######## tdp_ram_arbiter ########
Fig. 1: tdp_ram_arbiter, cell area per tile
Bar = 20 um. 10 x 10 tiles, from black (low) to pale yellow (high), 0 to 100% covered.
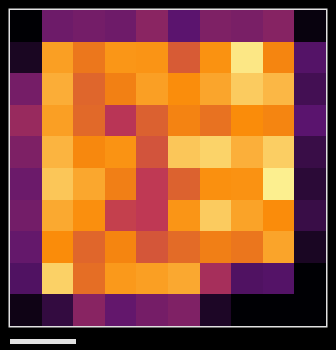
==> config.mk <==
export PLATFORM = sky130hd
export DESIGN_NAME = tdp_ram_arbiter
export DESIGN_NICKNAME = d
export VERILOG_FILES = /design/src/rtl/tdp_ram_arbiter_pkg.sv /design/src/rtl/tdp_ram_arbiter_rr_pick.sv /design/src/rtl/tdp_ram_arbiter.sv
export SDC_FILE = /design/constraint.sdc
export NUM_CORES = 1
export LEC_CHECK = 0
export CORE_MARGIN = 5
export CORE_UTILIZATION = 46
export CTS_CLUSTER_SIZE = 10
export DETAILED_ROUTE_END_ITERATION = 6
export PLACE_DENSITY_LB_ADDON = 0.25
export SYNTH_ARGS = -nofsm -noshare
export SYNTH_HDL_FRONTEND = slang
export SYNTH_HIERARCHICAL = 1
export SYNTH_SLANG_ARGS = --single-unit
==> constraint.sdc <==
create_clock -name clk -period 20.9 [get_ports clk]
set_clock_uncertainty 0.15 [all_clocks]
set_input_delay 4.18 -clock clk [delete_from_list [all_inputs] [get_ports clk]]
set_output_delay 4.18 -clock clk [all_outputs]
set_load 0.01 [all_outputs]
==> src/rtl/tdp_ram_arbiter_pkg.sv <==
// Shared sizing helpers and port indices for the TDP RAM arbiter.
// Latency: none (package only).
// Backpressure: none (package only).
package tdp_ram_arbiter_pkg;

   localparam int PORT_A = 0;
   localparam int PORT_B = 1;

   // Address width for a RAM of the given depth (never less than 1 bit)
   function automatic int addr_w(input int depth);
      return (depth > 1) ? $clog2(depth) : 1;
   endfunction

   // Width of a requester index (never less than 1 bit)
   function automatic int idx_w(input int nreq);
      return (nreq > 1) ? $clog2(nreq) : 1;
   endfunction

endpackage

==> src/rtl/tdp_ram_arbiter_rr_pick.sv <==
// Circular priority finder: first set mask bit at or after start, wrapping.
// Latency: purely combinational.
// Backpressure: none; result follows inputs in the same cycle.
module rr_pick #(
   parameter int N  = 4,
   parameter int IW = 2
) (
   input  logic [N-1:0]  mask,
   input  logic [IW-1:0] start,
   output logic          found,
   output logic [IW-1:0] idx
);

   logic [2*N-1:0] dbl;
   logic [N-1:0]   rot;
   int             off;

   // rotate so start sits at bit 0, then take the lowest set bit
   always_comb begin
      dbl   = {mask, mask} >> start;
      rot   = dbl[N-1:0];
      found = 1'b0;
      off   = 0;
      for (int k = N - 1; k >= 0; k--) begin
         if (rot[k]) begin
            found = 1'b1;
            off   = k;
         end
      end
      idx = IW'((int'(start) + off) % N);
   end

endmodule

==> src/rtl/tdp_ram_arbiter.sv <==
// Round-robin arbiter granting up to two requesters per cycle onto a TDP RAM.
// Latency: 0-cycle grant, read data returned 1 cycle after the accepting edge.
// Backpressure: req_ready only for selected requesters; responses cannot stall.
module tdp_ram_arbiter
   import tdp_ram_arbiter_pkg::*;
#(
   parameter int  NREQ  = 4,
   parameter int  WIDTH = 8,
   parameter int  DEPTH = 256,
   localparam int AW    = addr_w(DEPTH),
   localparam int IW    = idx_w(NREQ)
) (
   input  logic                  clk,
   input  logic                  rst,
   input  logic [NREQ-1:0]       req_valid,
   output logic [NREQ-1:0]       req_ready,
   input  logic [NREQ-1:0]       req_we,
   input  logic [NREQ*AW-1:0]    req_addr,
   input  logic [NREQ*WIDTH-1:0] req_wdata,
   output logic [NREQ-1:0]       rsp_valid,
   output logic [NREQ*WIDTH-1:0] rsp_data,
   output logic                  ram_ena,
   output logic                  ram_wea,
   output logic [AW-1:0]         ram_addra,
   output logic [WIDTH-1:0]      ram_dina,
   output logic                  ram_enb,
   output logic                  ram_web,
   output logic [AW-1:0]         ram_addrb,
   output logic [WIDTH-1:0]      ram_dinb,
   input  logic [WIDTH-1:0]      ram_douta,
   input  logic [WIDTH-1:0]      ram_doutb
);

   logic [IW-1:0]   ptr;
   logic [1:0]      pend;
   logic [IW-1:0]   tag [2];

   logic            a_found, b_found, a_gnt, b_gnt;
   logic [IW-1:0]   ga, gb, b_start;
   logic [AW-1:0]   addr_ga;
   logic [NREQ-1:0] collide, ga_oh, b_mask;

   rr_pick #(.N(NREQ), .IW(IW)) u_pick_a (
      .mask  (req_valid),
      .start (ptr),
      .found (a_found),
      .idx   (ga)
   );

   // port B candidates: everyone but ga, minus anything that collides with ga
   always_comb begin
      addr_ga = req_addr[ga*AW +: AW];
      ga_oh   = '0;
      ga_oh[ga] = 1'b1;
      collide = '0;
      for (int j = 0; j < NREQ; j++) begin
         collide[j] = (req_addr[j*AW +: AW] == addr_ga) && (req_we[j] || req_we[ga]);
      end
      b_mask  = req_valid & ~ga_oh & ~collide;
      b_start = IW'((int'(ga) + 1) % NREQ);
   end

   rr_pick #(.N(NREQ), .IW(IW)) u_pick_b (
      .mask  (b_mask),
      .start (b_start),
      .found (b_found),
      .idx   (gb)
   );

   // grants and RAM controls; reset gates everything off combinationally
   always_comb begin
      a_gnt     = a_found && !rst;
      b_gnt     = b_found && !rst;
      req_ready = '0;
      if (a_gnt) req_ready[ga] = 1'b1;
      if (b_gnt) req_ready[gb] = 1'b1;
      ram_ena   = a_gnt;
      ram_wea   = a_gnt && req_we[ga];
      ram_addra = a_gnt ? req_addr[ga*AW +: AW] : '0;
      ram_dina  = a_gnt ? req_wdata[ga*WIDTH +: WIDTH] : '0;
      ram_enb   = b_gnt;
      ram_web   = b_gnt && req_we[gb];
      ram_addrb = b_gnt ? req_addr[gb*AW +: AW] : '0;
      ram_dinb  = b_gnt ? req_wdata[gb*WIDTH +: WIDTH] : '0;
   end

   // advance pointer past the last grant and remember which reads are in flight
   always_ff @(posedge clk or posedge rst) begin
      if (rst) begin
         ptr         <= '0;
         pend        <= '0;
         tag[PORT_A] <= '0;
         tag[PORT_B] <= '0;
      end else begin
         if (b_gnt) begin
            ptr <= IW'((int'(gb) + 1) % NREQ);
         end else if (a_gnt) begin
            ptr <= b_start;
         end
         pend[PORT_A] <= a_gnt && !req_we[ga];
         pend[PORT_B] <= b_gnt && !req_we[gb];
         tag[PORT_A]  <= ga;
         tag[PORT_B]  <= gb;
      end
   end

   // steer registered RAM outputs back to the requester that issued the read
   always_comb begin
      logic hit_a, hit_b;
      rsp_valid = '0;
      rsp_data  = '0;
      hit_a     = 1'b0;
      hit_b     = 1'b0;
      for (int i = 0; i < NREQ; i++) begin
         hit_a = pend[PORT_A] && (tag[PORT_A] == IW'(i));
         hit_b = pend[PORT_B] && (tag[PORT_B] == IW'(i));
         rsp_valid[i] = hit_a || hit_b;
         rsp_data[i*WIDTH +: WIDTH] = hit_a ? ram_douta : ram_doutb;
      end
   end

endmodule

==> run notes <==
Observations from the implementation run.

Status:
- The run finished with clean final reports.

Layout:
- After layout, the clock buffer instance count stands at 3.
- The most common logic cells in the final layout are 165 x clkdlybuf4s50_1, 38 x xnor2_1, 34 x and2_1.
- The run gives the multi-input logic cell count as 311.
- The run gives the area occupied by registers as 200 um^2.
- The run gives the fraction of area in multi-input gates as 0.586.
- The most common logic cell in the final layout is clkdlybuf4s50_1.
- The run gives the proportion of layout cells with a drive suffix above 1 as 0.175.

Clock network:
- The run gives the buffer cell driving the clock tree root as clkbuf_8.
- The run puts the total of hold buffers inserted after clock tree synthesis at 0.
- The run gives the TritonCTS sink count as 8.

Job:
- The run gives the tool warning count as 32.

Worst setup path:
- STA lists the endpoint of the worst register-to-register path as pend[1].
- The script reports the combined buffer and inverter count of the critical path as 4.
- Looking at the reg2reg group, the worst path starts from ptr[1].
- The run gives the critical path's slowest cell as clkdlybuf4s50_1.
- STA classifies the critical path startpoint as an input pin.
- The run puts the highest fanout seen on the critical path at between 40 and 50.
- Broken down by cell family, the worst path's largest delay share belongs to buffers and inverters.
- The timing report gives the worst reg2reg path a setup slack of 14.88 ns.
- The run puts the largest stage delay on the critical path at approximately 0.7 ns.

STA:
- Setup repair after global routing left no endpoint under its margin.
- The run gives the slew at the pin closest to its max-slew limit as between 0.7 and 0.8 ns.
- The run gives the final tally of max-slew violations as 0.
- The run gives the hold violation total from the final report as 0.
- The run puts the post-layout minimum cycle time at 15.06 ns.

Placed design:
- The run gives the routability congestion estimate as just over 0.9.

Detailed routing:
- The detailed router reports a met3 wire length of between 700 and 800 um.
- The run gives the detailed-routing iteration count for the pre-antenna-repair pass as 4.

Die:
- The chip occupies 9130 um^2.
- The run puts the tap cell count at slightly below 100.

Worst hold path:
- The run gives the start point of the worst hold path as ptr[1].
- The run gives the kind of path behind the tightest hold check as flip-flop to flip-flop.

GRT:
- For this run, global-route usage on met1 was measured as 0.300.
- Per the GRT congestion report, total overflow comes to 0.
- For this run, global-route usage on met3 was measured as 0.0379.
- The run gives the most utilized layer in the global route result as met2.

Logic synthesis:
- The run gives the number of nets produced by synthesis as 472.
- The run gives the number of cells in the yosys synthesis report as roughly 370.
- The run puts the xor/xnor share of the synthesized area at 0.154.
- The cell type that accounts for the most area after synthesis is mux4_2.
- The run puts the flop and latch count out of synthesis at 8.
- After synthesis, the cell types taking the most area are mux4_2 22%, mux2_2 11%, xnor2_1 10%.
## Picture notes: Fig. 1
fullest tile: 97%
nearly empty tiles: 5.0%
emptiest ninth of the die: lower right
tiles over 75% full: 35%
mean over tiles: 54%

## registers in the layout, indices dropped and copies added (netlist names)
| name | cells |
|---|---|
| ptr | 2 |
| tag | 4 |
| pend | 2 |
## stage by stage
stage               cell area (um^2)  hold slack, ns
floorplan                       3370           0.437
global placement                5010           0.486
detailed placement              5010           0.491
CTS                             5050           0.498
global route                    5050           0.563
finish                          5050           0.507
## worst max path at each step
stage / from / end / slack [ns]
after floorplan: req_valid[1] / ram_dinb[0] / 7.65
after global placement: req_valid[0] / ram_web / 6.11
after detailed placement: req_valid[0] / ram_web / 5.88
after CTS: req_valid[0] / ram_web / 5.85
after global routing: req_valid[0] / ram_web / 5.54
final: req_valid[0] / ram_web / 5.84

######## usb_tx_packet ########
## config.mk

```make
export PLATFORM = sky130hd
export DESIGN_NAME = usb_tx_packet
export DESIGN_NICKNAME = d
export VERILOG_FILES = /design/src/rtl/usb_tx_pkg.sv /design/src/rtl/usb_crc16.sv /design/src/rtl/usb_tx_packet.sv
export SDC_FILE = /design/constraint.sdc
export NUM_CORES = 1
export LEC_CHECK = 0
export CORE_MARGIN = 10
export CORE_UTILIZATION = 45
export DETAILED_ROUTE_END_ITERATION = 10
export MAX_ROUTING_LAYER = met4
export PLACE_DENSITY = 0.66
export SLEW_MARGIN = 20
export SYNTH_ARGS = -nofsm -noshare
export SYNTH_HDL_FRONTEND = slang
export SYNTH_HIERARCHICAL = 1
export SYNTH_SLANG_ARGS = --single-unit
```

## constraint.sdc

```tcl
create_clock -name clk -period 3.59 [get_ports clk]
set_clock_uncertainty 0.15 [all_clocks]
set_input_delay 0.5385 -clock clk [delete_from_list [all_inputs] [get_ports clk]]
set_output_delay 0.5385 -clock clk [all_outputs]
set_load 0.02 [all_outputs]
```

## src/rtl/usb_tx_pkg.sv

```systemverilog
// Shared types and constants for the full-speed USB packet transmitter.
package usb_tx_pkg;

    typedef enum logic [2:0] {
        PKT_DATA0 = 3'd1,
        PKT_DATA1 = 3'd2,
        PKT_ACK   = 3'd3,
        PKT_NAK   = 3'd4,
        PKT_STALL = 3'd5
    } tx_pkt_e;

    localparam logic [3:0] PID_DATA0 = 4'b0011;
    localparam logic [3:0] PID_DATA1 = 4'b1011;
    localparam logic [3:0] PID_ACK   = 4'b0010;
    localparam logic [3:0] PID_NAK   = 4'b1010;
    localparam logic [3:0] PID_STALL = 4'b1110;

    typedef enum logic [2:0] {
        ST_IDLE, ST_SYNC, ST_PID, ST_DATA, ST_CRC, ST_EOP
    } tx_state_e;

    localparam logic [7:0]  SYNC_BYTE  = 8'h80;
    localparam logic [15:0] CRC16_POLY = 16'h8005;
    localparam logic [15:0] CRC16_INIT = 16'hFFFF;

    function automatic logic [15:0] reflect16(input logic [15:0] v);
        logic [15:0] r;
        for (int i = 0; i < 16; i++) r[i] = v[15-i];
        return r;
    endfunction

    function automatic logic pkt_valid(input logic [2:0] p);
        return (p != 3'd0) && (p <= 3'd5);
    endfunction

    function automatic logic pkt_is_data(input logic [2:0] p);
        return (p == PKT_DATA0) || (p == PKT_DATA1);
    endfunction

    function automatic logic [3:0] pid_of(input logic [2:0] p);
        case (p)
            PKT_DATA0: return PID_DATA0;
            PKT_DATA1: return PID_DATA1;
            PKT_ACK:   return PID_ACK;
            PKT_NAK:   return PID_NAK;
            default:   return PID_STALL;
        endcase
    endfunction

endpackage

```

## src/rtl/usb_crc16.sv

```systemverilog
// Serial USB CRC16, LSB-first data; register shifts right with the reflected polynomial.
module usb_crc16
    import usb_tx_pkg::*;
(
    input  logic        clk,
    input  logic        rst,
    input  logic        clr_i,
    input  logic        en_i,
    input  logic        bit_i,
    output logic [15:0] crc_o
);

    localparam logic [15:0] POLY_REFL = reflect16(CRC16_POLY);

    logic [15:0] crc_q;

    always_ff @(posedge clk) begin
        if (rst)        crc_q <= '0;
        else if (clr_i) crc_q <= CRC16_INIT;
        else if (en_i)  crc_q <= (crc_q >> 1) ^ ((bit_i ^ crc_q[0]) ? POLY_REFL : 16'h0000);
    end

    assign crc_o = crc_q;

endmodule

```

## src/rtl/usb_tx_packet.sv

```systemverilog
// Full-speed USB packet transmitter: SYNC/PID/payload/CRC16/EOP with bit stuffing and NRZI.
module usb_tx_packet
    import usb_tx_pkg::*;
#(
    parameter int CLKS_PER_BIT = 8,
    parameter int MAX_PAYLOAD  = 64
) (
    input  logic       clk,
    input  logic       rst,
    input  logic       tx_start,
    input  logic [2:0] tx_packet,
    input  logic [6:0] buffer_occupancy,
    input  logic [7:0] tx_packet_data,
    output logic       get_tx_packet_data,
    output logic       dp_out,
    output logic       dm_out,
    output logic       tx_transfer_active,
    output logic       tx_error
);

    localparam int            CW       = (CLKS_PER_BIT > 1) ? $clog2(CLKS_PER_BIT) : 1;
    localparam logic [CW-1:0] CNT_LAST = CW'(CLKS_PER_BIT - 1);
    localparam logic [6:0]    MAX_B    = 7'(MAX_PAYLOAD);

    tx_state_e     state_q, state_d;
    logic [CW-1:0] clk_cnt_q;
    logic [3:0]    idx_q, idx_d;
    logic [2:0]    ones_q, ones_d;
    logic [6:0]    rem_q;
    logic [7:0]    shift_q;
    logic [2:0]    pkt_q;
    logic          nrzi_q, nrzi_d;
    logic          stuff_d, load_d, bit_d;
    logic          dp_q, dm_q, get_q, act_q, err_q;
    logic          accept, boundary;
    logic [3:0]    pid;
    logic [7:0]    pid_byte;
    logic [15:0]   crc;

    assign accept   = (state_q == ST_IDLE) && tx_start && pkt_valid(tx_packet);
    assign boundary = (state_q != ST_IDLE) && (clk_cnt_q == CNT_LAST);
    assign pid      = pid_of(pkt_q);
    assign pid_byte = {~pid, pid};

    // Decide the bit for the next bit time; evaluated every cycle, committed on a boundary.
    always_comb begin
        state_d = state_q;
        idx_d   = idx_q + 4'd1;
        stuff_d = 1'b0;
        load_d  = 1'b0;
        bit_d   = 1'b1;
        if (state_q != ST_IDLE && state_q != ST_EOP && ones_q == 3'd6) begin
            stuff_d = 1'b1;
            idx_d   = idx_q;
        end else begin
            case (state_q)
                ST_SYNC: if (idx_q == 4'd7) begin
                    state_d = ST_PID;
                    idx_d   = 4'd0;
                end
                ST_PID: if (idx_q == 4'd7) begin
                    idx_d = 4'd0;
                    if (!pkt_is_data(pkt_q)) state_d = ST_EOP;
                    else if (rem_q != 7'd0) begin
                        state_d = ST_DATA;
                        load_d  = 1'b1;
                    end else state_d = ST_CRC;
                end
                ST_DATA: if (idx_q == 4'd7) begin
                    idx_d = 4'd0;
                    if (rem_q != 7'd0) load_d = 1'b1;
                    else state_d = ST_CRC;
                end
                ST_CRC: if (idx_q == 4'd15) begin
                    state_d = ST_EOP;
                    idx_d   = 4'd0;
                end
                ST_EOP: if (idx_q == 4'd2) begin
                    state_d = ST_IDLE;
                    idx_d   = 4'd0;
                end
                default: idx_d = idx_q;
            endcase
        end
        case (state_d)
            ST_SYNC: bit_d = SYNC_BYTE[idx_d[2:0]];
            ST_PID:  bit_d = pid_byte[idx_d[2:0]];
            ST_DATA: bit_d = load_d ? tx_packet_data[idx_d[2:0]] : shift_q[idx_d[2:0]];
            ST_CRC:  bit_d = ~crc[idx_d];
            default: bit_d = 1'b1;
        endcase
        if (stuff_d) bit_d = 1'b0;
        if (stuff_d || !bit_d || state_d == ST_EOP || state_d == ST_IDLE) ones_d = 3'd0;
        else ones_d = ones_q + 3'd1;
        nrzi_d = bit_d ? nrzi_q : ~nrzi_q;
    end

    always_ff @(posedge clk) begin
        if (rst) begin
            state_q   <= ST_IDLE;
            clk_cnt_q <= '0;
            idx_q     <= '0;
            ones_q    <= '0;
            rem_q     <= '0;
            shift_q   <= '0;
            pkt_q     <= '0;
            nrzi_q    <= 1'b1;
            dp_q      <= 1'b1;
            dm_q      <= 1'b0;
            get_q     <= 1'b0;
            act_q     <= 1'b0;
            err_q     <= 1'b0;
        end else begin
            get_q <= 1'b0;
            err_q <= (state_q == ST_IDLE) && tx_start && !pkt_valid(tx_packet);
            if (accept) begin
                // First SYNC bit is NRZI-encoded from J straight away.
                state_q   <= ST_SYNC;
                clk_cnt_q <= '0;
                idx_q     <= '0;
                ones_q    <= {2'b00, SYNC_BYTE[0]};
                rem_q     <= (buffer_occupancy > MAX_B) ? MAX_B : buffer_occupancy;
                pkt_q     <= tx_packet;
                nrzi_q    <= SYNC_BYTE[0];
                dp_q      <= SYNC_BYTE[0];
                dm_q      <= ~SYNC_BYTE[0];
                act_q     <= 1'b1;
            end else if (state_q != ST_IDLE) begin
                clk_cnt_q <= boundary ? '0 : clk_cnt_q + CW'(1);
                if (boundary) begin
                    state_q <= state_d;
                    idx_q   <= idx_d;
                    ones_q  <= ones_d;
                    if (load_d) begin
                        shift_q <= tx_packet_data;
                        rem_q   <= rem_q - 7'd1;
                        get_q   <= 1'b1;
                    end
                    if (state_d == ST_EOP) begin
                        dp_q <= (idx_d == 4'd2);
                        dm_q <= 1'b0;
                    end else if (state_d == ST_IDLE) begin
                        nrzi_q <= 1'b1;
                        dp_q   <= 1'b1;
                        dm_q   <= 1'b0;
                        act_q  <= 1'b0;
                    end else begin
                        nrzi_q <= nrzi_d;
                        dp_q   <= nrzi_d;
                        dm_q   <= ~nrzi_d;
                    end
                end
            end
        end
    end

    usb_crc16 u_crc (
        .clk   (clk),
        .rst   (rst),
        .clr_i (accept),
        .en_i  (boundary && state_d == ST_DATA && !stuff_d),
        .bit_i (bit_d),
        .crc_o (crc)
    );

    assign get_tx_packet_data = get_q;
    assign dp_out             = dp_q;
    assign dm_out             = dm_q;
    assign tx_transfer_active = act_q;
    assign tx_error           = err_q;

endmodule
```

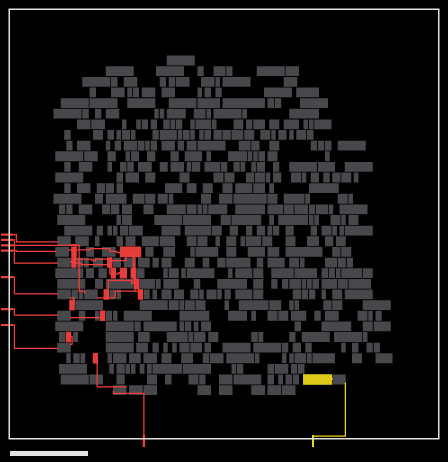
Fig. 2. I/O nets highlighted (usb_tx_packet).
Bar = 20 um.
[`tx_packet_data`] red | bits: 8 | direction: input | edge: 7 left, 1 bottom | end cells: 16 | buffers: 8 | wire: 275 um
[`tx_error`] yellow | bits: 1 | direction: output | edge: bottom | end cells: 1 | buffers: 1 | wire: 23.2 um

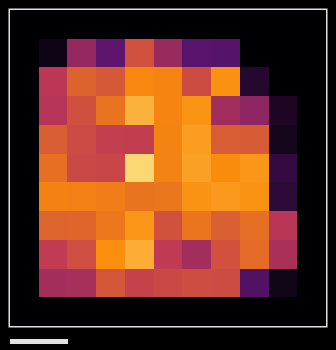
Fig. 3. Cell area per tile (usb_tx_packet).
Bar = 20 um. 11 x 11 tiles, from black (low) to pale yellow (high), 0 to 100% covered.
densest ninth of the die: centre
tiles over 75% full: 12%
mean over tiles: 36%
emptiest ninth of the die: upper right

==> run notes <==
Observations from the implementation run.

Status:
- The flow ran to the end, and the final reports show no timing, DRC or antenna violations.

Layout:
- The run puts the clock-cell share of area at 0.0262.
- The run gives the share of cell area taken by flip-flops and latches as 0.241.
- The run gives the post-route cell area as roughly 4400 um^2.
- The final layout report lists a non-clock buffer count of roughly 67.
- The run gives the proportion of layout cells with a drive suffix above 1 as 0.186.

Worst setup path:
- The run gives the worst endpoint required time as between 3 and 4 ns.
- The worst register-to-register path has a depth of 12.
- The run puts the buffer and inverter count on the worst path at 3.
- STA classifies the critical path endpoint as a flip-flop.
- The run gives the largest delay contributor family on the critical path as AND-OR/OR-AND gates.
- The run gives the critical path launch point type as a flip-flop.

GRT:
- The run gives the global-route wire length before repair as roughly 16000 um.
- The total overflow left after global routing is 0.

Die:
- The run puts the core utilization at floorplan at 0.464.
- The run puts the overall die area at between 10000 and 15000 um^2.

Power and ir drop:
- The run puts the switching portion of total power at 0.276.

Worst hold path:
- The worst hold path terminates at ones_q[0].

Clock network:
- The run gives the cell resize tally after clock tree synthesis as 9.

Logic synthesis:
- The run gives the fraction of post-synthesis cell area in the top cell type by area as 0.294.
- The run puts the average size of a mapped cell at 7.78 um^2.
- For reference, the top cells by area after synthesis are dfxtp_1 29%, nand2_1 6.6%, a21oi_1 5.8%.
- Per the synthesis report, the AND-OR/OR-AND share of the synthesized area is 0.271.
- Counting the warning lines in the Yosys log gives 6.
- The run gives the prevailing post-synth register cell as dfxtp_1.

Placed design:
- The run puts the worst setup timing slack at the placement stage at -0.0546 ns.
- The placement summary gives the final routability congestion estimate as slightly above 1.

STA:
- The run gives the setup slack of the critical path after layout as 0.0296 ns.

Detailed routing:
- The run gives the average wire per cell in the routed design as around 16 um.
- After detailed routing, the number of remaining DRC violations is 0.
==> metal layers <==
layer | track usage | vias to the layer above | part of all wire
met5 | - | - | 0
met4 | 0.0660 | 0 | 0.032
met3 | 0.0217 | 26 | 0.044
met2 | 0.262 | 120 | 0.47
met1 | 0.223 | 1673 | 0.45
li1 | - | 1779 | -
==> cells in the final DEF (no fill, tap or decap), drive strengths merged, types with 4 or more instances in the layout <==
cell | synthesis | routed
a211oi | 12 | 12
a21oi | 42 | 42
a311o | 5 | 5
a311oi | 4 | 4
a31oi | 7 | 7
and2 | 6 | 6
and3 | 13 | 13
buf | 20 | 42
clkbuf | 12 | 7
clkdlybuf4s50 | 0 | 25
dfxtp | 53 | 53
ha | 7 | 7
inv | 17 | 17
mux2i | 16 | 16
nand2 | 63 | 63
nand3 | 21 | 21
nand4 | 7 | 7
nor2 | 34 | 34
nor3 | 21 | 21
nor3b | 4 | 4
o211ai | 9 | 9
o21a | 5 | 5
o21ai | 23 | 23
xnor2 | 4 | 4
xor2 | 5 | 5

######## ex_stage_md ########
**config.mk**
```make
export PLATFORM = sky130hd
export DESIGN_NAME = ex_stage_md
export DESIGN_NICKNAME = d
export VERILOG_FILES = /design/src/rtl/ex_stage_md_pkg.sv /design/src/rtl/ex_stage_md_md_iter.sv /design/src/rtl/ex_stage_md.sv
export SDC_FILE = /design/constraint.sdc
export NUM_CORES = 2
export LEC_CHECK = 0
export CORE_AREA = 2 2 270 272
export DETAILED_ROUTE_END_ITERATION = 8
export DIE_AREA = 0 0 272 274
export PLACE_DENSITY = 0.82
export SYNTH_ARGS = -nofsm -noshare
export SYNTH_HDL_FRONTEND = slang
export SYNTH_HIERARCHICAL = 1
export SYNTH_SLANG_ARGS = --single-unit
```
**constraint.sdc**
```tcl
create_clock -name clk -period 11.8 [get_ports clk]
set_clock_uncertainty 0.1 [all_clocks]
set_input_delay 2.36 -clock clk [delete_from_list [all_inputs] [get_ports clk]]
set_output_delay 2.36 -clock clk [all_outputs]
set_load 0.02 [all_outputs]
```
**src/rtl/ex_stage_md_pkg.sv**
```systemverilog
// rtl/ex_stage_md_pkg.sv - shared types and op-class helpers for the execute stage
`timescale 1ns/1ps
package ex_stage_md_pkg;

    typedef enum logic [3:0] {
        ALU_ADD    = 4'd0,
        ALU_SUB    = 4'd1,
        ALU_AND    = 4'd2,
        ALU_OR     = 4'd3,
        ALU_XOR    = 4'd4,
        ALU_SLL    = 4'd5,
        ALU_SRL    = 4'd6,
        ALU_SRA    = 4'd7,
        ALU_SLT    = 4'd8,
        ALU_SLTU   = 4'd9,
        ALU_PASS_B = 4'd10
    } alu_op_e;

    typedef enum logic [2:0] {
        MUL    = 3'd0,
        MULH   = 3'd1,
        MULHSU = 3'd2,
        MULHU  = 3'd3,
        DIV    = 3'd4,
        DIVU   = 3'd5,
        REM    = 3'd6,
        REMU   = 3'd7
    } md_op_e;

    typedef enum logic [1:0] {
        FWD_RF  = 2'b00,
        FWD_MEM = 2'b01,
        FWD_WB  = 2'b10
    } fwd_sel_e;

    typedef enum logic [1:0] {
        MD_IDLE = 2'd0,
        MD_RUN  = 2'd1,
        MD_DONE = 2'd2
    } md_state_e;

    // MUL only returns the low half, which is sign-agnostic, so it runs unsigned.
    function automatic logic md_signed_a(input md_op_e op);
        return op inside {MULH, MULHSU, DIV, REM};
    endfunction

    function automatic logic md_signed_b(input md_op_e op);
        return op inside {MULH, DIV, REM};
    endfunction

    function automatic logic md_is_div(input md_op_e op);
        return op inside {DIV, DIVU, REM, REMU};
    endfunction

endpackage

```
**src/rtl/ex_stage_md_md_iter.sv**
```systemverilog
// rtl/ex_stage_md_md_iter.sv - radix-2 iterative multiply/divide unit with start/done handshake
`timescale 1ns/1ps
module md_iter_unit
    import ex_stage_md_pkg::*;
#(
    parameter int DATA_WIDTH = 32
) (
    input  logic                  clk,
    input  logic                  rst,
    input  logic                  flush,
    input  logic                  start,
    input  md_op_e                op,
    input  logic [DATA_WIDTH-1:0] a,
    input  logic [DATA_WIDTH-1:0] b,
    input  logic                  out_free,
    output logic                  busy,
    output logic                  done,
    output logic [DATA_WIDTH-1:0] result
);

    localparam int CNT_W = $clog2(DATA_WIDTH);
    localparam logic [CNT_W-1:0] LAST = CNT_W'(DATA_WIDTH - 1);
    localparam logic [DATA_WIDTH-1:0] MOST_NEG = {1'b1, {(DATA_WIDTH-1){1'b0}}};

    md_state_e             state;
    logic [CNT_W-1:0]      count;
    md_op_e                op_q;
    logic                  neg_a;
    logic                  neg_b;
    logic                  div0;
    logic                  ovf;
    logic [DATA_WIDTH-1:0] a_raw;
    logic [DATA_WIDTH-1:0] hi;
    logic [DATA_WIDTH-1:0] lo;
    logic [DATA_WIDTH-1:0] b_mag;

    logic                  sa;
    logic                  sb;
    logic [DATA_WIDTH-1:0] a_abs;
    logic [DATA_WIDTH-1:0] b_abs;
    logic [DATA_WIDTH:0]   add_sum;
    logic [DATA_WIDTH:0]   shifted;
    logic [DATA_WIDTH+1:0] diff;

    assign sa    = md_signed_a(op) & a[DATA_WIDTH-1];
    assign sb    = md_signed_b(op) & b[DATA_WIDTH-1];
    assign a_abs = sa ? -a : a;
    assign b_abs = sb ? -b : b;

    // hi:lo is the product accumulator for multiply and remainder:quotient for divide.
    assign add_sum = {1'b0, hi} + {1'b0, b_mag};
    assign shifted = {hi, lo[DATA_WIDTH-1]};
    assign diff    = {1'b0, shifted} - {2'b00, b_mag};

    always_ff @(posedge clk or posedge rst) begin
        if (rst) begin
            state <= MD_IDLE;
            busy  <= 1'b0;
            count <= '0;
            op_q  <= MUL;
            neg_a <= 1'b0;
            neg_b <= 1'b0;
            div0  <= 1'b0;
            ovf   <= 1'b0;
            a_raw <= '0;
            hi    <= '0;
            lo    <= '0;
            b_mag <= '0;
        end else if (flush) begin
            state <= MD_IDLE;
            busy  <= 1'b0;
        end else begin
            case (state)
                MD_IDLE: begin
                    if (start) begin
                        state <= MD_RUN;
                        busy  <= 1'b1;
                        count <= '0;
                        op_q  <= op;
                        neg_a <= sa;
                        neg_b <= sb;
                        div0  <= (b == '0);
                        ovf   <= md_signed_b(op) & md_is_div(op) & (a == MOST_NEG) & (b == '1);
                        a_raw <= a;
                        hi    <= '0;
                        lo    <= a_abs;
                        b_mag <= b_abs;
                    end
                end
                MD_RUN: begin
                    if (md_is_div(op_q)) begin
                        if (!diff[DATA_WIDTH+1]) begin
                            hi <= diff[DATA_WIDTH-1:0];
                            lo <= {lo[DATA_WIDTH-2:0], 1'b1};
                        end else begin
                            hi <= shifted[DATA_WIDTH-1:0];
                            lo <= {lo[DATA_WIDTH-2:0], 1'b0};
                        end
                    end else if (lo[0]) begin
                        hi <= add_sum[DATA_WIDTH:1];
                        lo <= {add_sum[0], lo[DATA_WIDTH-1:1]};
                    end else begin
                        hi <= {1'b0, hi[DATA_WIDTH-1:1]};
                        lo <= {hi[0], lo[DATA_WIDTH-1:1]};
                    end
                    count <= count + CNT_W'(1);
                    if (count == LAST) begin
                        state <= MD_DONE;
                    end
                end
                MD_DONE: begin
                    if (out_free) begin
                        state <= MD_IDLE;
                        busy  <= 1'b0;
                    end
                end
                default: begin
                    state <= MD_IDLE;
                    busy  <= 1'b0;
                end
            endcase
        end
    end

    logic [2*DATA_WIDTH-1:0] prod_fix;
    logic [DATA_WIDTH-1:0]   quot;
    logic [DATA_WIDTH-1:0]   rem;

    assign prod_fix = (neg_a ^ neg_b) ? -{hi, lo} : {hi, lo};
    assign quot     = (neg_a ^ neg_b) ? -lo : lo;
    assign rem      = neg_a ? -hi : hi;

    always_comb begin
        result = '0;
        case (op_q)
            MUL:                  result = prod_fix[DATA_WIDTH-1:0];
            MULH, MULHSU, MULHU:  result = prod_fix[2*DATA_WIDTH-1:DATA_WIDTH];
            DIV, DIVU:            result = div0 ? '1 : (ovf ? a_raw : quot);
            REM, REMU:            result = div0 ? a_raw : (ovf ? '0 : rem);
            default:              result = '0;
        endcase
    end

    assign done = (state == MD_DONE) & out_free & !flush;

endmodule

```
**src/rtl/ex_stage_md.sv**
```systemverilog
// rtl/ex_stage_md.sv - execute stage: forwarding, single-cycle ALU, iterative MD, valid/ready output register
`timescale 1ns/1ps
module ex_stage_md
    import ex_stage_md_pkg::*;
#(
    parameter int DATA_WIDTH = 32,
    parameter int CTRL_W     = 8,
    parameter bit MD_EN      = 1'b1
) (
    input  logic                  clk,
    input  logic                  rst,
    input  logic                  in_valid_i,
    output logic                  in_ready_o,
    input  logic                  flush_i,
    input  logic [1:0]            fwd_a_sel_i,
    input  logic [1:0]            fwd_b_sel_i,
    input  logic                  op_a_src_i,
    input  logic                  op_b_src_i,
    input  logic [DATA_WIDTH-1:0] rs1_data_i,
    input  logic [DATA_WIDTH-1:0] rs2_data_i,
    input  logic [DATA_WIDTH-1:0] imm_i,
    input  logic [DATA_WIDTH-1:0] pc_i,
    input  logic [DATA_WIDTH-1:0] mem_fwd_data_i,
    input  logic [DATA_WIDTH-1:0] wb_fwd_data_i,
    input  logic [3:0]            alu_op_i,
    input  logic                  md_en_i,
    input  logic [2:0]            md_op_i,
    input  logic [4:0]            rd_add_i,
    input  logic                  regwrite_i,
    input  logic [CTRL_W-1:0]     ctrl_i,
    output logic                  out_valid_o,
    input  logic                  out_ready_i,
    output logic [DATA_WIDTH-1:0] result_o,
    output logic                  zero_o,
    output logic [DATA_WIDTH-1:0] store_data_o,
    output logic [DATA_WIDTH-1:0] branch_target_o,
    output logic [4:0]            rd_add_o,
    output logic                  regwrite_o,
    output logic [CTRL_W-1:0]     ctrl_o,
    output logic                  busy_o
);

    localparam int SH_W = $clog2(DATA_WIDTH);

    logic [DATA_WIDTH-1:0] fwd_a;
    logic [DATA_WIDTH-1:0] fwd_b;
    logic [DATA_WIDTH-1:0] op_a;
    logic [DATA_WIDTH-1:0] op_b;
    logic [DATA_WIDTH-1:0] alu_res;
    logic [DATA_WIDTH-1:0] issue_res;
    logic [DATA_WIDTH-1:0] md_res;
    logic [SH_W-1:0]       shamt;
    logic                  out_free;
    logic                  accept;
    logic                  md_start;
    logic                  alu_accept;
    logic                  md_busy;
    logic                  md_done;

    always_comb begin
        fwd_a = rs1_data_i;
        case (fwd_sel_e'(fwd_a_sel_i))
            FWD_MEM: fwd_a = mem_fwd_data_i;
            FWD_WB:  fwd_a = wb_fwd_data_i;
            default: fwd_a = rs1_data_i;
        endcase
    end

    always_comb begin
        fwd_b = rs2_data_i;
        case (fwd_sel_e'(fwd_b_sel_i))
            FWD_MEM: fwd_b = mem_fwd_data_i;
            FWD_WB:  fwd_b = wb_fwd_data_i;
            default: fwd_b = rs2_data_i;
        endcase
    end

    assign op_a  = op_a_src_i ? pc_i : fwd_a;
    assign op_b  = op_b_src_i ? imm_i : fwd_b;
    assign shamt = op_b[SH_W-1:0];

    always_comb begin
        alu_res = '0;
        case (alu_op_e'(alu_op_i))
            ALU_ADD:    alu_res = op_a + op_b;
            ALU_SUB:    alu_res = op_a - op_b;
            ALU_AND:    alu_res = op_a & op_b;
            ALU_OR:     alu_res = op_a | op_b;
            ALU_XOR:    alu_res = op_a ^ op_b;
            ALU_SLL:    alu_res = op_a << shamt;
            ALU_SRL:    alu_res = op_a >> shamt;
            ALU_SRA:    alu_res = $signed(op_a) >>> shamt;
            ALU_SLT:    alu_res = {{(DATA_WIDTH-1){1'b0}}, $signed(op_a) < $signed(op_b)};
            ALU_SLTU:   alu_res = {{(DATA_WIDTH-1){1'b0}}, op_a < op_b};
            ALU_PASS_B: alu_res = op_b;
            default:    alu_res = '0;
        endcase
    end

    // Without the MD unit an MD op takes the single-cycle path and yields zero.
    assign issue_res  = md_en_i ? '0 : alu_res;
    assign out_free   = !out_valid_o | out_ready_i;
    assign in_ready_o = !flush_i & !md_busy & out_free;
    assign accept     = in_valid_i & in_ready_o;
    assign md_start   = accept & md_en_i & MD_EN;
    assign alu_accept = accept & !md_start;
    assign busy_o     = md_busy;

    generate
        if (MD_EN) begin : g_md
            md_iter_unit #(
                .DATA_WIDTH(DATA_WIDTH)
            ) u_md (
                .clk      (clk),
                .rst      (rst),
                .flush    (flush_i),
                .start    (md_start),
                .op       (md_op_e'(md_op_i)),
                .a        (op_a),
                .b        (op_b),
                .out_free (out_free),
                .busy     (md_busy),
                .done     (md_done),
                .result   (md_res)
            );
        end else begin : g_no_md
            assign md_busy = 1'b0;
            assign md_done = 1'b0;
            assign md_res  = '0;
        end
    endgenerate

    // Side-band of an MD op, captured at accept and released with its result.
    logic [DATA_WIDTH-1:0] hold_store;
    logic [DATA_WIDTH-1:0] hold_bt;
    logic [4:0]            hold_rd;
    logic                  hold_wr;
    logic [CTRL_W-1:0]     hold_ctrl;

    always_ff @(posedge clk or posedge rst) begin
        if (rst) begin
            hold_store <= '0;
            hold_bt    <= '0;
            hold_rd    <= '0;
            hold_wr    <= 1'b0;
            hold_ctrl  <= '0;
        end else if (md_start) begin
            hold_store <= fwd_b;
            hold_bt    <= pc_i + imm_i;
            hold_rd    <= rd_add_i;
            hold_wr    <= regwrite_i;
            hold_ctrl  <= ctrl_i;
        end
    end

    always_ff @(posedge clk or posedge rst) begin
        if (rst) begin
            out_valid_o     <= 1'b0;
            result_o        <= '0;
            zero_o          <= 1'b0;
            store_data_o    <= '0;
            branch_target_o <= '0;
            rd_add_o        <= '0;
            regwrite_o      <= 1'b0;
            ctrl_o          <= '0;
        end else if (flush_i) begin
            out_valid_o <= 1'b0;
        end else if (alu_accept) begin
            out_valid_o     <= 1'b1;
            result_o        <= issue_res;
            zero_o          <= (issue_res == '0);
            store_data_o    <= fwd_b;
            branch_target_o <= pc_i + imm_i;
            rd_add_o        <= rd_add_i;
            regwrite_o      <= regwrite_i;
            ctrl_o          <= ctrl_i;
        end else if (md_done) begin
            out_valid_o     <= 1'b1;
            result_o        <= md_res;
            zero_o          <= (md_res == '0);
            store_data_o    <= hold_store;
            branch_target_o <= hold_bt;
            rd_add_o        <= hold_rd;
            regwrite_o      <= hold_wr;
            ctrl_o          <= hold_ctrl;
        end else if (out_ready_i) begin
            out_valid_o <= 1'b0;
        end
    end

endmodule

```
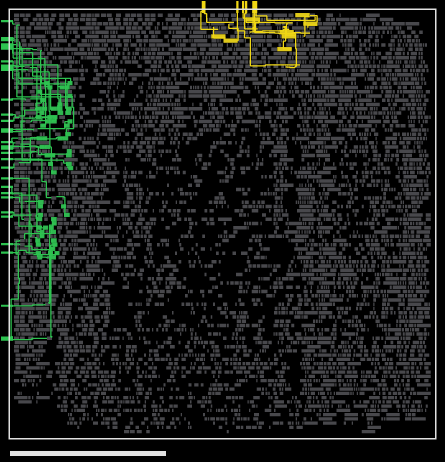
Fig. 4. I/O nets highlighted (ex_stage_md).
Bar = 100 um.
[`ctrl_o`] yellow | bits: 8 | direction: output | edge: top | end cells: 8 | buffers: 8 | wire: 471 um
[`wb_fwd_data_i`] green | bits: 32 | direction: input | edge: left | end cells: 64 | buffers: 32 | wire: 1780 um
top-level I/O count: 339
Buffers on Ports: 338

==> run notes <==
Observations from the implementation run.

Placed design:
- The congestion estimate from routability-driven global placement came to 1.10.
- The run gives the count of placed standard cells including taps as 5874.
- The run gives the worst setup timing slack at the placement stage as 2.19 ns.

Worst setup path:
- The run gives the reg-to-reg critical path startpoint as g_md.u_md/lo[4].
- The critical path's slowest stage uses the library cell a2111oi_1.
- At the worst endpoint, the required time is ~12 ns.
- The run puts the largest stage delay on the critical path at around 0.95 ns.
- The run gives the largest delay contributor family on the critical path as AND-OR/OR-AND gates.
- The run gives the category of the most critical setup path as input pin to flip-flop.

Layout:
- The run gives the number of nets in the finished design as between 5000 and 6000.
- At the end of the flow the core is filled with cells to 0.580.
- The run gives the synthesis-to-layout area growth as 15.5%.
- The largest cell class by area is combinational gates.
- The run puts the post-route cell area at 41800 um^2.
- The final layout report lists a non-clock buffer count of 457.
- In the final layout, the clock buffer count is between 50 and 60.
- The fraction of cell area in sequential cells is reported as 0.200.
- In the layout the commonest cells are 664 x nand2_1, 451 x o21ai_0, 408 x nor2_1.

STA:
- The run puts the slew at the pin closest to its max-slew limit at 1.32 ns.
- The critical path in the final layout is reported with a setup slack of around 2.4 ns.
- The run gives the total of endpoints with negative setup slack in the final report as 0.
- The run gives the setup TNS after final layout as 0 ns.
- The run gives the post-layout minimum cycle time as between 9 and 10 ns.
- The run puts the maximum frequency from static timing analysis at between 100 and 150 MHz.

Clock network:
- Once the clock tree was built, the setup fixing pass inserted 0 buffers.
- TritonCTS reports the number of clock sinks as roughly 330.
- The run gives the total of hold buffers inserted after clock tree synthesis as 0.

Status:
- The flow ran to the end, and the final reports show no timing, DRC or antenna violations.

Power and ir drop:
- The internal power of the cells totals 4.32 mW.
- The flow reported a cell area power density of roughly 210 nW/um^2.

Logic synthesis:
- The number of different library cells used by synthesis comes to 106.
- The run puts the share of flip-flops with an asynchronous set or reset at 1.00.

GRT:
- The run gives the overall track demand over capacity in global routing as 0.489.
- met2 is the most crowded layer.
- The run puts the largest net degree at the start of global routing at 127.

Detailed routing:
- The run gives the total DRC errors in the routed layout as 0.
- The run puts the routed length on met1 at roughly 67000 um.
- The run gives the violation tally from detailed-route iteration zero as 6150.

Worst hold path:
- Looking at hold timing, the worst path starts from hold_bt[31].
- Hold analysis lists the worst path endpoint as hold_bt[31].
- The run gives the kind of path behind the tightest hold check as flip-flop to flip-flop.

Die:
- In this run the horizontal extent of the chip is around 270 um.
- The run gives the tap cell count as ~960.
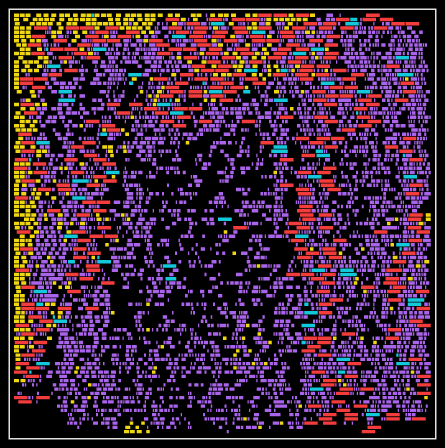
Fig. 5. Placed cells, one colour a class (ex_stage_md).
[sequential cells] red | cells: 333 | share of their area: 21%
[clock drivers and dummy loads] cyan | cells: 74 | share of their area: 3.6%
[combinational and other logic] purple | cells: 4125 | share of their area: 65%
[remaining buffers and delay cells] yellow | cells: 457 | share of their area: 11%

==> cells in the mapped netlist, types with 54 or more instances <==
| library cell | number | area (um^2) |
|---|---|---|
| a22o_1 | 60 | 526 |
| xor2_1 | 101 | 885 |
| inv_1 | 168 | 631 |
| nand2_1 | 665 | 2500 |
| ha_1 | 210 | 2630 |
| a21oi_1 | 353 | 1770 |
| a21o_1 | 59 | 443 |
| o22ai_1 | 55 | 344 |
| mux2_2 | 54 | 608 |
| o21ai_0 | 453 | 2270 |
| mux2i_1 | 172 | 1720 |
| nand3_1 | 64 | 320 |
| nor3_1 | 99 | 495 |
| a31oi_1 | 105 | 657 |
| nor2_1 | 410 | 1540 |
| a221o_1 | 54 | 541 |
| nand2b_1 | 67 | 419 |
| xnor2_1 | 126 | 1100 |
| clkbuf_1 | 259 | 972 |
| dfrtp_1 | 333 | 8330 |
==> kinds of logic after synthesis <==
family / Yosys count / synth area share
flip-flops: 333 / 0.230
XOR/XNOR: 227 / 0.0550
AND-OR/OR-AND: 1679 / 0.311
buffers and inverters: 523 / 0.0608
multiplexers: 229 / 0.0660
adder cells (fa/ha/maj): 215 / 0.0754
AND/OR/NAND/NOR: 1598 / 0.202

######## clz_share_ctrl ########
Fig. 6: clz_share_ctrl, routing congestion map
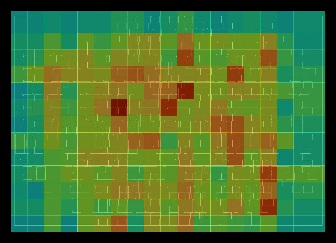
===== src/rtl/clz_share_ctrl.sv =====
// clz_share_ctrl: one shared count-leading-zeros/ones unit for two requesters.
// Round-robin arbitration, two registered stages (S1 operand, S2 result),
// valid/ready handshakes, and a requester-0 flush.
module clz_share_ctrl #(
  parameter int unsigned TAG_W = 4
) (
  input  logic             clk,
  input  logic             reset,
  input  logic             req0_valid,
  output logic             req0_ready,
  input  logic             req0_op,
  input  logic [31:0]      req0_data,
  input  logic [TAG_W-1:0] req0_tag,
  input  logic             req1_valid,
  output logic             req1_ready,
  input  logic             req1_op,
  input  logic [31:0]      req1_data,
  input  logic [TAG_W-1:0] req1_tag,
  input  logic             flush0,
  output logic             resp_valid,
  input  logic             resp_ready,
  output logic             resp_src,
  output logic [TAG_W-1:0] resp_tag,
  output logic [5:0]       resp_count,
  output logic             busy
);

  localparam int unsigned DATA_W = 32;
  localparam int unsigned RAW_W  = 5;
  localparam int unsigned CNT_W  = 6;

  typedef enum logic {
    EMPTY = 1'b0,
    FULL  = 1'b1
  } stage_e;

  stage_e s1_state_q, s1_state_d;
  stage_e s2_state_q, s2_state_d;
  logic   prio_q, prio_d;

  logic              s1_src_q;
  logic              s1_op_q;
  logic [DATA_W-1:0] s1_data_q;
  logic [TAG_W-1:0]  s1_tag_q;

  logic              s2_src_q;
  logic [TAG_W-1:0]  s2_tag_q;
  logic [CNT_W-1:0]  s2_count_q;

  logic s1_full, s2_full;
  logic s1_flush, s2_flush;
  logic resp_valid_c, xfer_c;
  logic s2_free_c, s1_adv_c, accept_ok_c;
  logic v0_eff_c, grant0_c, grant1_c, accept_c;
  logic s2_load_c;

  logic [DATA_W-1:0] unit_in;
  logic [RAW_W-1:0]  unit_raw;
  logic              unit_found;
  logic [CNT_W-1:0]  unit_count;

  // Stage occupancy, arbitration and handshake decode
  always_comb begin
    s1_full      = (s1_state_q == FULL);
    s2_full      = (s2_state_q == FULL);
    s1_flush     = flush0 & s1_full & ~s1_src_q;
    s2_flush     = flush0 & s2_full & ~s2_src_q;
    resp_valid_c = s2_full & ~s2_flush;
    xfer_c       = resp_valid_c & resp_ready;
    // A flushed requester-0 entry frees its S2 slot for a requester-1 entry behind it
    s2_free_c    = ~s2_full | xfer_c | s2_flush;
    s1_adv_c     = s1_full & s2_free_c;
    accept_ok_c  = ~s1_full | s1_adv_c;
    v0_eff_c     = req0_valid & ~flush0;
    grant0_c     = v0_eff_c & (~req1_valid | ~prio_q);
    grant1_c     = req1_valid & (~v0_eff_c | prio_q);
    accept_c     = accept_ok_c & (grant0_c | grant1_c);
    s2_load_c    = s2_free_c & s1_full & ~s1_flush;
  end

  // Shared count unit; the raw encoder reports 31 for an all-zero input
  always_comb begin
    unit_in    = s1_data_q ^ {DATA_W{s1_op_q}};
    unit_raw   = RAW_W'(DATA_W - 1);
    unit_found = 1'b0;
    for (int i = int'(DATA_W) - 1; i >= 0; i--) begin
      if (!unit_found && unit_in[i]) begin
        unit_raw   = RAW_W'(int'(DATA_W) - 1 - i);
        unit_found = 1'b1;
      end
    end
    unit_count = (unit_in == '0) ? CNT_W'(DATA_W) : CNT_W'(unit_raw);
  end

  // Stage state and round-robin pointer registers
  always_ff @(posedge clk) begin
    if (reset) begin
      s1_state_q <= EMPTY;
      s2_state_q <= EMPTY;
      prio_q     <= 1'b0;
    end else begin
      s1_state_q <= s1_state_d;
      s2_state_q <= s2_state_d;
      prio_q     <= prio_d;
    end
  end

  // Next-state for both stages and the priority pointer
  always_comb begin
    s1_state_d = s1_state_q;
    s2_state_d = s2_state_q;
    prio_d     = prio_q;
    if (accept_c) begin
      s1_state_d = FULL;
    end else if (s1_adv_c || s1_flush) begin
      s1_state_d = EMPTY;
    end
    if (s2_free_c) begin
      s2_state_d = s2_load_c ? FULL : EMPTY;
    end
    // Only a contended grant rotates priority
    if (accept_c && v0_eff_c && req1_valid) begin
      prio_d = ~prio_q;
    end
  end

  // Port outputs derived from stage state
  always_comb begin
    req0_ready = accept_ok_c & grant0_c;
    req1_ready = accept_ok_c & grant1_c;
    resp_valid = resp_valid_c;
    busy       = s1_full | s2_full;
  end

  // S1 operand register, loaded on accept
  always_ff @(posedge clk) begin
    if (reset) begin
      s1_src_q  <= 1'b0;
      s1_op_q   <= 1'b0;
      s1_data_q <= '0;
      s1_tag_q  <= '0;
    end else if (accept_c) begin
      s1_src_q  <= grant1_c;
      s1_op_q   <= grant1_c ? req1_op   : req0_op;
      s1_data_q <= grant1_c ? req1_data : req0_data;
      s1_tag_q  <= grant1_c ? req1_tag  : req0_tag;
    end
  end

  // S2 result register, loaded when S1 moves forward
  always_ff @(posedge clk) begin
    if (reset) begin
      s2_src_q   <= 1'b0;
      s2_tag_q   <= '0;
      s2_count_q <= '0;
    end else if (s2_load_c) begin
      s2_src_q   <= s1_src_q;
      s2_tag_q   <= s1_tag_q;
      s2_count_q <= unit_count;
    end
  end

  assign resp_src   = s2_src_q;
  assign resp_tag   = s2_tag_q;
  assign resp_count = s2_count_q;

endmodule

===== config.mk =====
export PLATFORM = sky130hd
export DESIGN_NAME = clz_share_ctrl
export DESIGN_NICKNAME = d
export VERILOG_FILES = /design/src/rtl/clz_share_ctrl.sv
export SDC_FILE = /design/constraint.sdc
export NUM_CORES = 1
export LEC_CHECK = 0
export CAP_MARGIN = 0
export CELL_PAD_IN_SITES_DETAIL_PLACEMENT = 1
export CELL_PAD_IN_SITES_GLOBAL_PLACEMENT = 2
export CORE_ASPECT_RATIO = 0.7
export CORE_UTILIZATION = 26
export CTS_CLUSTER_SIZE = 12
export DETAILED_ROUTE_END_ITERATION = 7
export GPL_ROUTABILITY_DRIVEN = 0
export GPL_TIMING_DRIVEN = 0
export MAX_ROUTING_LAYER = met4
export PLACE_DENSITY = 0.79
export SYNTH_ARGS = -nofsm -noshare
export SYNTH_HDL_FRONTEND = slang
export SYNTH_SLANG_ARGS = --single-unit

===== constraint.sdc =====
create_clock -name clk -period 2.5 [get_ports clk]
set_input_delay 0.5 -clock clk [delete_from_list [all_inputs] [get_ports clk]]
set_output_delay 0.5 -clock clk [all_outputs]
set_load 0.02 [all_outputs]

==> run notes <==
Observations from the implementation run.

Logic synthesis:
- The run puts the multiplexer share of the synthesized area at 0.123.
- The post-synth count of flops with an enable pin is 0.
- The run puts the simple-gate area share of the yosys netlist at 0.210.
- nor2_1 is the most common cell in the netlist.
- In the synthesized netlist, the cells that appear most often are 53 x nor2_1, 52 x dfxtp_1, 38 x a211oi_1.
- The run puts the synthesized-area fraction occupied by adder cells at 0.
- The run gives the flop and latch count out of synthesis as between 50 and 60.
- The run puts the xor/xnor share of the synthesized area at 0.00292.
- After synthesis, the cell types taking the most area are dfxtp_1 35%, mux2i_1 12%, a211oi_1 9.5%.
- The run puts the number of nets produced by synthesis at 440.
- Before any placement, the netlist area is recorded as between 2000 and 3000 um^2.
- The run gives the cell type with the largest total area after synthesis as dfxtp_1.
- In the synthesized netlist the dominant register cell turns out to be dfxtp_1.
- For this run, the register share of the synthesized area comes to 0.347.

GRT:
- The run gives the overall track demand over capacity in global routing as 0.173.
- The run gives the global route total overflow as 0.

STA:
- The run gives the post-route clock period utilization as 0.931.
- Setup repair after global routing left no endpoint under its margin.
- The run gives the post-layout minimum cycle time as around 2.3 ns.
- The run puts the final tally of max-slew violations at 0.
- The final report lists the setup-violating endpoint count as 0.
- Per the timing report, the achievable frequency comes out to 430 MHz.
- The run puts the hold violation total from the final report at 0.

Layout:
- The run puts the inverter tally of the final layout excluding the clock network at 7.
- After routing the design area is around 4300 um^2.
- The largest cell class by area is combinational gates.
- Relative to the synthesized area, the layout overhead comes to 44.5%.
- The run gives the area of the multi-input gates as around 1800 um^2.
- In the layout the commonest cells are 90 x clkdlybuf4s50_1, 53 x nor2_1, 52 x dfxtp_1.
- Registers take 1040 um^2.
- The run gives the number of antenna cells inserted as 0.
- The run gives the proportion of layout cells with a drive suffix above 1 as 0.0821.

Worst setup path:
- The most critical setup path has its endpoint at req0_ready.
- In this design, the largest share of critical-path delay is due to buffers and inverters.
- The run gives the most used cell along the critical path as buf_8.
- Per the timing report, the most critical flop-to-flop path finishes at resp_count[0].
- Per the timing report, the biggest fanout along the worst path comes to 10.
- The setup path with the least slack is of type input pin to output port.
- The run gives the endpoint kind of the worst setup timing path as an output port.
- For reference, the critical path cell chain is clkdlybuf4s50_1 -> nand2_1 -> o21ai_4 -> buf_8 -> buf_8 -> and3_1 -> buf_2.
- The run gives the reg-to-reg critical path startpoint as s1_data_q[20].
- The worst register-to-register path has a depth of 6.

Die:
- The run gives the floorplan die height as 91.9 um.
- The run gives the die span in x as roughly 130 um.
- According to the floorplan report, the placeable core area is 11100 um^2.
- The run gives the overall die area as ~12000 um^2.

Status:
- The flow ran to the end, and the final reports show no timing, DRC or antenna violations.

Power and ir drop:
- Summed over all cells, the static leakage comes to 1.67 nW.
- Looking at the group totals, the largest power group turns out to be sequential cells.
- In this run the VDD rail shows a maximum IR drop of between 0.2 and 0.3 mV.
- The run gives the switching power total as a little under 0.7 mW.
- Dividing total power by cell area gives a power density of around 540 nW/um^2.

Clock network:
- TritonCTS built the clock tree.
- The run gives the buffer cell driving the clock tree root as clkbuf_16.
- The run puts the clock-pin slew on the worst setup and hold paths at roughly 0.070 ns.
- The run puts the setup fix buffers added after clock tree synthesis at 2.
- The run gives the TritonCTS sink count as 52.
- CTS reports a maximum clock tree buffer depth of 2.
- The run puts the cell resize tally after clock tree synthesis at 16.
- The run puts the CTS H-tree depth at 2.

Placed design:
- The run puts the placement-stage cell area at between 4000 and 5000 um^2.
- The run gives the count of input and output buffers as 93.

Worst hold path:
- The run gives the start point of the worst hold path as resp_count[4].
- The type recorded for the worst min-delay path is flip-flop to flip-flop.
- The run gives the count of cells along the worst hold path as 2.

Detailed routing:
- The run gives the number of vias per cell after detailed routing as around 4.9.
- The run puts the detailed-route via count at 3022.
- The run puts the detailed-routing iteration count for the pre-antenna-repair pass at 4.
- The run gives the violation tally from detailed-route iteration zero as between 100 and 150.

Job:
- The run puts the tool warning count at 26.
About Fig. 6:
Most Used Layer, Global Route: met2
GR Layer Usage met1: 0.234
met2 track utilization from global routing: 0.267
average wire per cell in the routed design: 15.5 um
Final Util: 0.389

-- metrics by stage --
| step | instances | hold WS, ns | setup TNS [ns] | setup WS (ns) |
|---|---|---|---|---|
| global route | 616 | 0.490 | 0 | 0.0885 |
| detailed placement | 606 | 0.456 | -8.73 | -1.12 |
| global placement | 606 | 0.446 | -8.69 | -1.14 |
| floorplan | 360 | 0.432 | 0 | 0.387 |
| CTS | 616 | 0.466 | 0 | 0.0505 |
| finish | 616 | 0.463 | 0 | 0.172 |
-- routing by layer --
metal	share of wire	routed length (um)	track usage
met5	0	0	-
met1	0.50	4800	0.234
met2	0.45	4300	0.267
met4	0.011	102	0.0335
met3	0.036	347	0.0344
-- worst register-to-register path: cells and delay by family, from the launching register on --
| family | cells | cell delay, ns |
|---|---|---|
| DFF | 1 | 0.36 |
| and+or+nand+nor | 3 | 1.07 |
| AOI/OAI and AO/OA | 3 | 0.66 |
-- sequential cells by signal (all words and copies together) (netlist names) --
signal	flops
prio_q	1
resp_count	6
resp_src	1
resp_tag	4
s1_data_q	32
s1_full	1
s1_op_q	1
s1_src_q	1
s1_tag_q	4
s2_full	1

######## ring_fifo ########
===== src/rtl/ring_fifo.sv =====
// Single-clock circular-buffer FIFO with registered 1-cycle read, status flags and data count.
// Define RING_FIFO_ERROR_FLAGS_EN to build the sticky overflow/underflow registers.
module ring_fifo #(
  parameter int DATA_WIDTH         = 32,
  parameter int FIFO_DEPTH         = 8,
  parameter int ALMOST_FULL_LEVEL  = FIFO_DEPTH - 2,
  parameter int ALMOST_EMPTY_LEVEL = 2
) (
  input  logic                          clock,
  input  logic                          reset_n,
  input  logic                          enable,
  input  logic                          clear,
  input  logic                          push,
  input  logic [DATA_WIDTH-1:0]         in_data,
  input  logic                          pop,
  output logic [DATA_WIDTH-1:0]         out_data,
  output logic                          out_valid,
  output logic                          full,
  output logic                          empty,
  output logic                          almost_full,
  output logic                          almost_empty,
  output logic [$clog2(FIFO_DEPTH):0]   data_count,
  output logic                          overflow,
  output logic                          underflow
);
  localparam int PW = $clog2(FIFO_DEPTH);
  localparam int CW = PW + 1;

  logic [DATA_WIDTH-1:0] mem [FIFO_DEPTH];
  logic [PW-1:0]         wr_ptr, rd_ptr;
  logic [CW-1:0]         count;
  logic                  active, pop_acc, push_acc;

  // clear only acts while enabled, so enable=0 freezes everything but out_valid
  assign active   = enable & ~clear;
  assign pop_acc  = active & pop & ~empty;
  assign push_acc = active & push & (~full | pop_acc);

  assign full         = (count == CW'(FIFO_DEPTH));
  assign empty        = (count == '0);
  assign almost_full  = (count >= CW'(ALMOST_FULL_LEVEL));
  assign almost_empty = (count <= CW'(ALMOST_EMPTY_LEVEL));
  assign data_count   = count;

  always_ff @(posedge clock or negedge reset_n) begin
    if (!reset_n) begin
      wr_ptr    <= '0;
      rd_ptr    <= '0;
      count     <= '0;
      out_data  <= '0;
      out_valid <= 1'b0;
    end else if (enable && clear) begin
      wr_ptr    <= '0;
      rd_ptr    <= '0;
      count     <= '0;
      out_data  <= '0;
      out_valid <= 1'b0;
    end else begin
      out_valid <= pop_acc;
      if (pop_acc) begin
        out_data <= mem[rd_ptr];
        rd_ptr   <= rd_ptr + 1'b1;
      end
      if (push_acc) wr_ptr <= wr_ptr + 1'b1;
      case ({push_acc, pop_acc})
        2'b10:   count <= count + 1'b1;
        2'b01:   count <= count - 1'b1;
        default: count <= count;
      endcase
    end
  end

  // storage is not reset; a full push+pop reads the old word before it is overwritten
  always_ff @(posedge clock) begin
    if (push_acc) mem[wr_ptr] <= in_data;
  end

`ifdef RING_FIFO_ERROR_FLAGS_EN
  logic ov_evt, uf_evt;
  assign ov_evt = active & push & full & ~pop_acc;
  assign uf_evt = active & pop & empty;

  always_ff @(posedge clock or negedge reset_n) begin
    if (!reset_n) begin
      overflow  <= 1'b0;
      underflow <= 1'b0;
    end else if (enable && clear) begin
      overflow  <= 1'b0;
      underflow <= 1'b0;
    end else begin
      if (ov_evt) overflow  <= 1'b1;
      if (uf_evt) underflow <= 1'b1;
    end
  end
`else
  assign overflow  = 1'b0;
  assign underflow = 1'b0;
`endif
endmodule

===== config.mk =====
export PLATFORM = sky130hd
export DESIGN_NAME = ring_fifo
export DESIGN_NICKNAME = d
export VERILOG_FILES = /design/src/rtl/ring_fifo.sv
export SDC_FILE = /design/constraint.sdc
export NUM_CORES = 1
export LEC_CHECK = 0
export CAP_MARGIN = 30
export CORE_MARGIN = 3
export CORE_UTILIZATION = 52
export DETAILED_ROUTE_END_ITERATION = 6
export MAX_ROUTING_LAYER = met4
export PLACE_DENSITY = 0.73
export SKIP_CTS_REPAIR_TIMING = 1
export SLEW_MARGIN = 40
export SYNTH_ARGS = -nofsm -noshare
export SYNTH_HDL_FRONTEND = slang
export SYNTH_SLANG_ARGS = --single-unit

===== constraint.sdc =====
create_clock -name clock -period 4.3 [get_ports clock]
set_input_delay 0.43 -clock clock [delete_from_list [all_inputs] [get_ports clock]]
set_output_delay 0.43 -clock clock [all_outputs]
set_load 0.01 [all_outputs]

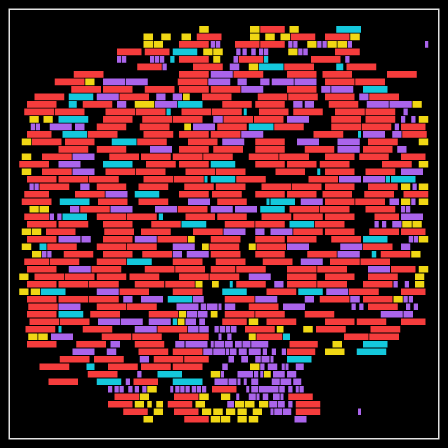
Fig. 7. Placed cells, one colour a class (ring_fifo).
[combinational and other logic] purple | cells: 240 | share of their area: 20%
[clock drivers and dummy loads] cyan | cells: 53 | share of their area: 7.3%
[remaining buffers and delay cells] yellow | cells: 95 | share of their area: 7.0%
[sequential cells] red | cells: 299 | share of their area: 66%

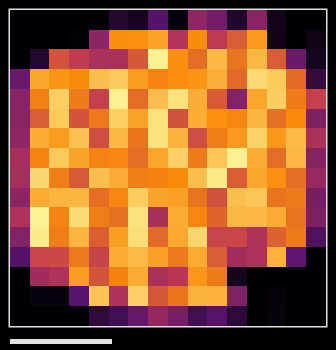
Fig. 8. Cell area per tile (ring_fifo).
Bar = 50 um. 16 x 16 tiles, from black (low) to pale yellow (high), 0 to 100% covered.
nearly empty tiles: 13%
fullest tile: 97%
densest ninth of the die: centre
starting utilization of the core area: 0.541
Final Util: 0.640
area of the placeable core: 21400 um^2

==> run notes <==
Observations from the implementation run.

Logic synthesis:
- The run gives the number of distinct standard cells referenced by the synthesized netlist as around 46.
- The synthesis run identifies the leading combinational cell family as multiplexers.
- The run gives the prevailing post-synth register cell as edfxtp_1.
- In this run, the synthesized area fraction spent on adder and majority cells is recorded as 0.00605.
- The run gives the number of synthesis warnings as 0.
- After synthesis the netlist holds a flip-flop and latch count of roughly 300.
- The synthesis report gives the async set-or-reset register share as 0.144.
- The run puts the average size of a mapped cell at roughly 20 um^2.

Power and ir drop:
- The run puts the combinational cell fraction of total power at 0.224.

Layout:
- The run gives the dominant kind of cell as registers.
- The final antenna diode tally reported by the flow is 0.
- The run gives the filler-free cell count of the finished design as just under 1000.
- The run puts the number of sequential cells in the layout at 299.
- The run gives the number of fillers in the final layout as 1422.
- Ranked by flip-flop count, first place goes to mem.
- The run puts the proportion of layout cells with a drive suffix above 1 at 0.211.

Detailed routing:
- The run gives the number of vias per cell after detailed routing as 5.87.
- The count of nets left with antenna violations once routing finished came out at 0.
- The run puts the amount of wire on met2 after detailed routing at ~12000 um.
- Once iteration 0 of detailed routing completed, the report listed around 490 DRC markers.
- The run gives the average wire per cell in the routed design as 22.9 um.
- The run puts the total DRC errors in the routed layout at 0.

Worst setup path:
- The run gives the path depth of the worst reg2reg path as 8.
- The worst setup path is launched from a flip-flop.
- Per STA, the endpoint of the critical path is empty.

GRT:
- The run puts the global routing usage on met1 at 0.260.
- The first global-routing pass estimated 35100 um of wire.
- The layer flagged by global routing as most heavily used is met2.

Clock network:
- Clock tree synthesis selected as its root buffer the cell clkbuf_16.
- TritonCTS created 29 clock buffers.

Job:
- The run reported a max-capacitance violation count of 0.

STA:
- The run puts the post-layout minimum cycle time at roughly 2.9 ns.
- The run gives the setup slack of the critical path after layout as 1.38 ns.

Status:
- The flow ran to the end, and the final reports show no timing, DRC or antenna violations.

Placed design:
- In the placement report, post-DP HPWL is listed as between 10000 and 15000 um.
- The run gives the placement-stage cell area as around 13000 um^2.
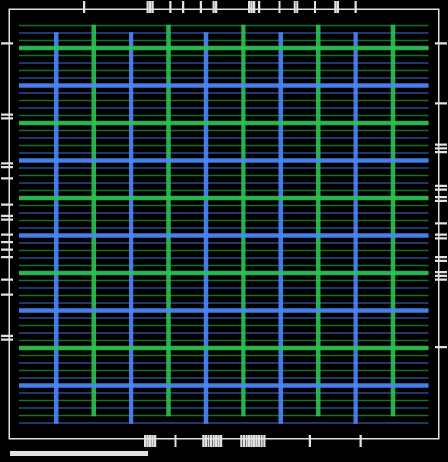
Fig. 9. Floorplan with the power grid (ring_fifo).
Bar = 50 um. Pins as bars on the die edge.
[VDD] green
[VSS] blue
signal pins: 81
met1 rails: 54
horizontal die size: 155 um
DIE HEIGHT: 155 um
worst vdd rail ir drop: 0.348 mV

==> synth_stat cells (2+ instances only) <==
| library cell | instances |
|---|---|
| buf_6 | 6 |
| nor2_1 | 9 |
| mux2i_1 | 34 |
| edfxtp_1 | 256 |
| buf_2 | 9 |
| nand2_1 | 10 |
| o21ai_1 | 3 |
| clkbuf_2 | 2 |
| nand3b_1 | 3 |
| nor2b_1 | 2 |
| nand2b_1 | 4 |
| dfrtp_1 | 43 |
| a21oi_1 | 5 |
| o21ai_0 | 32 |
| mux4_2 | 64 |
| nor3_1 | 2 |
| clkbuf_1 | 13 |
| inv_1 | 5 |
| nand3_1 | 35 |
| ha_1 | 4 |
| o2bb2ai_1 | 2 |
| buf_4 | 3 |
| o311ai_0 | 3 |
==> worst max-delay path, cell delays in order (launching register included) <==
cell             delay (ns)
dfrtp_1                0.51
or4_1                  0.78
inv_1                  0.12
clkdlybuf4s50_1        0.54
==> cell families (layout without fill, tap and decap cells) <==
kind of cell,count (synthesis),count (layout)
and+or+nand+nor,71,71
AOI/OAI and AO/OA,57,57
buffers and inverters,39,153
DFF,299,299
muxes,99,99
adders and majority gates,5,5
other,1,2
xor gates and xnor gates,1,1

######## dram_cmd_responder ########
$ cat src/rtl/dram_cmd_responder.sv
// Memory-side responder for the controller command handshake: tracks per-bank open rows,
// models ACT/RD/WR/PRE latency and acks 4-phase. Optional refresh under DRAM_RESP_REFRESH_EN.
module dram_cmd_responder #(
  parameter int NUMBER_OF_BANKS = 8,
  parameter int T_RCD  = 3,
  parameter int T_CAS  = 2,
  parameter int T_WR   = 2,
  parameter int T_RP   = 3,
  parameter int T_REFI = 64,
  parameter int T_RFC  = 8,
  localparam int BW    = $clog2(NUMBER_OF_BANKS)
) (
  input  logic                       clk,
  input  logic                       rst_b,
  input  logic                       cmd_req,
  input  logic [1:0]                 cmd,
  input  logic [BW-1:0]              bank_rw,
  input  logic [BW-1:0]              buf_rw,
  output logic                       cmd_ack,
  output logic                       cmd_err,
  output logic [BW-1:0]              resp_buf,
  output logic                       rd_valid,
  output logic                       wr_done,
  output logic [NUMBER_OF_BANKS-1:0] bank_open,
`ifdef DRAM_RESP_REFRESH_EN
  output logic                       refresh_flag,
`endif
  output logic                       busy
);

  localparam logic [1:0] C_ACT = 2'b00, C_RD = 2'b01, C_WR = 2'b10, C_PRE = 2'b11;
  localparam int M1    = (T_RCD > T_CAS) ? T_RCD : T_CAS;
  localparam int M2    = (T_WR  > T_RP)  ? T_WR  : T_RP;
  localparam int M3    = (M1 > M2) ? M1 : M2;
  localparam int T_MAX = (M3 > T_RFC) ? M3 : T_RFC;
  localparam int TW    = $clog2(T_MAX) + 1;

  typedef enum logic [1:0] {IDLE, WAIT, ACK, REFRESH} state_t;

  state_t                     state, state_d;
  logic [TW-1:0]              timer, timer_d;
  logic [1:0]                 cmd_q, cmd_d;
  logic [BW-1:0]              bank_q, bank_d, buf_d;
  logic                       ack_d, err_d, rdv_d, wrd_d;
  logic [NUMBER_OF_BANKS-1:0] open_d;
  logic                       illegal;

`ifdef DRAM_RESP_REFRESH_EN
  localparam int RW = (T_REFI > 1) ? $clog2(T_REFI) : 1;
  logic [RW-1:0] ref_cnt, ref_cnt_d;
  logic          flag_d, ref_wrap;
`endif

  // ACTIVATE needs a closed bank; everything else needs it open
  assign illegal = (cmd == C_ACT) ? bank_open[bank_rw] : !bank_open[bank_rw];
  assign busy    = (state != IDLE);

  always_ff @(posedge clk) begin
    if (rst_b) begin
      state     <= IDLE;
      timer     <= '0;
      cmd_q     <= '0;
      bank_q    <= '0;
      resp_buf  <= '0;
      cmd_ack   <= 1'b0;
      cmd_err   <= 1'b0;
      rd_valid  <= 1'b0;
      wr_done   <= 1'b0;
      bank_open <= '0;
`ifdef DRAM_RESP_REFRESH_EN
      ref_cnt      <= '0;
      refresh_flag <= 1'b0;
`endif
    end else begin
      state     <= state_d;
      timer     <= timer_d;
      cmd_q     <= cmd_d;
      bank_q    <= bank_d;
      resp_buf  <= buf_d;
      cmd_ack   <= ack_d;
      cmd_err   <= err_d;
      rd_valid  <= rdv_d;
      wr_done   <= wrd_d;
      bank_open <= open_d;
`ifdef DRAM_RESP_REFRESH_EN
      ref_cnt      <= ref_cnt_d;
      refresh_flag <= flag_d;
`endif
    end
  end

  always_comb begin
    state_d = state;
    timer_d = timer;
    cmd_d   = cmd_q;
    bank_d  = bank_q;
    buf_d   = resp_buf;
    ack_d   = cmd_ack;
    err_d   = cmd_err;
    rdv_d   = 1'b0;
    wrd_d   = 1'b0;
    open_d  = bank_open;
`ifdef DRAM_RESP_REFRESH_EN
    ref_wrap  = (ref_cnt == RW'(T_REFI - 1));
    ref_cnt_d = ref_wrap ? '0 : ref_cnt + 1'b1;
    flag_d    = refresh_flag | ref_wrap;
`endif
    unique case (state)
      IDLE: begin
`ifdef DRAM_RESP_REFRESH_EN
        if (refresh_flag && bank_open == '0) begin
          state_d = REFRESH;
          timer_d = TW'(T_RFC - 1);
        end else
`endif
        if (cmd_req) begin
          cmd_d  = cmd;
          bank_d = bank_rw;
          buf_d  = buf_rw;
          if (illegal) begin
            err_d   = 1'b1;
            state_d = ACK;
          end else begin
            state_d = WAIT;
            unique case (cmd)
              C_ACT:   timer_d = TW'(T_RCD - 1);
              C_RD:    timer_d = TW'(T_CAS - 1);
              C_WR:    timer_d = TW'(T_WR - 1);
              default: timer_d = TW'(T_RP - 1);
            endcase
          end
        end
      end
      WAIT: begin
        if (timer == '0) begin
          unique case (cmd_q)
            C_ACT:   open_d[bank_q] = 1'b1;
            C_RD:    rdv_d = 1'b1;
            C_WR:    wrd_d = 1'b1;
            default: open_d[bank_q] = 1'b0;
          endcase
          state_d = ACK;
        end else begin
          timer_d = timer - 1'b1;
        end
      end
      ACK: begin
        if (cmd_req) begin
          ack_d = 1'b1;
        end else begin
          ack_d   = 1'b0;
          err_d   = 1'b0;
          state_d = IDLE;
        end
      end
      default: begin
`ifdef DRAM_RESP_REFRESH_EN
        // a new interval elapsing on the exit edge keeps the flag set
        if (timer == '0) begin
          state_d = IDLE;
          flag_d  = ref_wrap;
        end else begin
          timer_d = timer - 1'b1;
        end
`else
        state_d = IDLE;
`endif
      end
    endcase
  end

endmodule

$ cat config.mk
export PLATFORM = sky130hd
export DESIGN_NAME = dram_cmd_responder
export DESIGN_NICKNAME = d
export VERILOG_FILES = /design/src/rtl/dram_cmd_responder.sv
export SDC_FILE = /design/constraint.sdc
export NUM_CORES = 1
export LEC_CHECK = 0
export CORE_MARGIN = 2
export CORE_UTILIZATION = 46
export DETAILED_ROUTE_END_ITERATION = 12
export HOLD_SLACK_MARGIN = 0.06
export PLACE_DENSITY = 0.83
export SLEW_MARGIN = 20
export SYNTH_ARGS = -nofsm -noshare
export SYNTH_HDL_FRONTEND = slang
export SYNTH_SLANG_ARGS = --single-unit
$ cat constraint.sdc
create_clock -name clk -period 1.7 [get_ports clk]
set_input_delay 0.34 -clock clk [delete_from_list [all_inputs] [get_ports clk]]
set_output_delay 0.34 -clock clk [all_outputs]
set_load 0.03 [all_outputs]
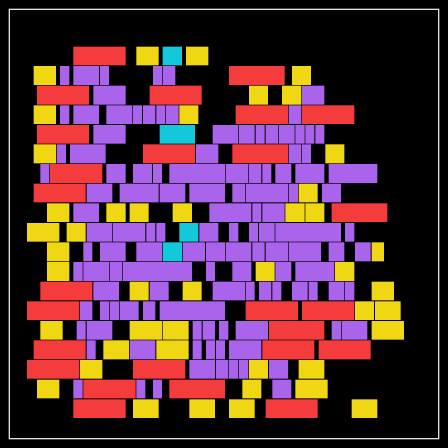
Fig. 10. Placed cells, one colour a class (dram_cmd_responder).
[clock drivers and dummy loads] cyan | cells: 4 | share of their area: 2.0%
[remaining buffers and delay cells] yellow | cells: 45 | share of their area: 21%
[combinational and other logic] purple | cells: 120 | share of their area: 48%
[sequential cells] red | cells: 26 | share of their area: 28%

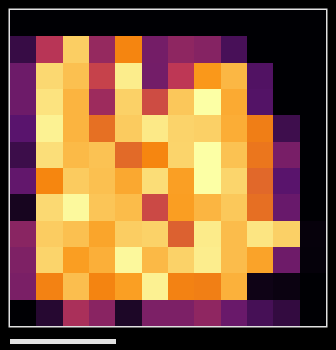
Fig. 11. Cell area per tile (dram_cmd_responder).
Bar = 20 um. 12 x 12 tiles, from black (low) to pale yellow (high), 0 to 100% covered.
densest ninth of the die: centre
emptiest ninth of the die: upper right
tiles over 75% full: 42%
fullest tile: 100%

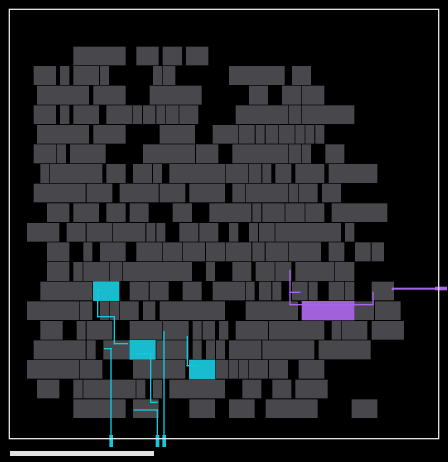
Fig. 12. I/O nets highlighted (dram_cmd_responder).
Bar = 20 um.
[`cmd_err`] purple | bits: 1 | direction: output | edge: right | end cells: 1 | buffers: 1 | wire: 25.4 um
[`buf_rw`] cyan | bits: 3 | direction: input | edge: bottom | end cells: 3 | buffers: 3 | wire: 61.3 um

==> run notes <==
Observations from the implementation run.

Layout:
- Per the final layout report, the fraction of cells sized above drive strength 1 comes to 0.256.
- The run puts the area share of buffers outside the clock network at 0.208.
- The clock buffers instantiated in the layout total 4.

STA:
- The run gives the final tally of max-slew violations as 0.
- The run puts the worst max-slew margin expressed relative to the limit at 0.735.

GRT:
- The run gives the global-route wire length before repair as ~5400 um.

Worst setup path:
- The run gives the buffer and inverter count on the worst path as 1.
- The run gives the largest stage delay on the critical path as approximately 0.40 ns.
- According to the timing report, the critical path is launched from timer[0].
- The run gives the reg-to-reg critical path startpoint as timer[0].

Worst hold path:
- The run puts the count of cells along the worst hold path at 4.

Status:
- The run finished with clean final reports.

Power and ir drop:
- Per the summary, power density relative to cell area is approximately 700 nW/um^2.
- The run puts the worst voltage drop across the vdd grid at roughly 0.42 mV.

Clock network:
- The run gives the TritonCTS sink count as 26.

Logic synthesis:
- Yosys mapped a number of flops with a built-in enable equal to 0.

Detailed routing:
- The run gives the total DRC errors in the routed layout as 0.

Placed design:
- The run gives the half-perimeter wire length after detailed placement as 2460 um.
[repair_timing]
action / in CTS / in global routing
cloned: 0 / 0
setup endpoints to repair: 22 / 18
gates resized: 16 / 17
buffers inserted: 1 / 2
pin swaps: 3 / 10
[where the power goes]
| group | switching (mW) | internal [mW] | leakage [nW] | total (mW) |
|---|---|---|---|---|
| clock | 0.182 | 0.131 | 0.0210 | 0.313 |
| combinational | 0.179 | 0.178 | 0.626 | 0.358 |
| sequential | 0.0284 | 0.640 | 0.214 | 0.668 |
[stage by stage]
stage	cell area [um^2]	TNS, ns
5_1_grt	1900	-0.136
6_report	1900	0
3_5_place_dp	1800	-3.13
3_3_place_gp	1800	-2.70
4_1_cts	1830	-0.0222
2_1_floorplan	1410	0
[metal layers]
layer	share of wire	up-vias	GRT usage
li1	-	620	-
met1	0.45	575	0.238
met2	0.49	37	0.356
met3	0.044	4	0.0240
met4	0.012	0	0.0779
met5	0	-	0
[cells by family after synthesis]
family          after synthesis  share of synthesized area
fa+ha+maj                     5                     0.0443
mux                          17                      0.127
simple gates                 68                      0.279
buf+inv                      16                     0.0487
flops                        26                      0.368
compound gates               22                      0.133

######## rx_deframer ########
===== src/rtl/rx_deframer.sv =====
// Receive deframer: hunts for an 802.15.4 preamble and SFD in the recovered bit
// stream, decodes the PHR length and forwards length*8 payload bits to the FIFO.
module rx_deframer #(
  parameter int PREAMBLE_MIN = 24,
  parameter int SFD_TIMEOUT  = 16,
  parameter int MAX_LEN      = 127
) (
  input  logic       inClock,
  input  logic       inReset,
  input  logic       inData,
  input  logic       inFlag,
  input  logic       inFull,
  output logic       outData,
  output logic       outWriteEnable,
  output logic [6:0] outLength,
  output logic       outFrameStart,
  output logic       outFrameDone,
  output logic       outSyncError,
  output logic       outOverflow,
  output logic       outBusy
);

  localparam int         ZC_W = $clog2(PREAMBLE_MIN + 1);
  localparam int         TC_W = $clog2(SFD_TIMEOUT + 1);
  localparam logic [7:0] SFD  = 8'hA7;

  typedef enum logic [1:0] {HUNT, SFD_SEARCH, PHR, PAYLOAD} state_t;

  state_t          state_q, state_d;
  logic [7:0]      sh_q, sh_d;
  logic [ZC_W-1:0] zc_q, zc_d;
  logic [TC_W-1:0] tc_q, tc_d;
  logic [2:0]      bc_q, bc_d;
  logic [9:0]      pc_q, pc_d;
  logic            data_q, data_d;
  logic            we_q, we_d;
  logic [6:0]      len_q, len_d;
  logic            start_q, start_d;
  logic            done_q, done_d;
  logic            serr_q, serr_d;
  logic            ovf_q, ovf_d;
  logic            busy_q, busy_d;

  logic [7:0] sh_next;
  logic [6:0] phr_len;

  // The octet as it will look once the current bit is shifted in (LSB first).
  assign sh_next = {inData, sh_q[7:1]};
  assign phr_len = sh_next[6:0];

  always_comb begin
    // NOTE: every signal gets a default before any branch so no path can leave
    // it unassigned; a missing default here is what infers a latch.
    state_d = state_q;
    sh_d    = sh_q;
    zc_d    = zc_q;
    tc_d    = tc_q;
    bc_d    = bc_q;
    pc_d    = pc_q;
    data_d  = data_q;
    len_d   = len_q;
    we_d    = 1'b0;
    start_d = 1'b0;
    done_d  = 1'b0;
    serr_d  = 1'b0;
    ovf_d   = 1'b0;

    if (inFlag) begin
      sh_d = sh_next;
      unique case (state_q)
        HUNT: begin
          if (inData) begin
            zc_d = '0;
          end else if (zc_q == ZC_W'(PREAMBLE_MIN - 1)) begin
            zc_d    = '0;
            tc_d    = '0;
            state_d = SFD_SEARCH;
          end else begin
            zc_d = zc_q + ZC_W'(1);
          end
        end

        SFD_SEARCH: begin
          // Extra preamble zeros keep the search window open indefinitely.
          tc_d = (!inData && sh_q[7:1] == 7'd0) ? '0 : tc_q + TC_W'(1);
          if (sh_next == SFD) begin
            bc_d    = '0;
            state_d = PHR;
          end else if (tc_d == TC_W'(SFD_TIMEOUT)) begin
            serr_d  = 1'b1;
            zc_d    = '0;
            state_d = HUNT;
          end
        end

        PHR: begin
          bc_d = bc_q + 3'd1;
          if (bc_q == 3'd7) begin
            // Bit 7 of the PHR is reserved and takes no part in the length.
            if (phr_len == 7'd0 || {1'b0, phr_len} > 8'(MAX_LEN)) begin
              serr_d  = 1'b1;
              zc_d    = '0;
              state_d = HUNT;
            end else begin
              len_d   = phr_len;
              start_d = 1'b1;
              pc_d    = {phr_len, 3'b000};
              state_d = PAYLOAD;
            end
          end
        end

        PAYLOAD: begin
          if (inFull) begin
            ovf_d   = 1'b1;
            zc_d    = '0;
            state_d = HUNT;
          end else begin
            data_d = inData;
            we_d   = 1'b1;
            pc_d   = pc_q - 10'd1;
            if (pc_q == 10'd1) begin
              done_d  = 1'b1;
              zc_d    = '0;
              state_d = HUNT;
            end
          end
        end
      endcase
    end

    busy_d = (state_d == PHR) || (state_d == PAYLOAD);
  end

  always_ff @(posedge inClock or posedge inReset) begin
    if (inReset) begin
      state_q <= HUNT;
      sh_q    <= '0;
      zc_q    <= '0;
      tc_q    <= '0;
      bc_q    <= '0;
      pc_q    <= '0;
      data_q  <= 1'b0;
      we_q    <= 1'b0;
      len_q   <= '0;
      start_q <= 1'b0;
      done_q  <= 1'b0;
      serr_q  <= 1'b0;
      ovf_q   <= 1'b0;
      busy_q  <= 1'b0;
    end else begin
      // NOTE: non-blocking so every register samples the pre-edge values of
      // the others; blocking here would create order-dependent behaviour.
      state_q <= state_d;
      sh_q    <= sh_d;
      zc_q    <= zc_d;
      tc_q    <= tc_d;
      bc_q    <= bc_d;
      pc_q    <= pc_d;
      data_q  <= data_d;
      we_q    <= we_d;
      len_q   <= len_d;
      start_q <= start_d;
      done_q  <= done_d;
      serr_q  <= serr_d;
      ovf_q   <= ovf_d;
      busy_q  <= busy_d;
    end
  end

  assign outData        = data_q;
  assign outWriteEnable = we_q;
  assign outLength      = len_q;
  assign outFrameStart  = start_q;
  assign outFrameDone   = done_q;
  assign outSyncError   = serr_q;
  assign outOverflow    = ovf_q;
  assign outBusy        = busy_q;

endmodule


===== config.mk =====
export PLATFORM = sky130hd
export DESIGN_NAME = rx_deframer
export DESIGN_NICKNAME = d
export VERILOG_FILES = /design/src/rtl/rx_deframer.sv
export SDC_FILE = /design/constraint.sdc
export NUM_CORES = 1
export LEC_CHECK = 0
export CAP_MARGIN = 20
export CORE_ASPECT_RATIO = 0.5
export CORE_MARGIN = 2
export CORE_UTILIZATION = 62
export CTS_CLUSTER_SIZE = 8
export DETAILED_ROUTE_END_ITERATION = 10
export PLACE_DENSITY = 0.84
export SYNTH_ARGS = -nofsm -noshare
export SYNTH_HDL_FRONTEND = slang
export SYNTH_SLANG_ARGS = --single-unit

===== constraint.sdc =====
create_clock -name inClock -period 3.6 [get_ports inClock]
set_input_delay 0.72 -clock inClock [delete_from_list [all_inputs] [get_ports inClock]]
set_output_delay 0.72 -clock inClock [all_outputs]
set_load 0.01 [all_outputs]

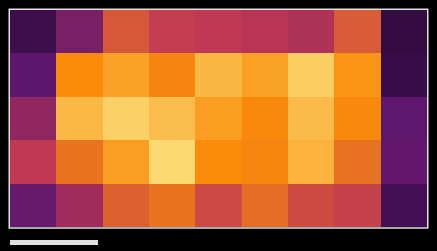
Fig. 13. Cell area per tile (rx_deframer).
Bar = 20 um. 9 x 5 tiles, from black (low) to pale yellow (high), 0 to 100% covered.
densest ninth of the die: centre
mean over tiles: 60%
fullest tile: 91%
tiles over 75% full: 31%

==> run notes <==
Observations from the implementation run.

Status:
- The run finished with clean final reports.

Worst setup path:
- The run puts the path depth of the worst reg2reg path at 6.
- The run gives the slack of the worst reg-to-reg path as 1.10 ns.
- The run gives the endpoint kind of the worst setup timing path as a flip-flop.
- Traced cell by cell, the critical path runs through ha_1 -> o21ai_0 -> a21oi_1 -> nand2_2 -> o21ai_0 -> o21ai_0.
- The launch point of the worst register-to-register path is recorded as state_q[1].

GRT:
- The run puts the global routing usage on met1 at 0.301.
- The run gives the initial antenna violation count as 0.
- The number of global-route vias before repair came to around 1900.

Detailed routing:
- The run puts the total DRC errors in the routed layout at 0.
- The run gives the number of vias per cell after detailed routing as between 6 and 7.

Power and ir drop:
- The run puts the switching portion of total power at 0.307.
- The combinational power reported by the tool is 0.237 mW.
- The power report puts the net switching power at 0.388 mW.

Placed design:
- The run gives the half-perimeter wire length after detailed placement as 3370 um.

Die:
- The run puts the die span in x at approximately 94 um.

Logic synthesis:
- The area recorded from the Yosys report for this design is 2530 um^2.
- The run gives the instance count of the mapped netlist as approximately 240.
- For this run, the register share of the synthesized area comes to 0.456.

STA:
- The run gives the maximum clock skew at final layout as approximately 0.0037 ns.
- The run puts the worst hold slack across all endpoints at a little over 0.5 ns.
- Counting endpoints that fail hold in the final report gives 0.

Worst hold path:
- The run gives the kind of path behind the tightest hold check as flip-flop to flip-flop.

Clock network:
- The run gives the setup fix buffers added after clock tree synthesis as 0.

Layout:
- The library cells used most frequently in the layout, excluding fill and tap cells, are 46 x dfrtp_1, 20 x nand2_1, 18 x clkdlybuf4s50_1.
- The run gives the proportion of layout cells with a drive suffix above 1 as 0.177.
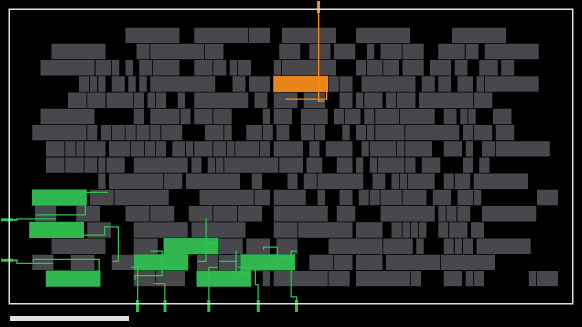
Fig. 14. I/O nets highlighted (rx_deframer).
Bar = 20 um.
[`outLength`] green | bits: 7 | direction: output | edge: 5 bottom, 2 left | end cells: 7 | buffers: 7 | wire: 135 um
[`outData`] orange | bits: 1 | direction: output | edge: top | end cells: 1 | buffers: 1 | wire: 25.9 um

cell families (layout without fill, tap and decap cells):
family / after synthesis / after routing / synth area share
and+or+nand+nor: 79 / 79 / 0.175
xor gates and xnor gates: 2 / 2 / 0.00694
DFF: 46 / 46 / 0.456
adders and majority gates: 11 / 11 / 0.0545
muxes: 17 / 17 / 0.0758
AOI/OAI and AO/OA: 66 / 66 / 0.191
buffers and inverters: 21 / 39 / 0.0411
area by class of cell:
class	count	area (um^2)	share of cell area
tap	54	67.6	0.0239
multi-input combinational	175	1270	0.449
sequential	46	1150	0.407
clock buffer	5	68.8	0.0243
timing repair buffer	19	188	0.0663
clock inverter	3	40.0	0.0141
inverter	12	45.0	0.0159
worst max path at each step:
stage,from,end,slack [ns],depth (start not counted)
floorplan,state_q[0],pc_q[3],1.68,8
detailed placement,inData,zc_q[1],0.95,6
global route,state_q[1],pc_q[2],0.88,6
CTS,state_q[1],pc_q[2],1.12,6
global placement,inData,zc_q[1],0.99,6
finish,state_q[1],pc_q[2],1.10,6
routing by layer:
metal,vias to the layer above,part of all wire,wire (um)
li1,929,-,-
met4,0,0.016,79
met1,943,0.46,2280
met5,-,0,0
met3,9,0.049,242
met2,48,0.47,2310

######## execute ########
<file path="src/rtl/ecap5_dproc_pkg.sv">
// Shared encodings for the execute stage: ALU op codes, branch conditions,
// the registered result entry and the branch-condition evaluator.
package ecap5_dproc_pkg;

    localparam logic [2:0] ALU_ADD   = 3'd0;
    localparam logic [2:0] ALU_XOR   = 3'd1;
    localparam logic [2:0] ALU_OR    = 3'd2;
    localparam logic [2:0] ALU_AND   = 3'd3;
    localparam logic [2:0] ALU_SLT   = 3'd4;
    localparam logic [2:0] ALU_SLTU  = 3'd5;
    localparam logic [2:0] ALU_SHIFT = 3'd6;

    localparam logic [2:0] BRANCH_NONE   = 3'd0;
    localparam logic [2:0] BRANCH_EQ     = 3'd1;
    localparam logic [2:0] BRANCH_NE     = 3'd2;
    localparam logic [2:0] BRANCH_LT     = 3'd3;
    localparam logic [2:0] BRANCH_GE     = 3'd4;
    localparam logic [2:0] BRANCH_LTU    = 3'd5;
    localparam logic [2:0] BRANCH_GEU    = 3'd6;
    localparam logic [2:0] BRANCH_ALWAYS = 3'd7;

    typedef struct packed {
        logic [31:0] alu_result;
        logic        enable;
        logic        write;
        logic [31:0] write_data;
        logic [3:0]  sel;
        logic        unsigned_load;
        logic        reg_write;
        logic [4:0]  reg_addr;
    } exec_entry_t;

    function automatic logic branch_taken(input logic [2:0] cond,
                                          input logic [31:0] a,
                                          input logic [31:0] b);
        logic taken;
        taken = 1'b0;
        case (cond)
            BRANCH_EQ:     taken = (a == b);
            BRANCH_NE:     taken = (a != b);
            BRANCH_LT:     taken = ($signed(a) < $signed(b));
            BRANCH_GE:     taken = ($signed(a) >= $signed(b));
            BRANCH_LTU:    taken = (a < b);
            BRANCH_GEU:    taken = (a >= b);
            BRANCH_ALWAYS: taken = 1'b1;
            default:       taken = 1'b0;
        endcase
        return taken;
    endfunction

endpackage

</file>
<file path="src/rtl/alu.sv">
// Combinational ALU for the execute stage. A single right shifter serves
// both directions by bit-reversing the operand around it for left shifts.
module alu
    import ecap5_dproc_pkg::*;
(
    input  logic [2:0]  op,
    input  logic        sub,
    input  logic        shift_left,
    input  logic        signed_shift,
    input  logic [31:0] operand1,
    input  logic [31:0] operand2,
    output logic [31:0] result
);

    logic [31:0] shift_in;
    logic [31:0] shift_raw;
    logic [31:0] shift_out;
    logic [4:0]  shamt;
    logic        fill;

    assign shamt = operand2[4:0];
    assign fill  = signed_shift & ~shift_left & operand1[31];

    for (genvar gi = 0; gi < 32; gi++) begin : gen_reverse
        assign shift_in[gi]  = shift_left ? operand1[31 - gi]  : operand1[gi];
        assign shift_out[gi] = shift_left ? shift_raw[31 - gi] : shift_raw[gi];
    end

    // Vacated upper bits are filled with the sign only for arithmetic right shifts.
    assign shift_raw = (shift_in >> shamt) | (fill ? ~(32'hFFFF_FFFF >> shamt) : 32'd0);

    always_comb begin
        result = 32'd0;
        case (op)
            ALU_ADD:   result = sub ? (operand1 - operand2) : (operand1 + operand2);
            ALU_XOR:   result = operand1 ^ operand2;
            ALU_OR:    result = operand1 | operand2;
            ALU_AND:   result = operand1 & operand2;
            ALU_SLT:   result = {31'd0, $signed(operand1) < $signed(operand2)};
            ALU_SLTU:  result = {31'd0, operand1 < operand2};
            ALU_SHIFT: result = shift_out;
            default:   result = 32'd0;
        endcase
    end

endmodule

</file>
<file path="src/rtl/execute.sv">
// Execute stage: ALU + branch resolution, registered toward load/store.
// Optional EXECUTE_SKID_BUFFER_EN adds a skid entry so input_ready_o is registered.
module execute
    import ecap5_dproc_pkg::*;
(
    input  logic        clk_i,
    input  logic        rst_i,
    input  logic        input_valid_i,
    output logic        input_ready_o,
    input  logic [31:0] pc_i,
    input  logic [31:0] alu_operand1_i,
    input  logic [31:0] alu_operand2_i,
    input  logic [2:0]  alu_op_i,
    input  logic        alu_sub_i,
    input  logic        alu_shift_left_i,
    input  logic        alu_signed_shift_i,
    input  logic [2:0]  branch_cond_i,
    input  logic [31:0] branch_offset_i,
    input  logic        ls_enable_i,
    input  logic        ls_write_i,
    input  logic [31:0] ls_write_data_i,
    input  logic [3:0]  ls_sel_i,
    input  logic        ls_unsigned_load_i,
    input  logic        reg_write_i,
    input  logic [4:0]  reg_addr_i,
    input  logic        output_ready_i,
    output logic        output_valid_o,
    output logic [31:0] alu_result_o,
    output logic        enable_o,
    output logic        write_o,
    output logic [31:0] write_data_o,
    output logic [3:0]  sel_o,
    output logic        unsigned_load_o,
    output logic        reg_write_o,
    output logic [4:0]  reg_addr_o,
    output logic        branch_o,
    output logic [31:0] branch_target_o
);

    logic [31:0] alu_result;
    exec_entry_t in_entry;
    logic        in_branch;
    logic [31:0] in_target;
    logic        accept;

    exec_entry_t out_reg;
    logic        out_valid_reg;
    logic        branch_reg;
    logic [31:0] target_reg;

    alu u_alu (
        .op           (alu_op_i),
        .sub          (alu_sub_i),
        .shift_left   (alu_shift_left_i),
        .signed_shift (alu_signed_shift_i),
        .operand1     (alu_operand1_i),
        .operand2     (alu_operand2_i),
        .result       (alu_result)
    );

    assign in_entry = '{
        alu_result:    alu_result,
        enable:        ls_enable_i,
        write:         ls_write_i,
        write_data:    ls_write_data_i,
        sel:           ls_sel_i,
        unsigned_load: ls_unsigned_load_i,
        reg_write:     reg_write_i,
        reg_addr:      reg_addr_i
    };
    assign in_branch = branch_taken(branch_cond_i, alu_operand1_i, alu_operand2_i);
    assign in_target = pc_i + branch_offset_i;

`ifdef EXECUTE_SKID_BUFFER_EN
    exec_entry_t skid_reg;
    logic        skid_valid_reg;
    logic        skid_branch_reg;
    logic [31:0] skid_target_reg;
    logic        out_free;

    // Ready only depends on skid occupancy, so it is a flop output.
    assign input_ready_o = ~skid_valid_reg;
    assign accept        = input_valid_i & input_ready_o;
    assign out_free      = ~out_valid_reg | output_ready_i;

    always_ff @(posedge clk_i or negedge rst_i) begin
        if (!rst_i) begin
            out_reg         <= '0;
            out_valid_reg   <= 1'b0;
            branch_reg      <= 1'b0;
            target_reg      <= 32'd0;
            skid_reg        <= '0;
            skid_valid_reg  <= 1'b0;
            skid_branch_reg <= 1'b0;
            skid_target_reg <= 32'd0;
        end else begin
            branch_reg <= 1'b0;
            if (out_free) begin
                // Skid holds the older instruction, so it drains first.
                if (skid_valid_reg) begin
                    out_reg        <= skid_reg;
                    out_valid_reg  <= 1'b1;
                    branch_reg     <= skid_branch_reg;
                    skid_valid_reg <= 1'b0;
                    if (skid_branch_reg) begin
                        target_reg <= skid_target_reg;
                    end
                end else if (accept) begin
                    out_reg       <= in_entry;
                    out_valid_reg <= 1'b1;
                    branch_reg    <= in_branch;
                    if (in_branch) begin
                        target_reg <= in_target;
                    end
                end else begin
                    out_valid_reg <= 1'b0;
                end
            end else if (accept) begin
                skid_reg        <= in_entry;
                skid_valid_reg  <= 1'b1;
                skid_branch_reg <= in_branch;
                skid_target_reg <= in_target;
            end
        end
    end
`else
    assign input_ready_o = ~out_valid_reg | output_ready_i;
    assign accept        = input_valid_i & input_ready_o;

    always_ff @(posedge clk_i or negedge rst_i) begin
        if (!rst_i) begin
            out_reg       <= '0;
            out_valid_reg <= 1'b0;
            branch_reg    <= 1'b0;
            target_reg    <= 32'd0;
        end else begin
            // branch_reg is a pulse: it clears even while the output stalls.
            branch_reg <= accept & in_branch;
            if (accept) begin
                out_reg       <= in_entry;
                out_valid_reg <= 1'b1;
                if (in_branch) begin
                    target_reg <= in_target;
                end
            end else if (output_ready_i) begin
                out_valid_reg <= 1'b0;
            end
        end
    end
`endif

    assign output_valid_o  = out_valid_reg;
    assign alu_result_o    = out_reg.alu_result;
    assign enable_o        = out_reg.enable;
    assign write_o         = out_reg.write;
    assign write_data_o    = out_reg.write_data;
    assign sel_o           = out_reg.sel;
    assign unsigned_load_o = out_reg.unsigned_load;
    assign reg_write_o     = out_reg.reg_write;
    assign reg_addr_o      = out_reg.reg_addr;
    assign branch_o        = branch_reg;
    assign branch_target_o = target_reg;

endmodule

</file>
<file path="config.mk">
export PLATFORM = sky130hd
export DESIGN_NAME = execute
export DESIGN_NICKNAME = d
export VERILOG_FILES = /design/src/rtl/ecap5_dproc_pkg.sv /design/src/rtl/alu.sv /design/src/rtl/execute.sv
export SDC_FILE = /design/constraint.sdc
export NUM_CORES = 1
export LEC_CHECK = 0
export ABC_AREA = 1
export CAP_MARGIN = 25
export CORE_UTILIZATION = 59
export DETAILED_ROUTE_END_ITERATION = 10
export MAX_ROUTING_LAYER = met4
export PLACE_DENSITY_LB_ADDON = 0.2
export SLEW_MARGIN = 20
export SYNTH_ARGS = -nofsm -noshare
export SYNTH_HDL_FRONTEND = slang
export SYNTH_SLANG_ARGS = --single-unit
</file>
<file path="constraint.sdc">
create_clock -name clk_i -period 5.2 [get_ports clk_i]
set_input_delay 0.78 -clock clk_i [delete_from_list [all_inputs] [get_ports clk_i]]
set_output_delay 0.78 -clock clk_i [all_outputs]
set_load 0.03 [all_outputs]
</file>
==> run notes <==
Observations from the implementation run.

Detailed routing:
- The run puts the total DRC errors in the routed layout at 2.
- For this block, the via count after detailed routing is between 20000 and 25000.
- The run gives the number of nets with antenna violations after routing as 0.
- The run puts the number of vias per cell after detailed routing at slightly above 6.
- The run gives the uppermost layer routed as met4.
- The run puts the average wire per cell in the routed design at about 20 um.

GRT:
- The layer flagged by global routing as most heavily used is met2.
- The initial antenna violation count was 3.
- The run puts the global route total overflow at 0.
- The number of global-route vias before repair came to 18577.
- Entering global routing, the biggest net connects slightly below 80 pins.
- The global routing report lists met1 layer usage as 0.576.

Layout:
- The layout summary lists the proportion of cells stronger than drive strength 1 as 0.0432.
- The run gives the number of non-clock buffers as between 300 and 400.
- The fraction of final cell area spent on non-clock buffers in this run is 0.170.
- Counting only logic cells after layout, the most numerous master is nand2_1.
- The run puts the number of nets in the finished design at roughly 3200.
- The run puts the area of the multi-input gates at roughly 11000 um^2.
- The run gives the count of clock buffers in the final design as 9.
- The run gives the dominant kind of cell as combinational gates.
- The run gives the number of fillers in the final layout as around 2100.
- The run puts the post-route cell area at 18700 um^2.
- The run puts the fraction of area in multi-input gates at 0.576.

Logic synthesis:
- The run gives the portion of the post-synthesis area used by sequential elements as 0.182.
- Among all flip-flop cells after synthesis, the most frequent one is dfrtp_1.
- The synthesized netlist has a Yosys-reported chip area of between 15000 and 20000 um^2.
- The run gives the number of nets produced by synthesis as between 2000 and 3000.
- The run gives the instance count of the mapped netlist as 2681.
- The cell-mix breakdown from Yosys lists the XOR/XNOR area share as 0.0155.
- The run gives the simple-gate area share of the yosys netlist as 0.471.
- The average instance in the mapped netlist occupies roughly 5.7 um^2.
- The run gives the mapped cell area as about 15000 um^2.

Worst setup path:
- Per the timing report, the most critical flop-to-flop path finishes at branch_target_o[1].
- Looking at the reg2reg group, the worst path starts from output_valid_o.
- On the worst path, the slowest cell contributes a delay of between 0.5 and 0.6 ns.
- The OpenROAD report gives the critical path a required time of roughly 5.5 ns.
- The run gives the critical path launch point type as an input pin.
- The run gives the most used cell along the critical path as nand2_1.
- For reference, the critical path is captured by branch_target_o[1].

STA:
- The run gives the worst hold slack across all endpoints as ~0.48 ns.
- The run puts the post-layout minimum cycle time at 4.18 ns.
- Dividing the final minimum period by the clock period gives 0.804.
- The run puts the slew at the pin closest to its max-slew limit at 1.05 ns.
- The run gives the setup TNS after final layout as 0 ns.
- The run puts the worst max-slew margin expressed relative to the limit at 0.297.
- The run puts the setup slack of the critical path after layout at approximately 1.0 ns.
- The run puts the hold violation total from the final report at 0.

Placed design:
- The run puts the count of placed standard cells including taps at 3229.
- The run puts the count of input and output buffers at approximately 300.
- The run puts the half-perimeter wire length after detailed placement at a little over 50000 um.

Power and ir drop:
- The run gives the switching portion of total power as 0.484.
- The run puts the total design power at roughly 4.4 mW.

Clock network:
- The run gives the TritonCTS sink count as roughly 110.
- On the reported timing paths, the clock transition at the registers reads approximately 0.080 ns.
- The run gives the maximum count of clock buffers along a single path as 2.
- In this run the clock root is driven by a clkbuf_16.
- Per the skew report, the later register of the worst-skew pair sees a clock latency of approximately 0.36 ns.

Die:
- For this configuration, the core starts out at a cell density of 0.604.

Worst hold path:
- The run gives the start point of the worst hold path as branch_target_o[2].
- The run gives the kind of path behind the tightest hold check as flip-flop to flip-flop.
- For hold timing, the worst endpoint is branch_target_o[2].

Status:
- The final reports fail on DRC.
- The flow ran to the end, but the final reports show violations.

Job:
- The logs give a warning total of 90.
- The run puts the number of maximum-capacitance violations at 0.
## cell usage after synthesis (all sizes together) (2+ instances only)
master	count	area, um^2
nand2	1016	3930
nand3	416	2100
inv	316	1190
nor2	200	828
ha	127	1590
a21oi	124	654
dfrtp	111	2780
o21ai	88	440
clkbuf	54	203
buf	53	338
nand4	26	163
o22ai	26	163
nor3	22	115
xor2	20	175
o21bai	17	128
o211ai	14	105
clkinv	8	30.0
xnor2	7	61.3
a21o	6	45.0
a31oi	5	31.3
a221oi	4	35.0
fa	3	60.1
o21a	3	22.5
o221ai	3	26.3
or2	3	18.8
a21boi	2	15.0
nor4	2	12.5
## cells by family (layout without fill, tap and decap cells)
| kind of cell | count (synthesis) | count (layout) |
|---|---|---|
| simple gates | 1689 | 1689 |
| xor+xnor | 27 | 27 |
| flops | 111 | 111 |
| other cells | 0 | 4 |
| fa+ha+maj | 130 | 130 |
| buf+inv | 431 | 665 |
| compound gates | 293 | 293 |
## power groups by stage
stage               combinational (mW)  sequential, mW  clock (mW)
floorplan                         1.10            1.52           0
global placement                  2.35            1.18           0
detailed placement                2.40            1.18           0
CTS                               2.42            1.17       0.728
global route                      2.65            1.19       0.758
finish                            2.50            1.18       0.730
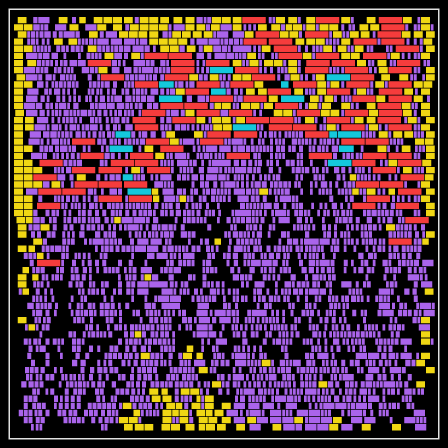
Fig. 15. Placed cells, one colour a class (execute).
[sequential cells] red | cells: 111 | share of their area: 15%
[clock drivers and dummy loads] cyan | cells: 16 | share of their area: 1.7%
[combinational and other logic] purple | cells: 2463 | share of their area: 66%
[remaining buffers and delay cells] yellow | cells: 325 | share of their area: 17%

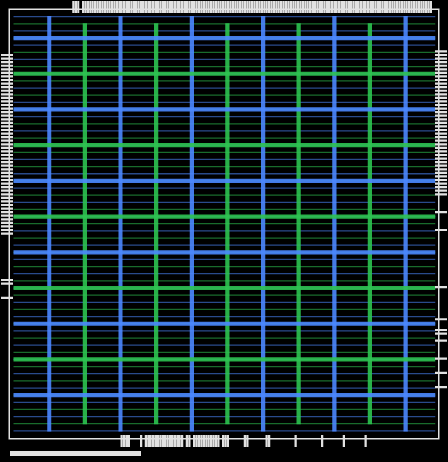
Fig. 16. Floorplan with the power grid (execute).
Bar = 50 um. Pins as bars on the die edge.
[VDD] green
[VSS] blue
signal pins: 298
met5 straps: 11
met1 rails: 59
worst vdd rail ir drop: 0.261 mV
horizontal die size: 163 um
DIE HEIGHT: 163 um
area of the placeable core: 25300 um^2

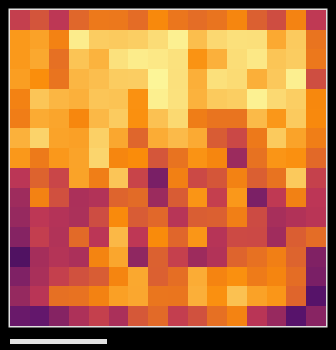
Fig. 17. Cell area per tile (execute).
Bar = 50 um. 16 x 16 tiles, from black (low) to pale yellow (high), 0 to 100% covered.
fullest tile: 98%
mean over tiles: 69%
emptiest ninth of the die: lower left


######## univ_shift_reg_flat ########
Fig. 18: univ_shift_reg_flat, routing congestion map
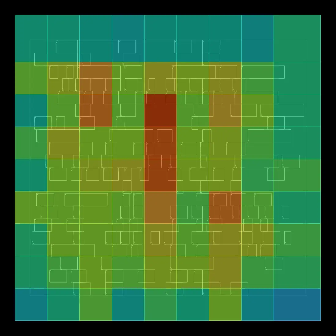
Fig. 19: univ_shift_reg_flat, I/O nets highlighted
Bar = 20 um.
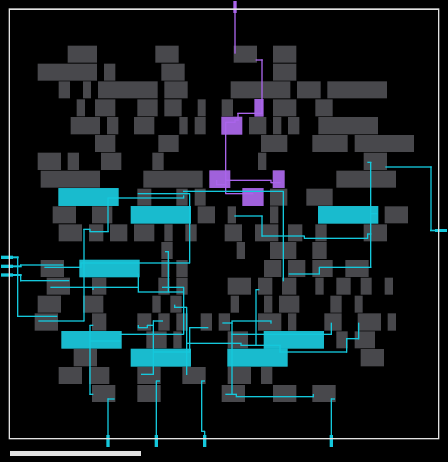
Fig. 20: univ_shift_reg_flat, floorplan with the power grid
Bar = 20 um. Pins as bars on the die edge.
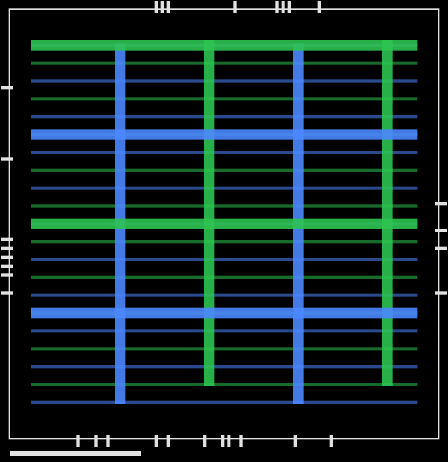
[config.mk]
export PLATFORM = sky130hd
export DESIGN_NAME = univ_shift_reg_flat
export DESIGN_NICKNAME = d
export VERILOG_FILES = /design/src/rtl/univ_shift_reg_if.sv /design/src/rtl/univ_shift_reg.sv /design/src/flat_wrapper.sv
export SDC_FILE = /design/constraint.sdc
export NUM_CORES = 1
export LEC_CHECK = 0
export ABC_CLOCK_PERIOD_IN_PS = 4300
export CAP_MARGIN = 20
export CELL_PAD_IN_SITES_DETAIL_PLACEMENT = 1
export CELL_PAD_IN_SITES_GLOBAL_PLACEMENT = 2
export CORE_MARGIN = 3
export CORE_UTILIZATION = 31
export CTS_BUF_LIST = sky130_fd_sc_hd__clkbuf_4
export DETAILED_ROUTE_END_ITERATION = 6
export PLACE_DENSITY_LB_ADDON = 0.2
export RECOVER_POWER = 100
export SLEW_MARGIN = 10
export SYNTH_ARGS = -nofsm -noshare
export SYNTH_HDL_FRONTEND = slang
export SYNTH_SLANG_ARGS = --single-unit
[constraint.sdc]
create_clock -name clk -period 4.3 [get_ports clk]
set_clock_uncertainty 0.1 [all_clocks]
set_input_delay 1.29 -clock clk [delete_from_list [all_inputs] [get_ports clk]]
set_output_delay 1.29 -clock clk [all_outputs]
set_load 0.005 [all_outputs]
[src/rtl/univ_shift_reg_if.sv]
// -----------------------------------------------------------------------------
// univ_shift_reg_if
//   Command and data bundle for the universal shift register.
//
//   Command side (driven by the controller, master modport):
//     start   - command strobe, honoured only while the register is idle
//     mode    - command type (hold/load/shift/rotate/arith-shift/reserved)
//     amount  - number of single-bit steps for shift/rotate modes
//     sin     - serial input bit, sampled live on every shift step
//     pin     - parallel load data
//
//   Result side (driven by the register, slave modport):
//     q       - register contents
//     sout_r  - q[0], combinational
//     sout_l  - q[WIDTH-1], combinational
//     busy    - high while a multi-step command is running
//     done    - one-cycle completion pulse
// -----------------------------------------------------------------------------
interface univ_shift_reg_if #(
    parameter int unsigned WIDTH = 8,
    parameter int unsigned CNT_W = $clog2(WIDTH) + 1
);
    logic             start;
    logic [2:0]       mode;
    logic [CNT_W-1:0] amount;
    logic             sin;
    logic [WIDTH-1:0] pin;

    logic [WIDTH-1:0] q;
    logic             sout_r;
    logic             sout_l;
    logic             busy;
    logic             done;

    modport master (
        output start, mode, amount, sin, pin,
        input  q, sout_r, sout_l, busy, done
    );

    modport slave (
        input  start, mode, amount, sin, pin,
        output q, sout_r, sout_l, busy, done
    );
endinterface

[src/rtl/univ_shift_reg.sv]
// -----------------------------------------------------------------------------
// univ_shift_reg
//   Parametrised universal shift register with parallel load, logical
//   left/right shift, rotate left/right and arithmetic right shift. Shift and
//   rotate commands run for 'amount' single-bit steps, one per clock, with a
//   busy/done handshake toward the issuing controller.
//
//   Parameters:
//     WIDTH  - register width in bits (>= 2)
//     CNT_W  - width of the step-count field; holds 0..WIDTH
//
//   Ports:
//     clk    - clock, rising edge active
//     rst    - asynchronous reset, active low
//     bus    - command/result bundle (slave side), see univ_shift_reg_if
// -----------------------------------------------------------------------------
module univ_shift_reg #(
    parameter int unsigned WIDTH = 8,
    parameter int unsigned CNT_W = $clog2(WIDTH) + 1
) (
    input  logic            clk,
    input  logic            rst,
    univ_shift_reg_if.slave bus
);

    typedef enum logic {
        IDLE,
        RUN
    } state_e;

    typedef enum logic [2:0] {
        M_HOLD = 3'd0,
        M_LOAD = 3'd1,
        M_SHR  = 3'd2,
        M_SHL  = 3'd3,
        M_ROR  = 3'd4,
        M_ROL  = 3'd5,
        M_ASR  = 3'd6,
        M_RSVD = 3'd7
    } mode_e;

    state_e           state, state_n;
    mode_e            run_mode, run_mode_n;
    mode_e            cmd_mode;
    logic [CNT_W-1:0] cnt, cnt_n;
    logic [WIDTH-1:0] q, q_n, q_step;
    logic             done, done_n;
    logic             busy;

    assign cmd_mode = mode_e'(bus.mode);

    // Single-step result for the latched command; sin is taken live.
    always_comb begin
        q_step = q;
        case (run_mode)
            M_SHR:   q_step = {bus.sin, q[WIDTH-1:1]};
            M_SHL:   q_step = {q[WIDTH-2:0], bus.sin};
            M_ROR:   q_step = {q[0], q[WIDTH-1:1]};
            M_ROL:   q_step = {q[WIDTH-2:0], q[WIDTH-1]};
            M_ASR:   q_step = {q[WIDTH-1], q[WIDTH-1:1]};
            default: q_step = q;
        endcase
    end

    // Next-state and datapath control.
    always_comb begin
        state_n    = state;
        run_mode_n = run_mode;
        cnt_n      = cnt;
        q_n        = q;
        done_n     = 1'b0;

        case (state)
            IDLE: begin
                if (bus.start) begin
                    case (cmd_mode)
                        M_LOAD: begin
                            q_n    = bus.pin;
                            done_n = 1'b1;
                        end
                        M_SHR, M_SHL, M_ROR, M_ROL, M_ASR: begin
                            if (bus.amount == '0) begin
                                done_n = 1'b1;
                            end else begin
                                run_mode_n = cmd_mode;
                                cnt_n      = bus.amount;
                                state_n    = RUN;
                            end
                        end
                        default: done_n = 1'b1;
                    endcase
                end
            end

            RUN: begin
                q_n   = q_step;
                cnt_n = cnt - CNT_W'(1);
                // The step that empties the counter is the last one.
                if (cnt == CNT_W'(1)) begin
                    state_n = IDLE;
                    done_n  = 1'b1;
                end
            end

            default: state_n = IDLE;
        endcase
    end

    always_ff @(posedge clk or negedge rst) begin
        if (!rst) begin
            state    <= IDLE;
            run_mode <= M_HOLD;
            cnt      <= '0;
            q        <= '0;
            done     <= 1'b0;
            busy     <= 1'b0;
        end else begin
            state    <= state_n;
            run_mode <= run_mode_n;
            cnt      <= cnt_n;
            q        <= q_n;
            done     <= done_n;
            busy     <= (state_n == RUN);
        end
    end

    assign bus.q      = q;
    assign bus.sout_r = q[0];
    assign bus.sout_l = q[WIDTH-1];
    assign bus.busy   = busy;
    assign bus.done   = done;

endmodule

[src/flat_wrapper.sv]
// flat-port wrapper written by rule: the top's interface ports become plain ports
module univ_shift_reg_flat 
#(
    parameter int unsigned WIDTH = 8,
    parameter int unsigned CNT_W = $clog2(WIDTH) + 1
)
  (clk, rst, bus_start, bus_mode, bus_amount, bus_sin, bus_pin, bus_q, bus_sout_r, bus_sout_l, bus_busy, bus_done);
  univ_shift_reg_if #(.WIDTH(WIDTH), .CNT_W(CNT_W)) bus_i ();
  input  logic clk;
  input  logic rst;
  input wire logic [$bits(bus_i.start)-1:0] bus_start;
  input wire logic [$bits(bus_i.mode)-1:0] bus_mode;
  input wire logic [$bits(bus_i.amount)-1:0] bus_amount;
  input wire logic [$bits(bus_i.sin)-1:0] bus_sin;
  input wire logic [$bits(bus_i.pin)-1:0] bus_pin;
  output wire logic [$bits(bus_i.q)-1:0] bus_q;
  output wire logic [$bits(bus_i.sout_r)-1:0] bus_sout_r;
  output wire logic [$bits(bus_i.sout_l)-1:0] bus_sout_l;
  output wire logic [$bits(bus_i.busy)-1:0] bus_busy;
  output wire logic [$bits(bus_i.done)-1:0] bus_done;
  assign bus_i.start = bus_start;
  assign bus_i.mode = bus_mode;
  assign bus_i.amount = bus_amount;
  assign bus_i.sin = bus_sin;
  assign bus_i.pin = bus_pin;
  assign bus_q = bus_i.q;
  assign bus_sout_r = bus_i.sout_r;
  assign bus_sout_l = bus_i.sout_l;
  assign bus_busy = bus_i.busy;
  assign bus_done = bus_i.done;
  univ_shift_reg #(.WIDTH(WIDTH), .CNT_W(CNT_W)) u_core (.clk(clk), .rst(rst), .bus(bus_i));
endmodule
==> run notes <==
Observations from the implementation run.

Status:
- The run finished with clean final reports.

Placed design:
- Counting tap cells, the placed design contains a total of between 150 and 200 instances.

Clock network:
- CTS saw 17 sinks.
- The run gives the maximum count of clock buffers along a single path as 2.

Detailed routing:
- The run puts the detailed-routing iteration count for the pre-antenna-repair pass at 3.

Logic synthesis:
- In the post-synthesis netlist, the cell with the most instances is dfrtp_1.
- The run puts the synthesized-area fraction occupied by adder cells at 0.0230.
- The run gives the xor/xnor share of the synthesized area as 0.0242.
- The run puts the number of distinct standard cells referenced by the synthesized netlist at 36.
- The run gives the simple-gate area share of the yosys netlist as 0.223.
- The run gives the number of nets produced by synthesis as between 100 and 150.
- For reference, the top cells by count after synthesis are 17 x dfrtp_1, 13 x a21oi_1, 10 x nor2_1.

Worst setup path:
- Following the worst setup path forward leads to its endpoint at bus_busy.
- The run gives the buffer and inverter count on the worst path as 1.
- The run gives the critical path launch point type as a flip-flop.
- The run gives the critical path's slowest cell as dfrtp_1.

Worst hold path:
- The run gives the kind of path behind the tightest hold check as flip-flop to flip-flop.

Layout:
- The run gives the filler-free cell count of the finished design as approximately 190.

Job:
- The run gives the number of maximum-capacitance violations as 0.
## Picture notes: Fig. 18
Most Used Layer, Global Route: met2
global-route usage over all layers: 0.151
Final Util: 0.437
global routing usage on met3: 0.0359
met2 track utilization from global routing: 0.234

## Picture notes: Fig. 19
[`bus_start`] purple | bits: 1 | direction: input | edge: top | end cells: 5 | buffers: 1 | wire: 47.9 um
[`bus_q`] cyan | bits: 8 | direction: output | edge: 4 bottom, 3 left, 1 right | end cells: 8 | buffers: 8 | wire: 444 um

## Picture notes: Fig. 20
[VDD] green
[VSS] blue
rows: 20
met1 rails: 21
met4 straps: 4

[metal layers]
layer  vias to the layer above  GRT usage  share of wire
met5                         -          0              0
li1                        482          -              -
met3                         2     0.0359          0.023
met1                       483      0.214           0.50
met4                         0     0.0311         0.0064
met2                        15      0.234           0.47
[worst min-delay path by stage]
| stage | end | slack [ns] | depth (start not counted) | start |
|---|---|---|---|---|
| floorplan | u_core.cnt[0] | 0.40 | 1 | u_core.cnt[0] |
| global placement | u_core.cnt[0] | 0.43 | 1 | u_core.cnt[0] |
| detailed placement | u_core.cnt[0] | 0.43 | 1 | u_core.cnt[0] |
| CTS | u_core.cnt[0] | 0.45 | 1 | u_core.cnt[0] |
| global route | u_core.cnt[0] | 0.49 | 1 | u_core.cnt[0] |
| finish | u_core.cnt[0] | 0.44 | 1 | u_core.cnt[0] |
[flip-flops by register name, indices dropped and copies added, names as in the netlist]
name	flops
u_core.bus.q	8
u_core.cnt	4
u_core.run_mode	3
u_core.bus.done	1
u_core.state	1
[layout make-up]
cell class,count,area share
clock buffer,4,0.0215
inverter,4,0.0107
multi-input combinational,87,0.410
sequential,17,0.304
tap,44,0.0394
timing repair buffer,30,0.215

######## acc_dump_scaler ########
--- config.mk ---
export PLATFORM = sky130hd
export DESIGN_NAME = acc_dump_scaler
export DESIGN_NICKNAME = d
export VERILOG_FILES = /design/src/rtl/acc_dump_scaler.sv
export SDC_FILE = /design/constraint.sdc
export NUM_CORES = 1
export LEC_CHECK = 0
export CAP_MARGIN = 20
export CORE_MARGIN = 2
export CORE_UTILIZATION = 25
export DETAILED_ROUTE_END_ITERATION = 16
export PLACE_DENSITY = 0.44
export SLEW_MARGIN = 20
export SYNTH_ARGS = -nofsm -noshare
export SYNTH_HDL_FRONTEND = slang
export SYNTH_SLANG_ARGS = --single-unit
--- constraint.sdc ---
create_clock -name clk -period 2.9 [get_ports clk]
set_input_delay 0.58 -clock clk [delete_from_list [all_inputs] [get_ports clk]]
set_output_delay 0.58 -clock clk [all_outputs]
set_load 0.01 [all_outputs]
--- src/rtl/acc_dump_scaler.sv ---
// Multi-channel integrate-and-dump accumulator with shifted readout over valid/ready streams.
// Define ACC_DUMP_SCALER_SAT_EN to saturate accumulation and scaling instead of wrapping.
module acc_dump_scaler #(
  parameter int LEN   = 8,
  parameter int CH    = 4,
  parameter int DUMP  = 16,
  parameter int SHIFT = 1,
  localparam int CHW  = (CH > 1) ? $clog2(CH) : 1
) (
  input  logic           clk,
  input  logic           rst_n,
  input  logic           clear,
  input  logic           in_valid,
  output logic           in_ready,
  input  logic [LEN-1:0] in_data,
  output logic           out_valid,
  input  logic           out_ready,
  output logic [LEN-1:0] out_data,
  output logic [CHW-1:0] out_ch
);

  localparam int RW = (DUMP > 1) ? $clog2(DUMP) : 1;

  // Handshake: a beat moves on a rising edge where valid && ready && !clear.
  typedef enum logic {ST_ACC, ST_DUMP} state_t;

  state_t         state, state_next;
  logic [LEN-1:0] acc [CH];
  logic [CHW-1:0] ptr, dump_idx;
  logic [RW-1:0]  round_cnt;
  logic           accept, fire, last_ptr, last_round, last_dump;
  logic [LEN:0]   sum;
  logic [LEN-1:0] acc_next, cur, scaled;

  assign last_ptr   = (ptr == CHW'(CH - 1));
  assign last_round = (round_cnt == RW'(DUMP - 1));
  assign last_dump  = (dump_idx == CHW'(CH - 1));
  assign sum        = {1'b0, acc[ptr]} + {1'b0, in_data};
  assign cur        = acc[dump_idx];

`ifdef ACC_DUMP_SCALER_SAT_EN
  assign acc_next = sum[LEN] ? '1 : sum[LEN-1:0];
  // Any bit that would be shifted out forces full scale.
  assign scaled   = ((cur >> (LEN - SHIFT)) != '0) ? '1 : (cur << SHIFT);
`else
  assign acc_next = sum[LEN-1:0];
  assign scaled   = cur << SHIFT;
`endif

  always_comb begin
    state_next = state;
    in_ready   = (state == ST_ACC);
    out_valid  = (state == ST_DUMP);
    out_data   = '0;
    out_ch     = '0;
    accept     = in_valid && in_ready && !clear;
    fire       = out_valid && out_ready && !clear;
    if (out_valid) begin
      out_data = scaled;
      out_ch   = dump_idx;
    end
    case (state)
      ST_ACC:  if (accept && last_ptr && last_round) state_next = ST_DUMP;
      ST_DUMP: if (fire && last_dump) state_next = ST_ACC;
      default: state_next = ST_ACC;
    endcase
  end

  always_ff @(posedge clk or negedge rst_n) begin
    if (!rst_n) begin
      state     <= ST_ACC;
      ptr       <= '0;
      dump_idx  <= '0;
      round_cnt <= '0;
      for (int i = 0; i < CH; i++) acc[i] <= '0;
    end else if (clear) begin
      state     <= ST_ACC;
      ptr       <= '0;
      dump_idx  <= '0;
      round_cnt <= '0;
      for (int i = 0; i < CH; i++) acc[i] <= '0;
    end else begin
      state <= state_next;
      if (accept) begin
        acc[ptr] <= acc_next;
        if (last_ptr) begin
          ptr <= '0;
          if (last_round) begin
            round_cnt <= '0;
            dump_idx  <= '0;
          end else begin
            round_cnt <= round_cnt + 1'b1;
          end
        end else begin
          ptr <= ptr + 1'b1;
        end
      end
      if (fire) begin
        acc[dump_idx] <= '0;
        dump_idx      <= last_dump ? '0 : dump_idx + 1'b1;
      end
    end
  end

endmodule

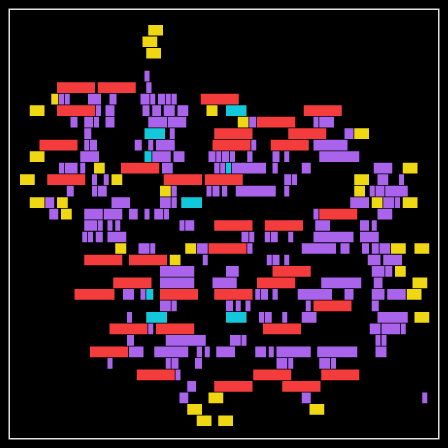
Fig. 21. Placed cells, one colour a class (acc_dump_scaler).
[sequential cells] red | cells: 37 | share of their area: 34%
[clock drivers and dummy loads] cyan | cells: 8 | share of their area: 3.0%
[combinational and other logic] purple | cells: 189 | share of their area: 51%
[remaining buffers and delay cells] yellow | cells: 35 | share of their area: 12%
area of the placeable core: 9240 um^2
Final Util: 0.312
sequential cell area share: 0.322
count of standard-cell rows: 35
area of all placed cells without fillers: 2880 um^2

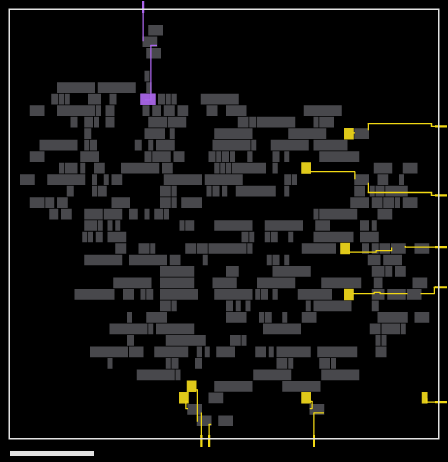
Fig. 22. I/O nets highlighted (acc_dump_scaler).
Bar = 20 um.
[`out_ready`] purple | bits: 1 | direction: input | edge: top | end cells: 2 | buffers: 1 | wire: 22.6 um
[`out_data`] yellow | bits: 8 | direction: output | edge: 5 right, 3 bottom | end cells: 8 | buffers: 7 | wire: 120 um

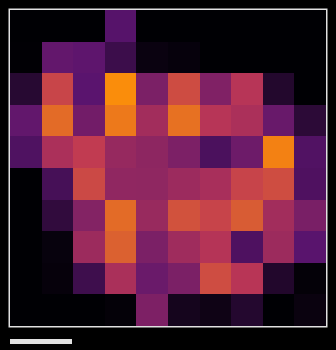
Fig. 23. Cell area per tile (acc_dump_scaler).
Bar = 20 um. 10 x 10 tiles, from black (low) to pale yellow (high), 0 to 100% covered.
mean over tiles: 27%
emptiest ninth of the die: upper right
densest ninth of the die: centre
fullest tile: 75%
tiles over 75% full: 1.0%
nearly empty tiles: 27%
starting utilization of the core area: 0.256

## report_power, final
group / switching, mW / leakage [nW] / internal, mW
Sequential: 0.0163 / 0.510 / 0.532
Clock: 0.198 / 0.0450 / 0.167
Combinational: 0.119 / 0.644 / 0.0986
## flip-flops by register name (all words and copies together) (netlist names)
register,cells
out_valid,1
dump_idx,2
acc,28
ptr,2
round_cnt,4
## repair_timing
| item | in CTS | in global routing |
|---|---|---|
| gates resized | 0 | 3 |
| hold endpoints to repair | 0 | 0 |
| setup endpoints to repair | 0 | 4 |
## how the worst max path moves through the flow
stage | from | end | slack [ns] | cells past startpoint
after CTS | ptr[0] | acc[5] | 0.14 | 8
after global routing | ptr[0] | acc[22] | 0.03 | 10
after global placement | in_data[0] | acc[22] | 0.05 | 9
after detailed placement | in_data[0] | acc[30] | 0.03 | 9
final | ptr[0] | acc[22] | 0.22 | 10
after floorplan | ptr[0] | acc[5] | 0.36 | 8
## final cells by class
type | instances | area share
inverters | 10 | 0.0130
multi-input cells | 179 | 0.472
repair buffers | 35 | 0.109
well taps | 129 | 0.0560
flip-flops and latches | 37 | 0.322
clock inverters | 2 | 0.00348
clock buffers | 6 | 0.0252
==> run notes <==
Observations from the implementation run.

Status:
- The run finished with clean final reports.

Placed design:
- RePlAce ended its routability-driven mode at a weighted congestion of between 0.7 and 0.8.
- The run gives the placement-stage cell area as 2780 um^2.
- The number of placed instances, taps included, is about 400.

Worst setup path:
- The run gives the critical path launch point type as a flip-flop.
- The run gives the arrival time at the worst endpoint as 2.83 ns.
- Looking at the reg2reg group, the worst path starts from ptr[0].
- The run gives the endpoint of the most critical register-to-register path as acc[22].
- Walking the worst path, the cells encountered are buf_4 -> mux4_1 -> ha_1 -> inv_1 -> fa_1 -> nor2b_1 -> o31a_1 -> o22ai_2 -> xnor2_1 -> a211oi_1.
- The timing report gives the biggest stage delay along the critical path as 0.41 ns.
- The run gives the path depth of the worst reg2reg path as 10.

Clock network:
- Looking at the post-CTS report, the setup buffer insertion count equals 0.
- TritonCTS built the clock tree.
- The run puts the total of hold buffers inserted after clock tree synthesis at 0.
- The run gives the buffer cell driving the clock tree root as clkbuf_8.

STA:
- The run puts the setup TNS after final layout at 0 ns.
- The run puts the maximum frequency from static timing analysis at around 370 MHz.
- The transition time recorded at the tightest slew-check pin is approximately 0.86 ns.
- The run puts the hold violation total from the final report at 0.

Layout:
- The final antenna diode tally reported by the flow is 0.
- Leaving out fill and tap cells, the most frequent cells in the layout are 41 x nand2_1, 36 x dfrtp_1, 25 x nor2_1.
- The run gives the area of the multi-input gates as between 1000 and 1500 um^2.
- In the final layout, the share of cells above drive strength 1 is 0.126.
- In the final design database the tool counted 297 nets.

Logic synthesis:
- Yosys reported that registers with async set or reset make up 1.00.
- The cell-mix breakdown from Yosys lists the adder-cell area share as 0.0876.
- The run gives the most frequent cell after synthesis as nand2_1.
- Warnings reported by Yosys during synthesis add up to 0.
- The run gives the instance count of the mapped netlist as around 240.
- The run gives the prevailing post-synth register cell as dfrtp_1.
- The run gives the total cell area reported by yosys after synthesis as 2370 um^2.
- After synthesis the cells add up to 2370 um^2.
- The run gives the number of nets produced by synthesis as approximately 270.
- Per the post-synthesis stats, the area per cell is 10.0 um^2.

Detailed routing:
- The run gives the sum of met3 wire segment lengths after detailed routing as around 310 um.
- The routed layout has 1847 vias.
- The run puts the number of vias per cell after detailed routing at between 4 and 5.
- The run gives the uppermost layer routed as met4.
- Per the post-route antenna check, the number of violating nets is 0.
- For this block, the routed nets add up to between 6000 and 7000 um of wire.
- The run puts the routed length on met1 at 2870 um.

Power and ir drop:
- The run gives the worst voltage drop across the vdd grid as between 0.1 and 0.15 mV.

GRT:
- The run puts the global routing usage on met1 at 0.166.
- Entering global routing, the biggest net connects 38 pins.

Die:
- The run puts the die span in x at ~100 um.


==> layout pictures side by side <==
I/O nets highlighted.
shot_01.png
Bar = 50 um.
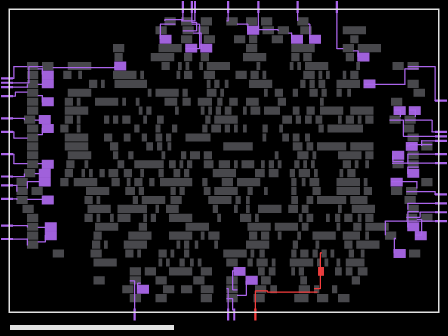
shot_02.png
Bar = 50 um.
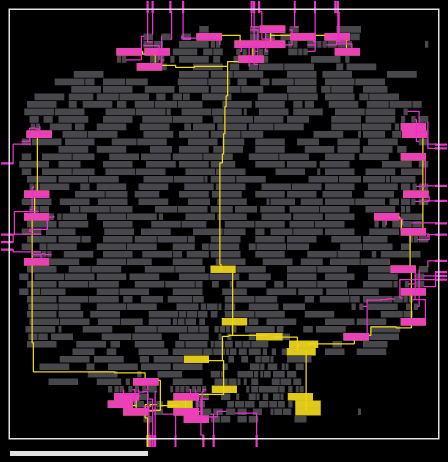
shot_03.png
Bar = 20 um.
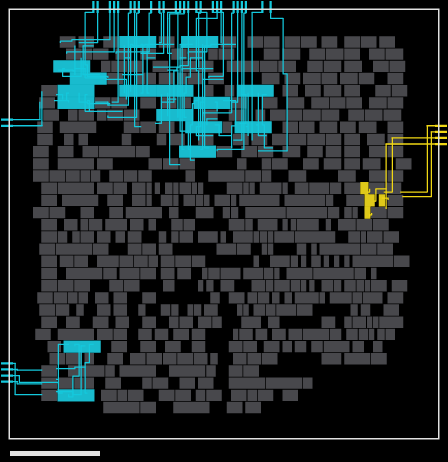
shot_04.png
Bar = 50 um.
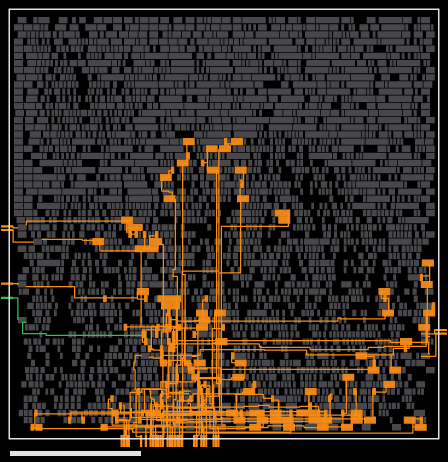
Of these, most cells: shot_04.png
Of these, smallest die: shot_03.png
- shot_04.png = execute
- shot_01.png = clz_share_ctrl
- shot_03.png = tdp_ram_arbiter
- shot_02.png = ring_fifo

Key to shot_01.png:
[`req1_ready`] red | bits: 1 | direction: output | edge: bottom | end cells: 1 | buffers: 1 | wire: 38.8 um
[`req1_data`] purple | bits: 32 | direction: input | edge: 12 left, 10 right, 7 top, 3 bottom | end cells: 32 | buffers: 32 | wire: 486 um


## Gallery

Cell area per tile.
panel A
Bar = 50 um. 13 x 9 tiles, from black (low) to pale yellow (high), 0 to 100% covered.
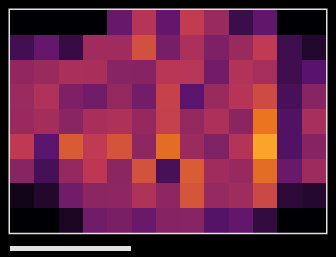
panel B
Bar = 20 um. 7 x 7 tiles, from black (low) to pale yellow (high), 0 to 100% covered.
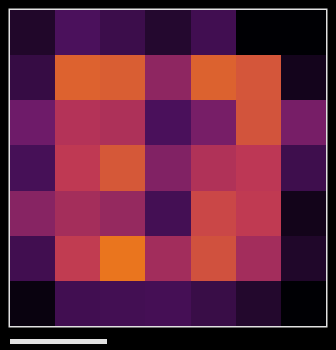
panel C
Bar = 100 um. 27 x 27 tiles, from black (low) to pale yellow (high), 0 to 100% covered.
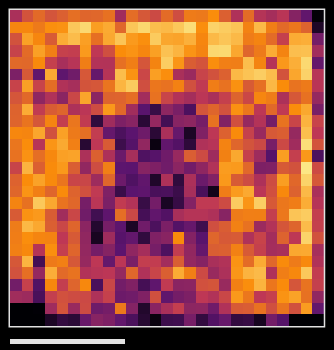
Of these, highest utilization: panel C
Of these, smallest die: panel B
Panel A comes from clz_share_ctrl.
Panel B comes from univ_shift_reg_flat.
Panel C comes from ex_stage_md.

No activity file was given, so power comes from the tool's default toggle rates.
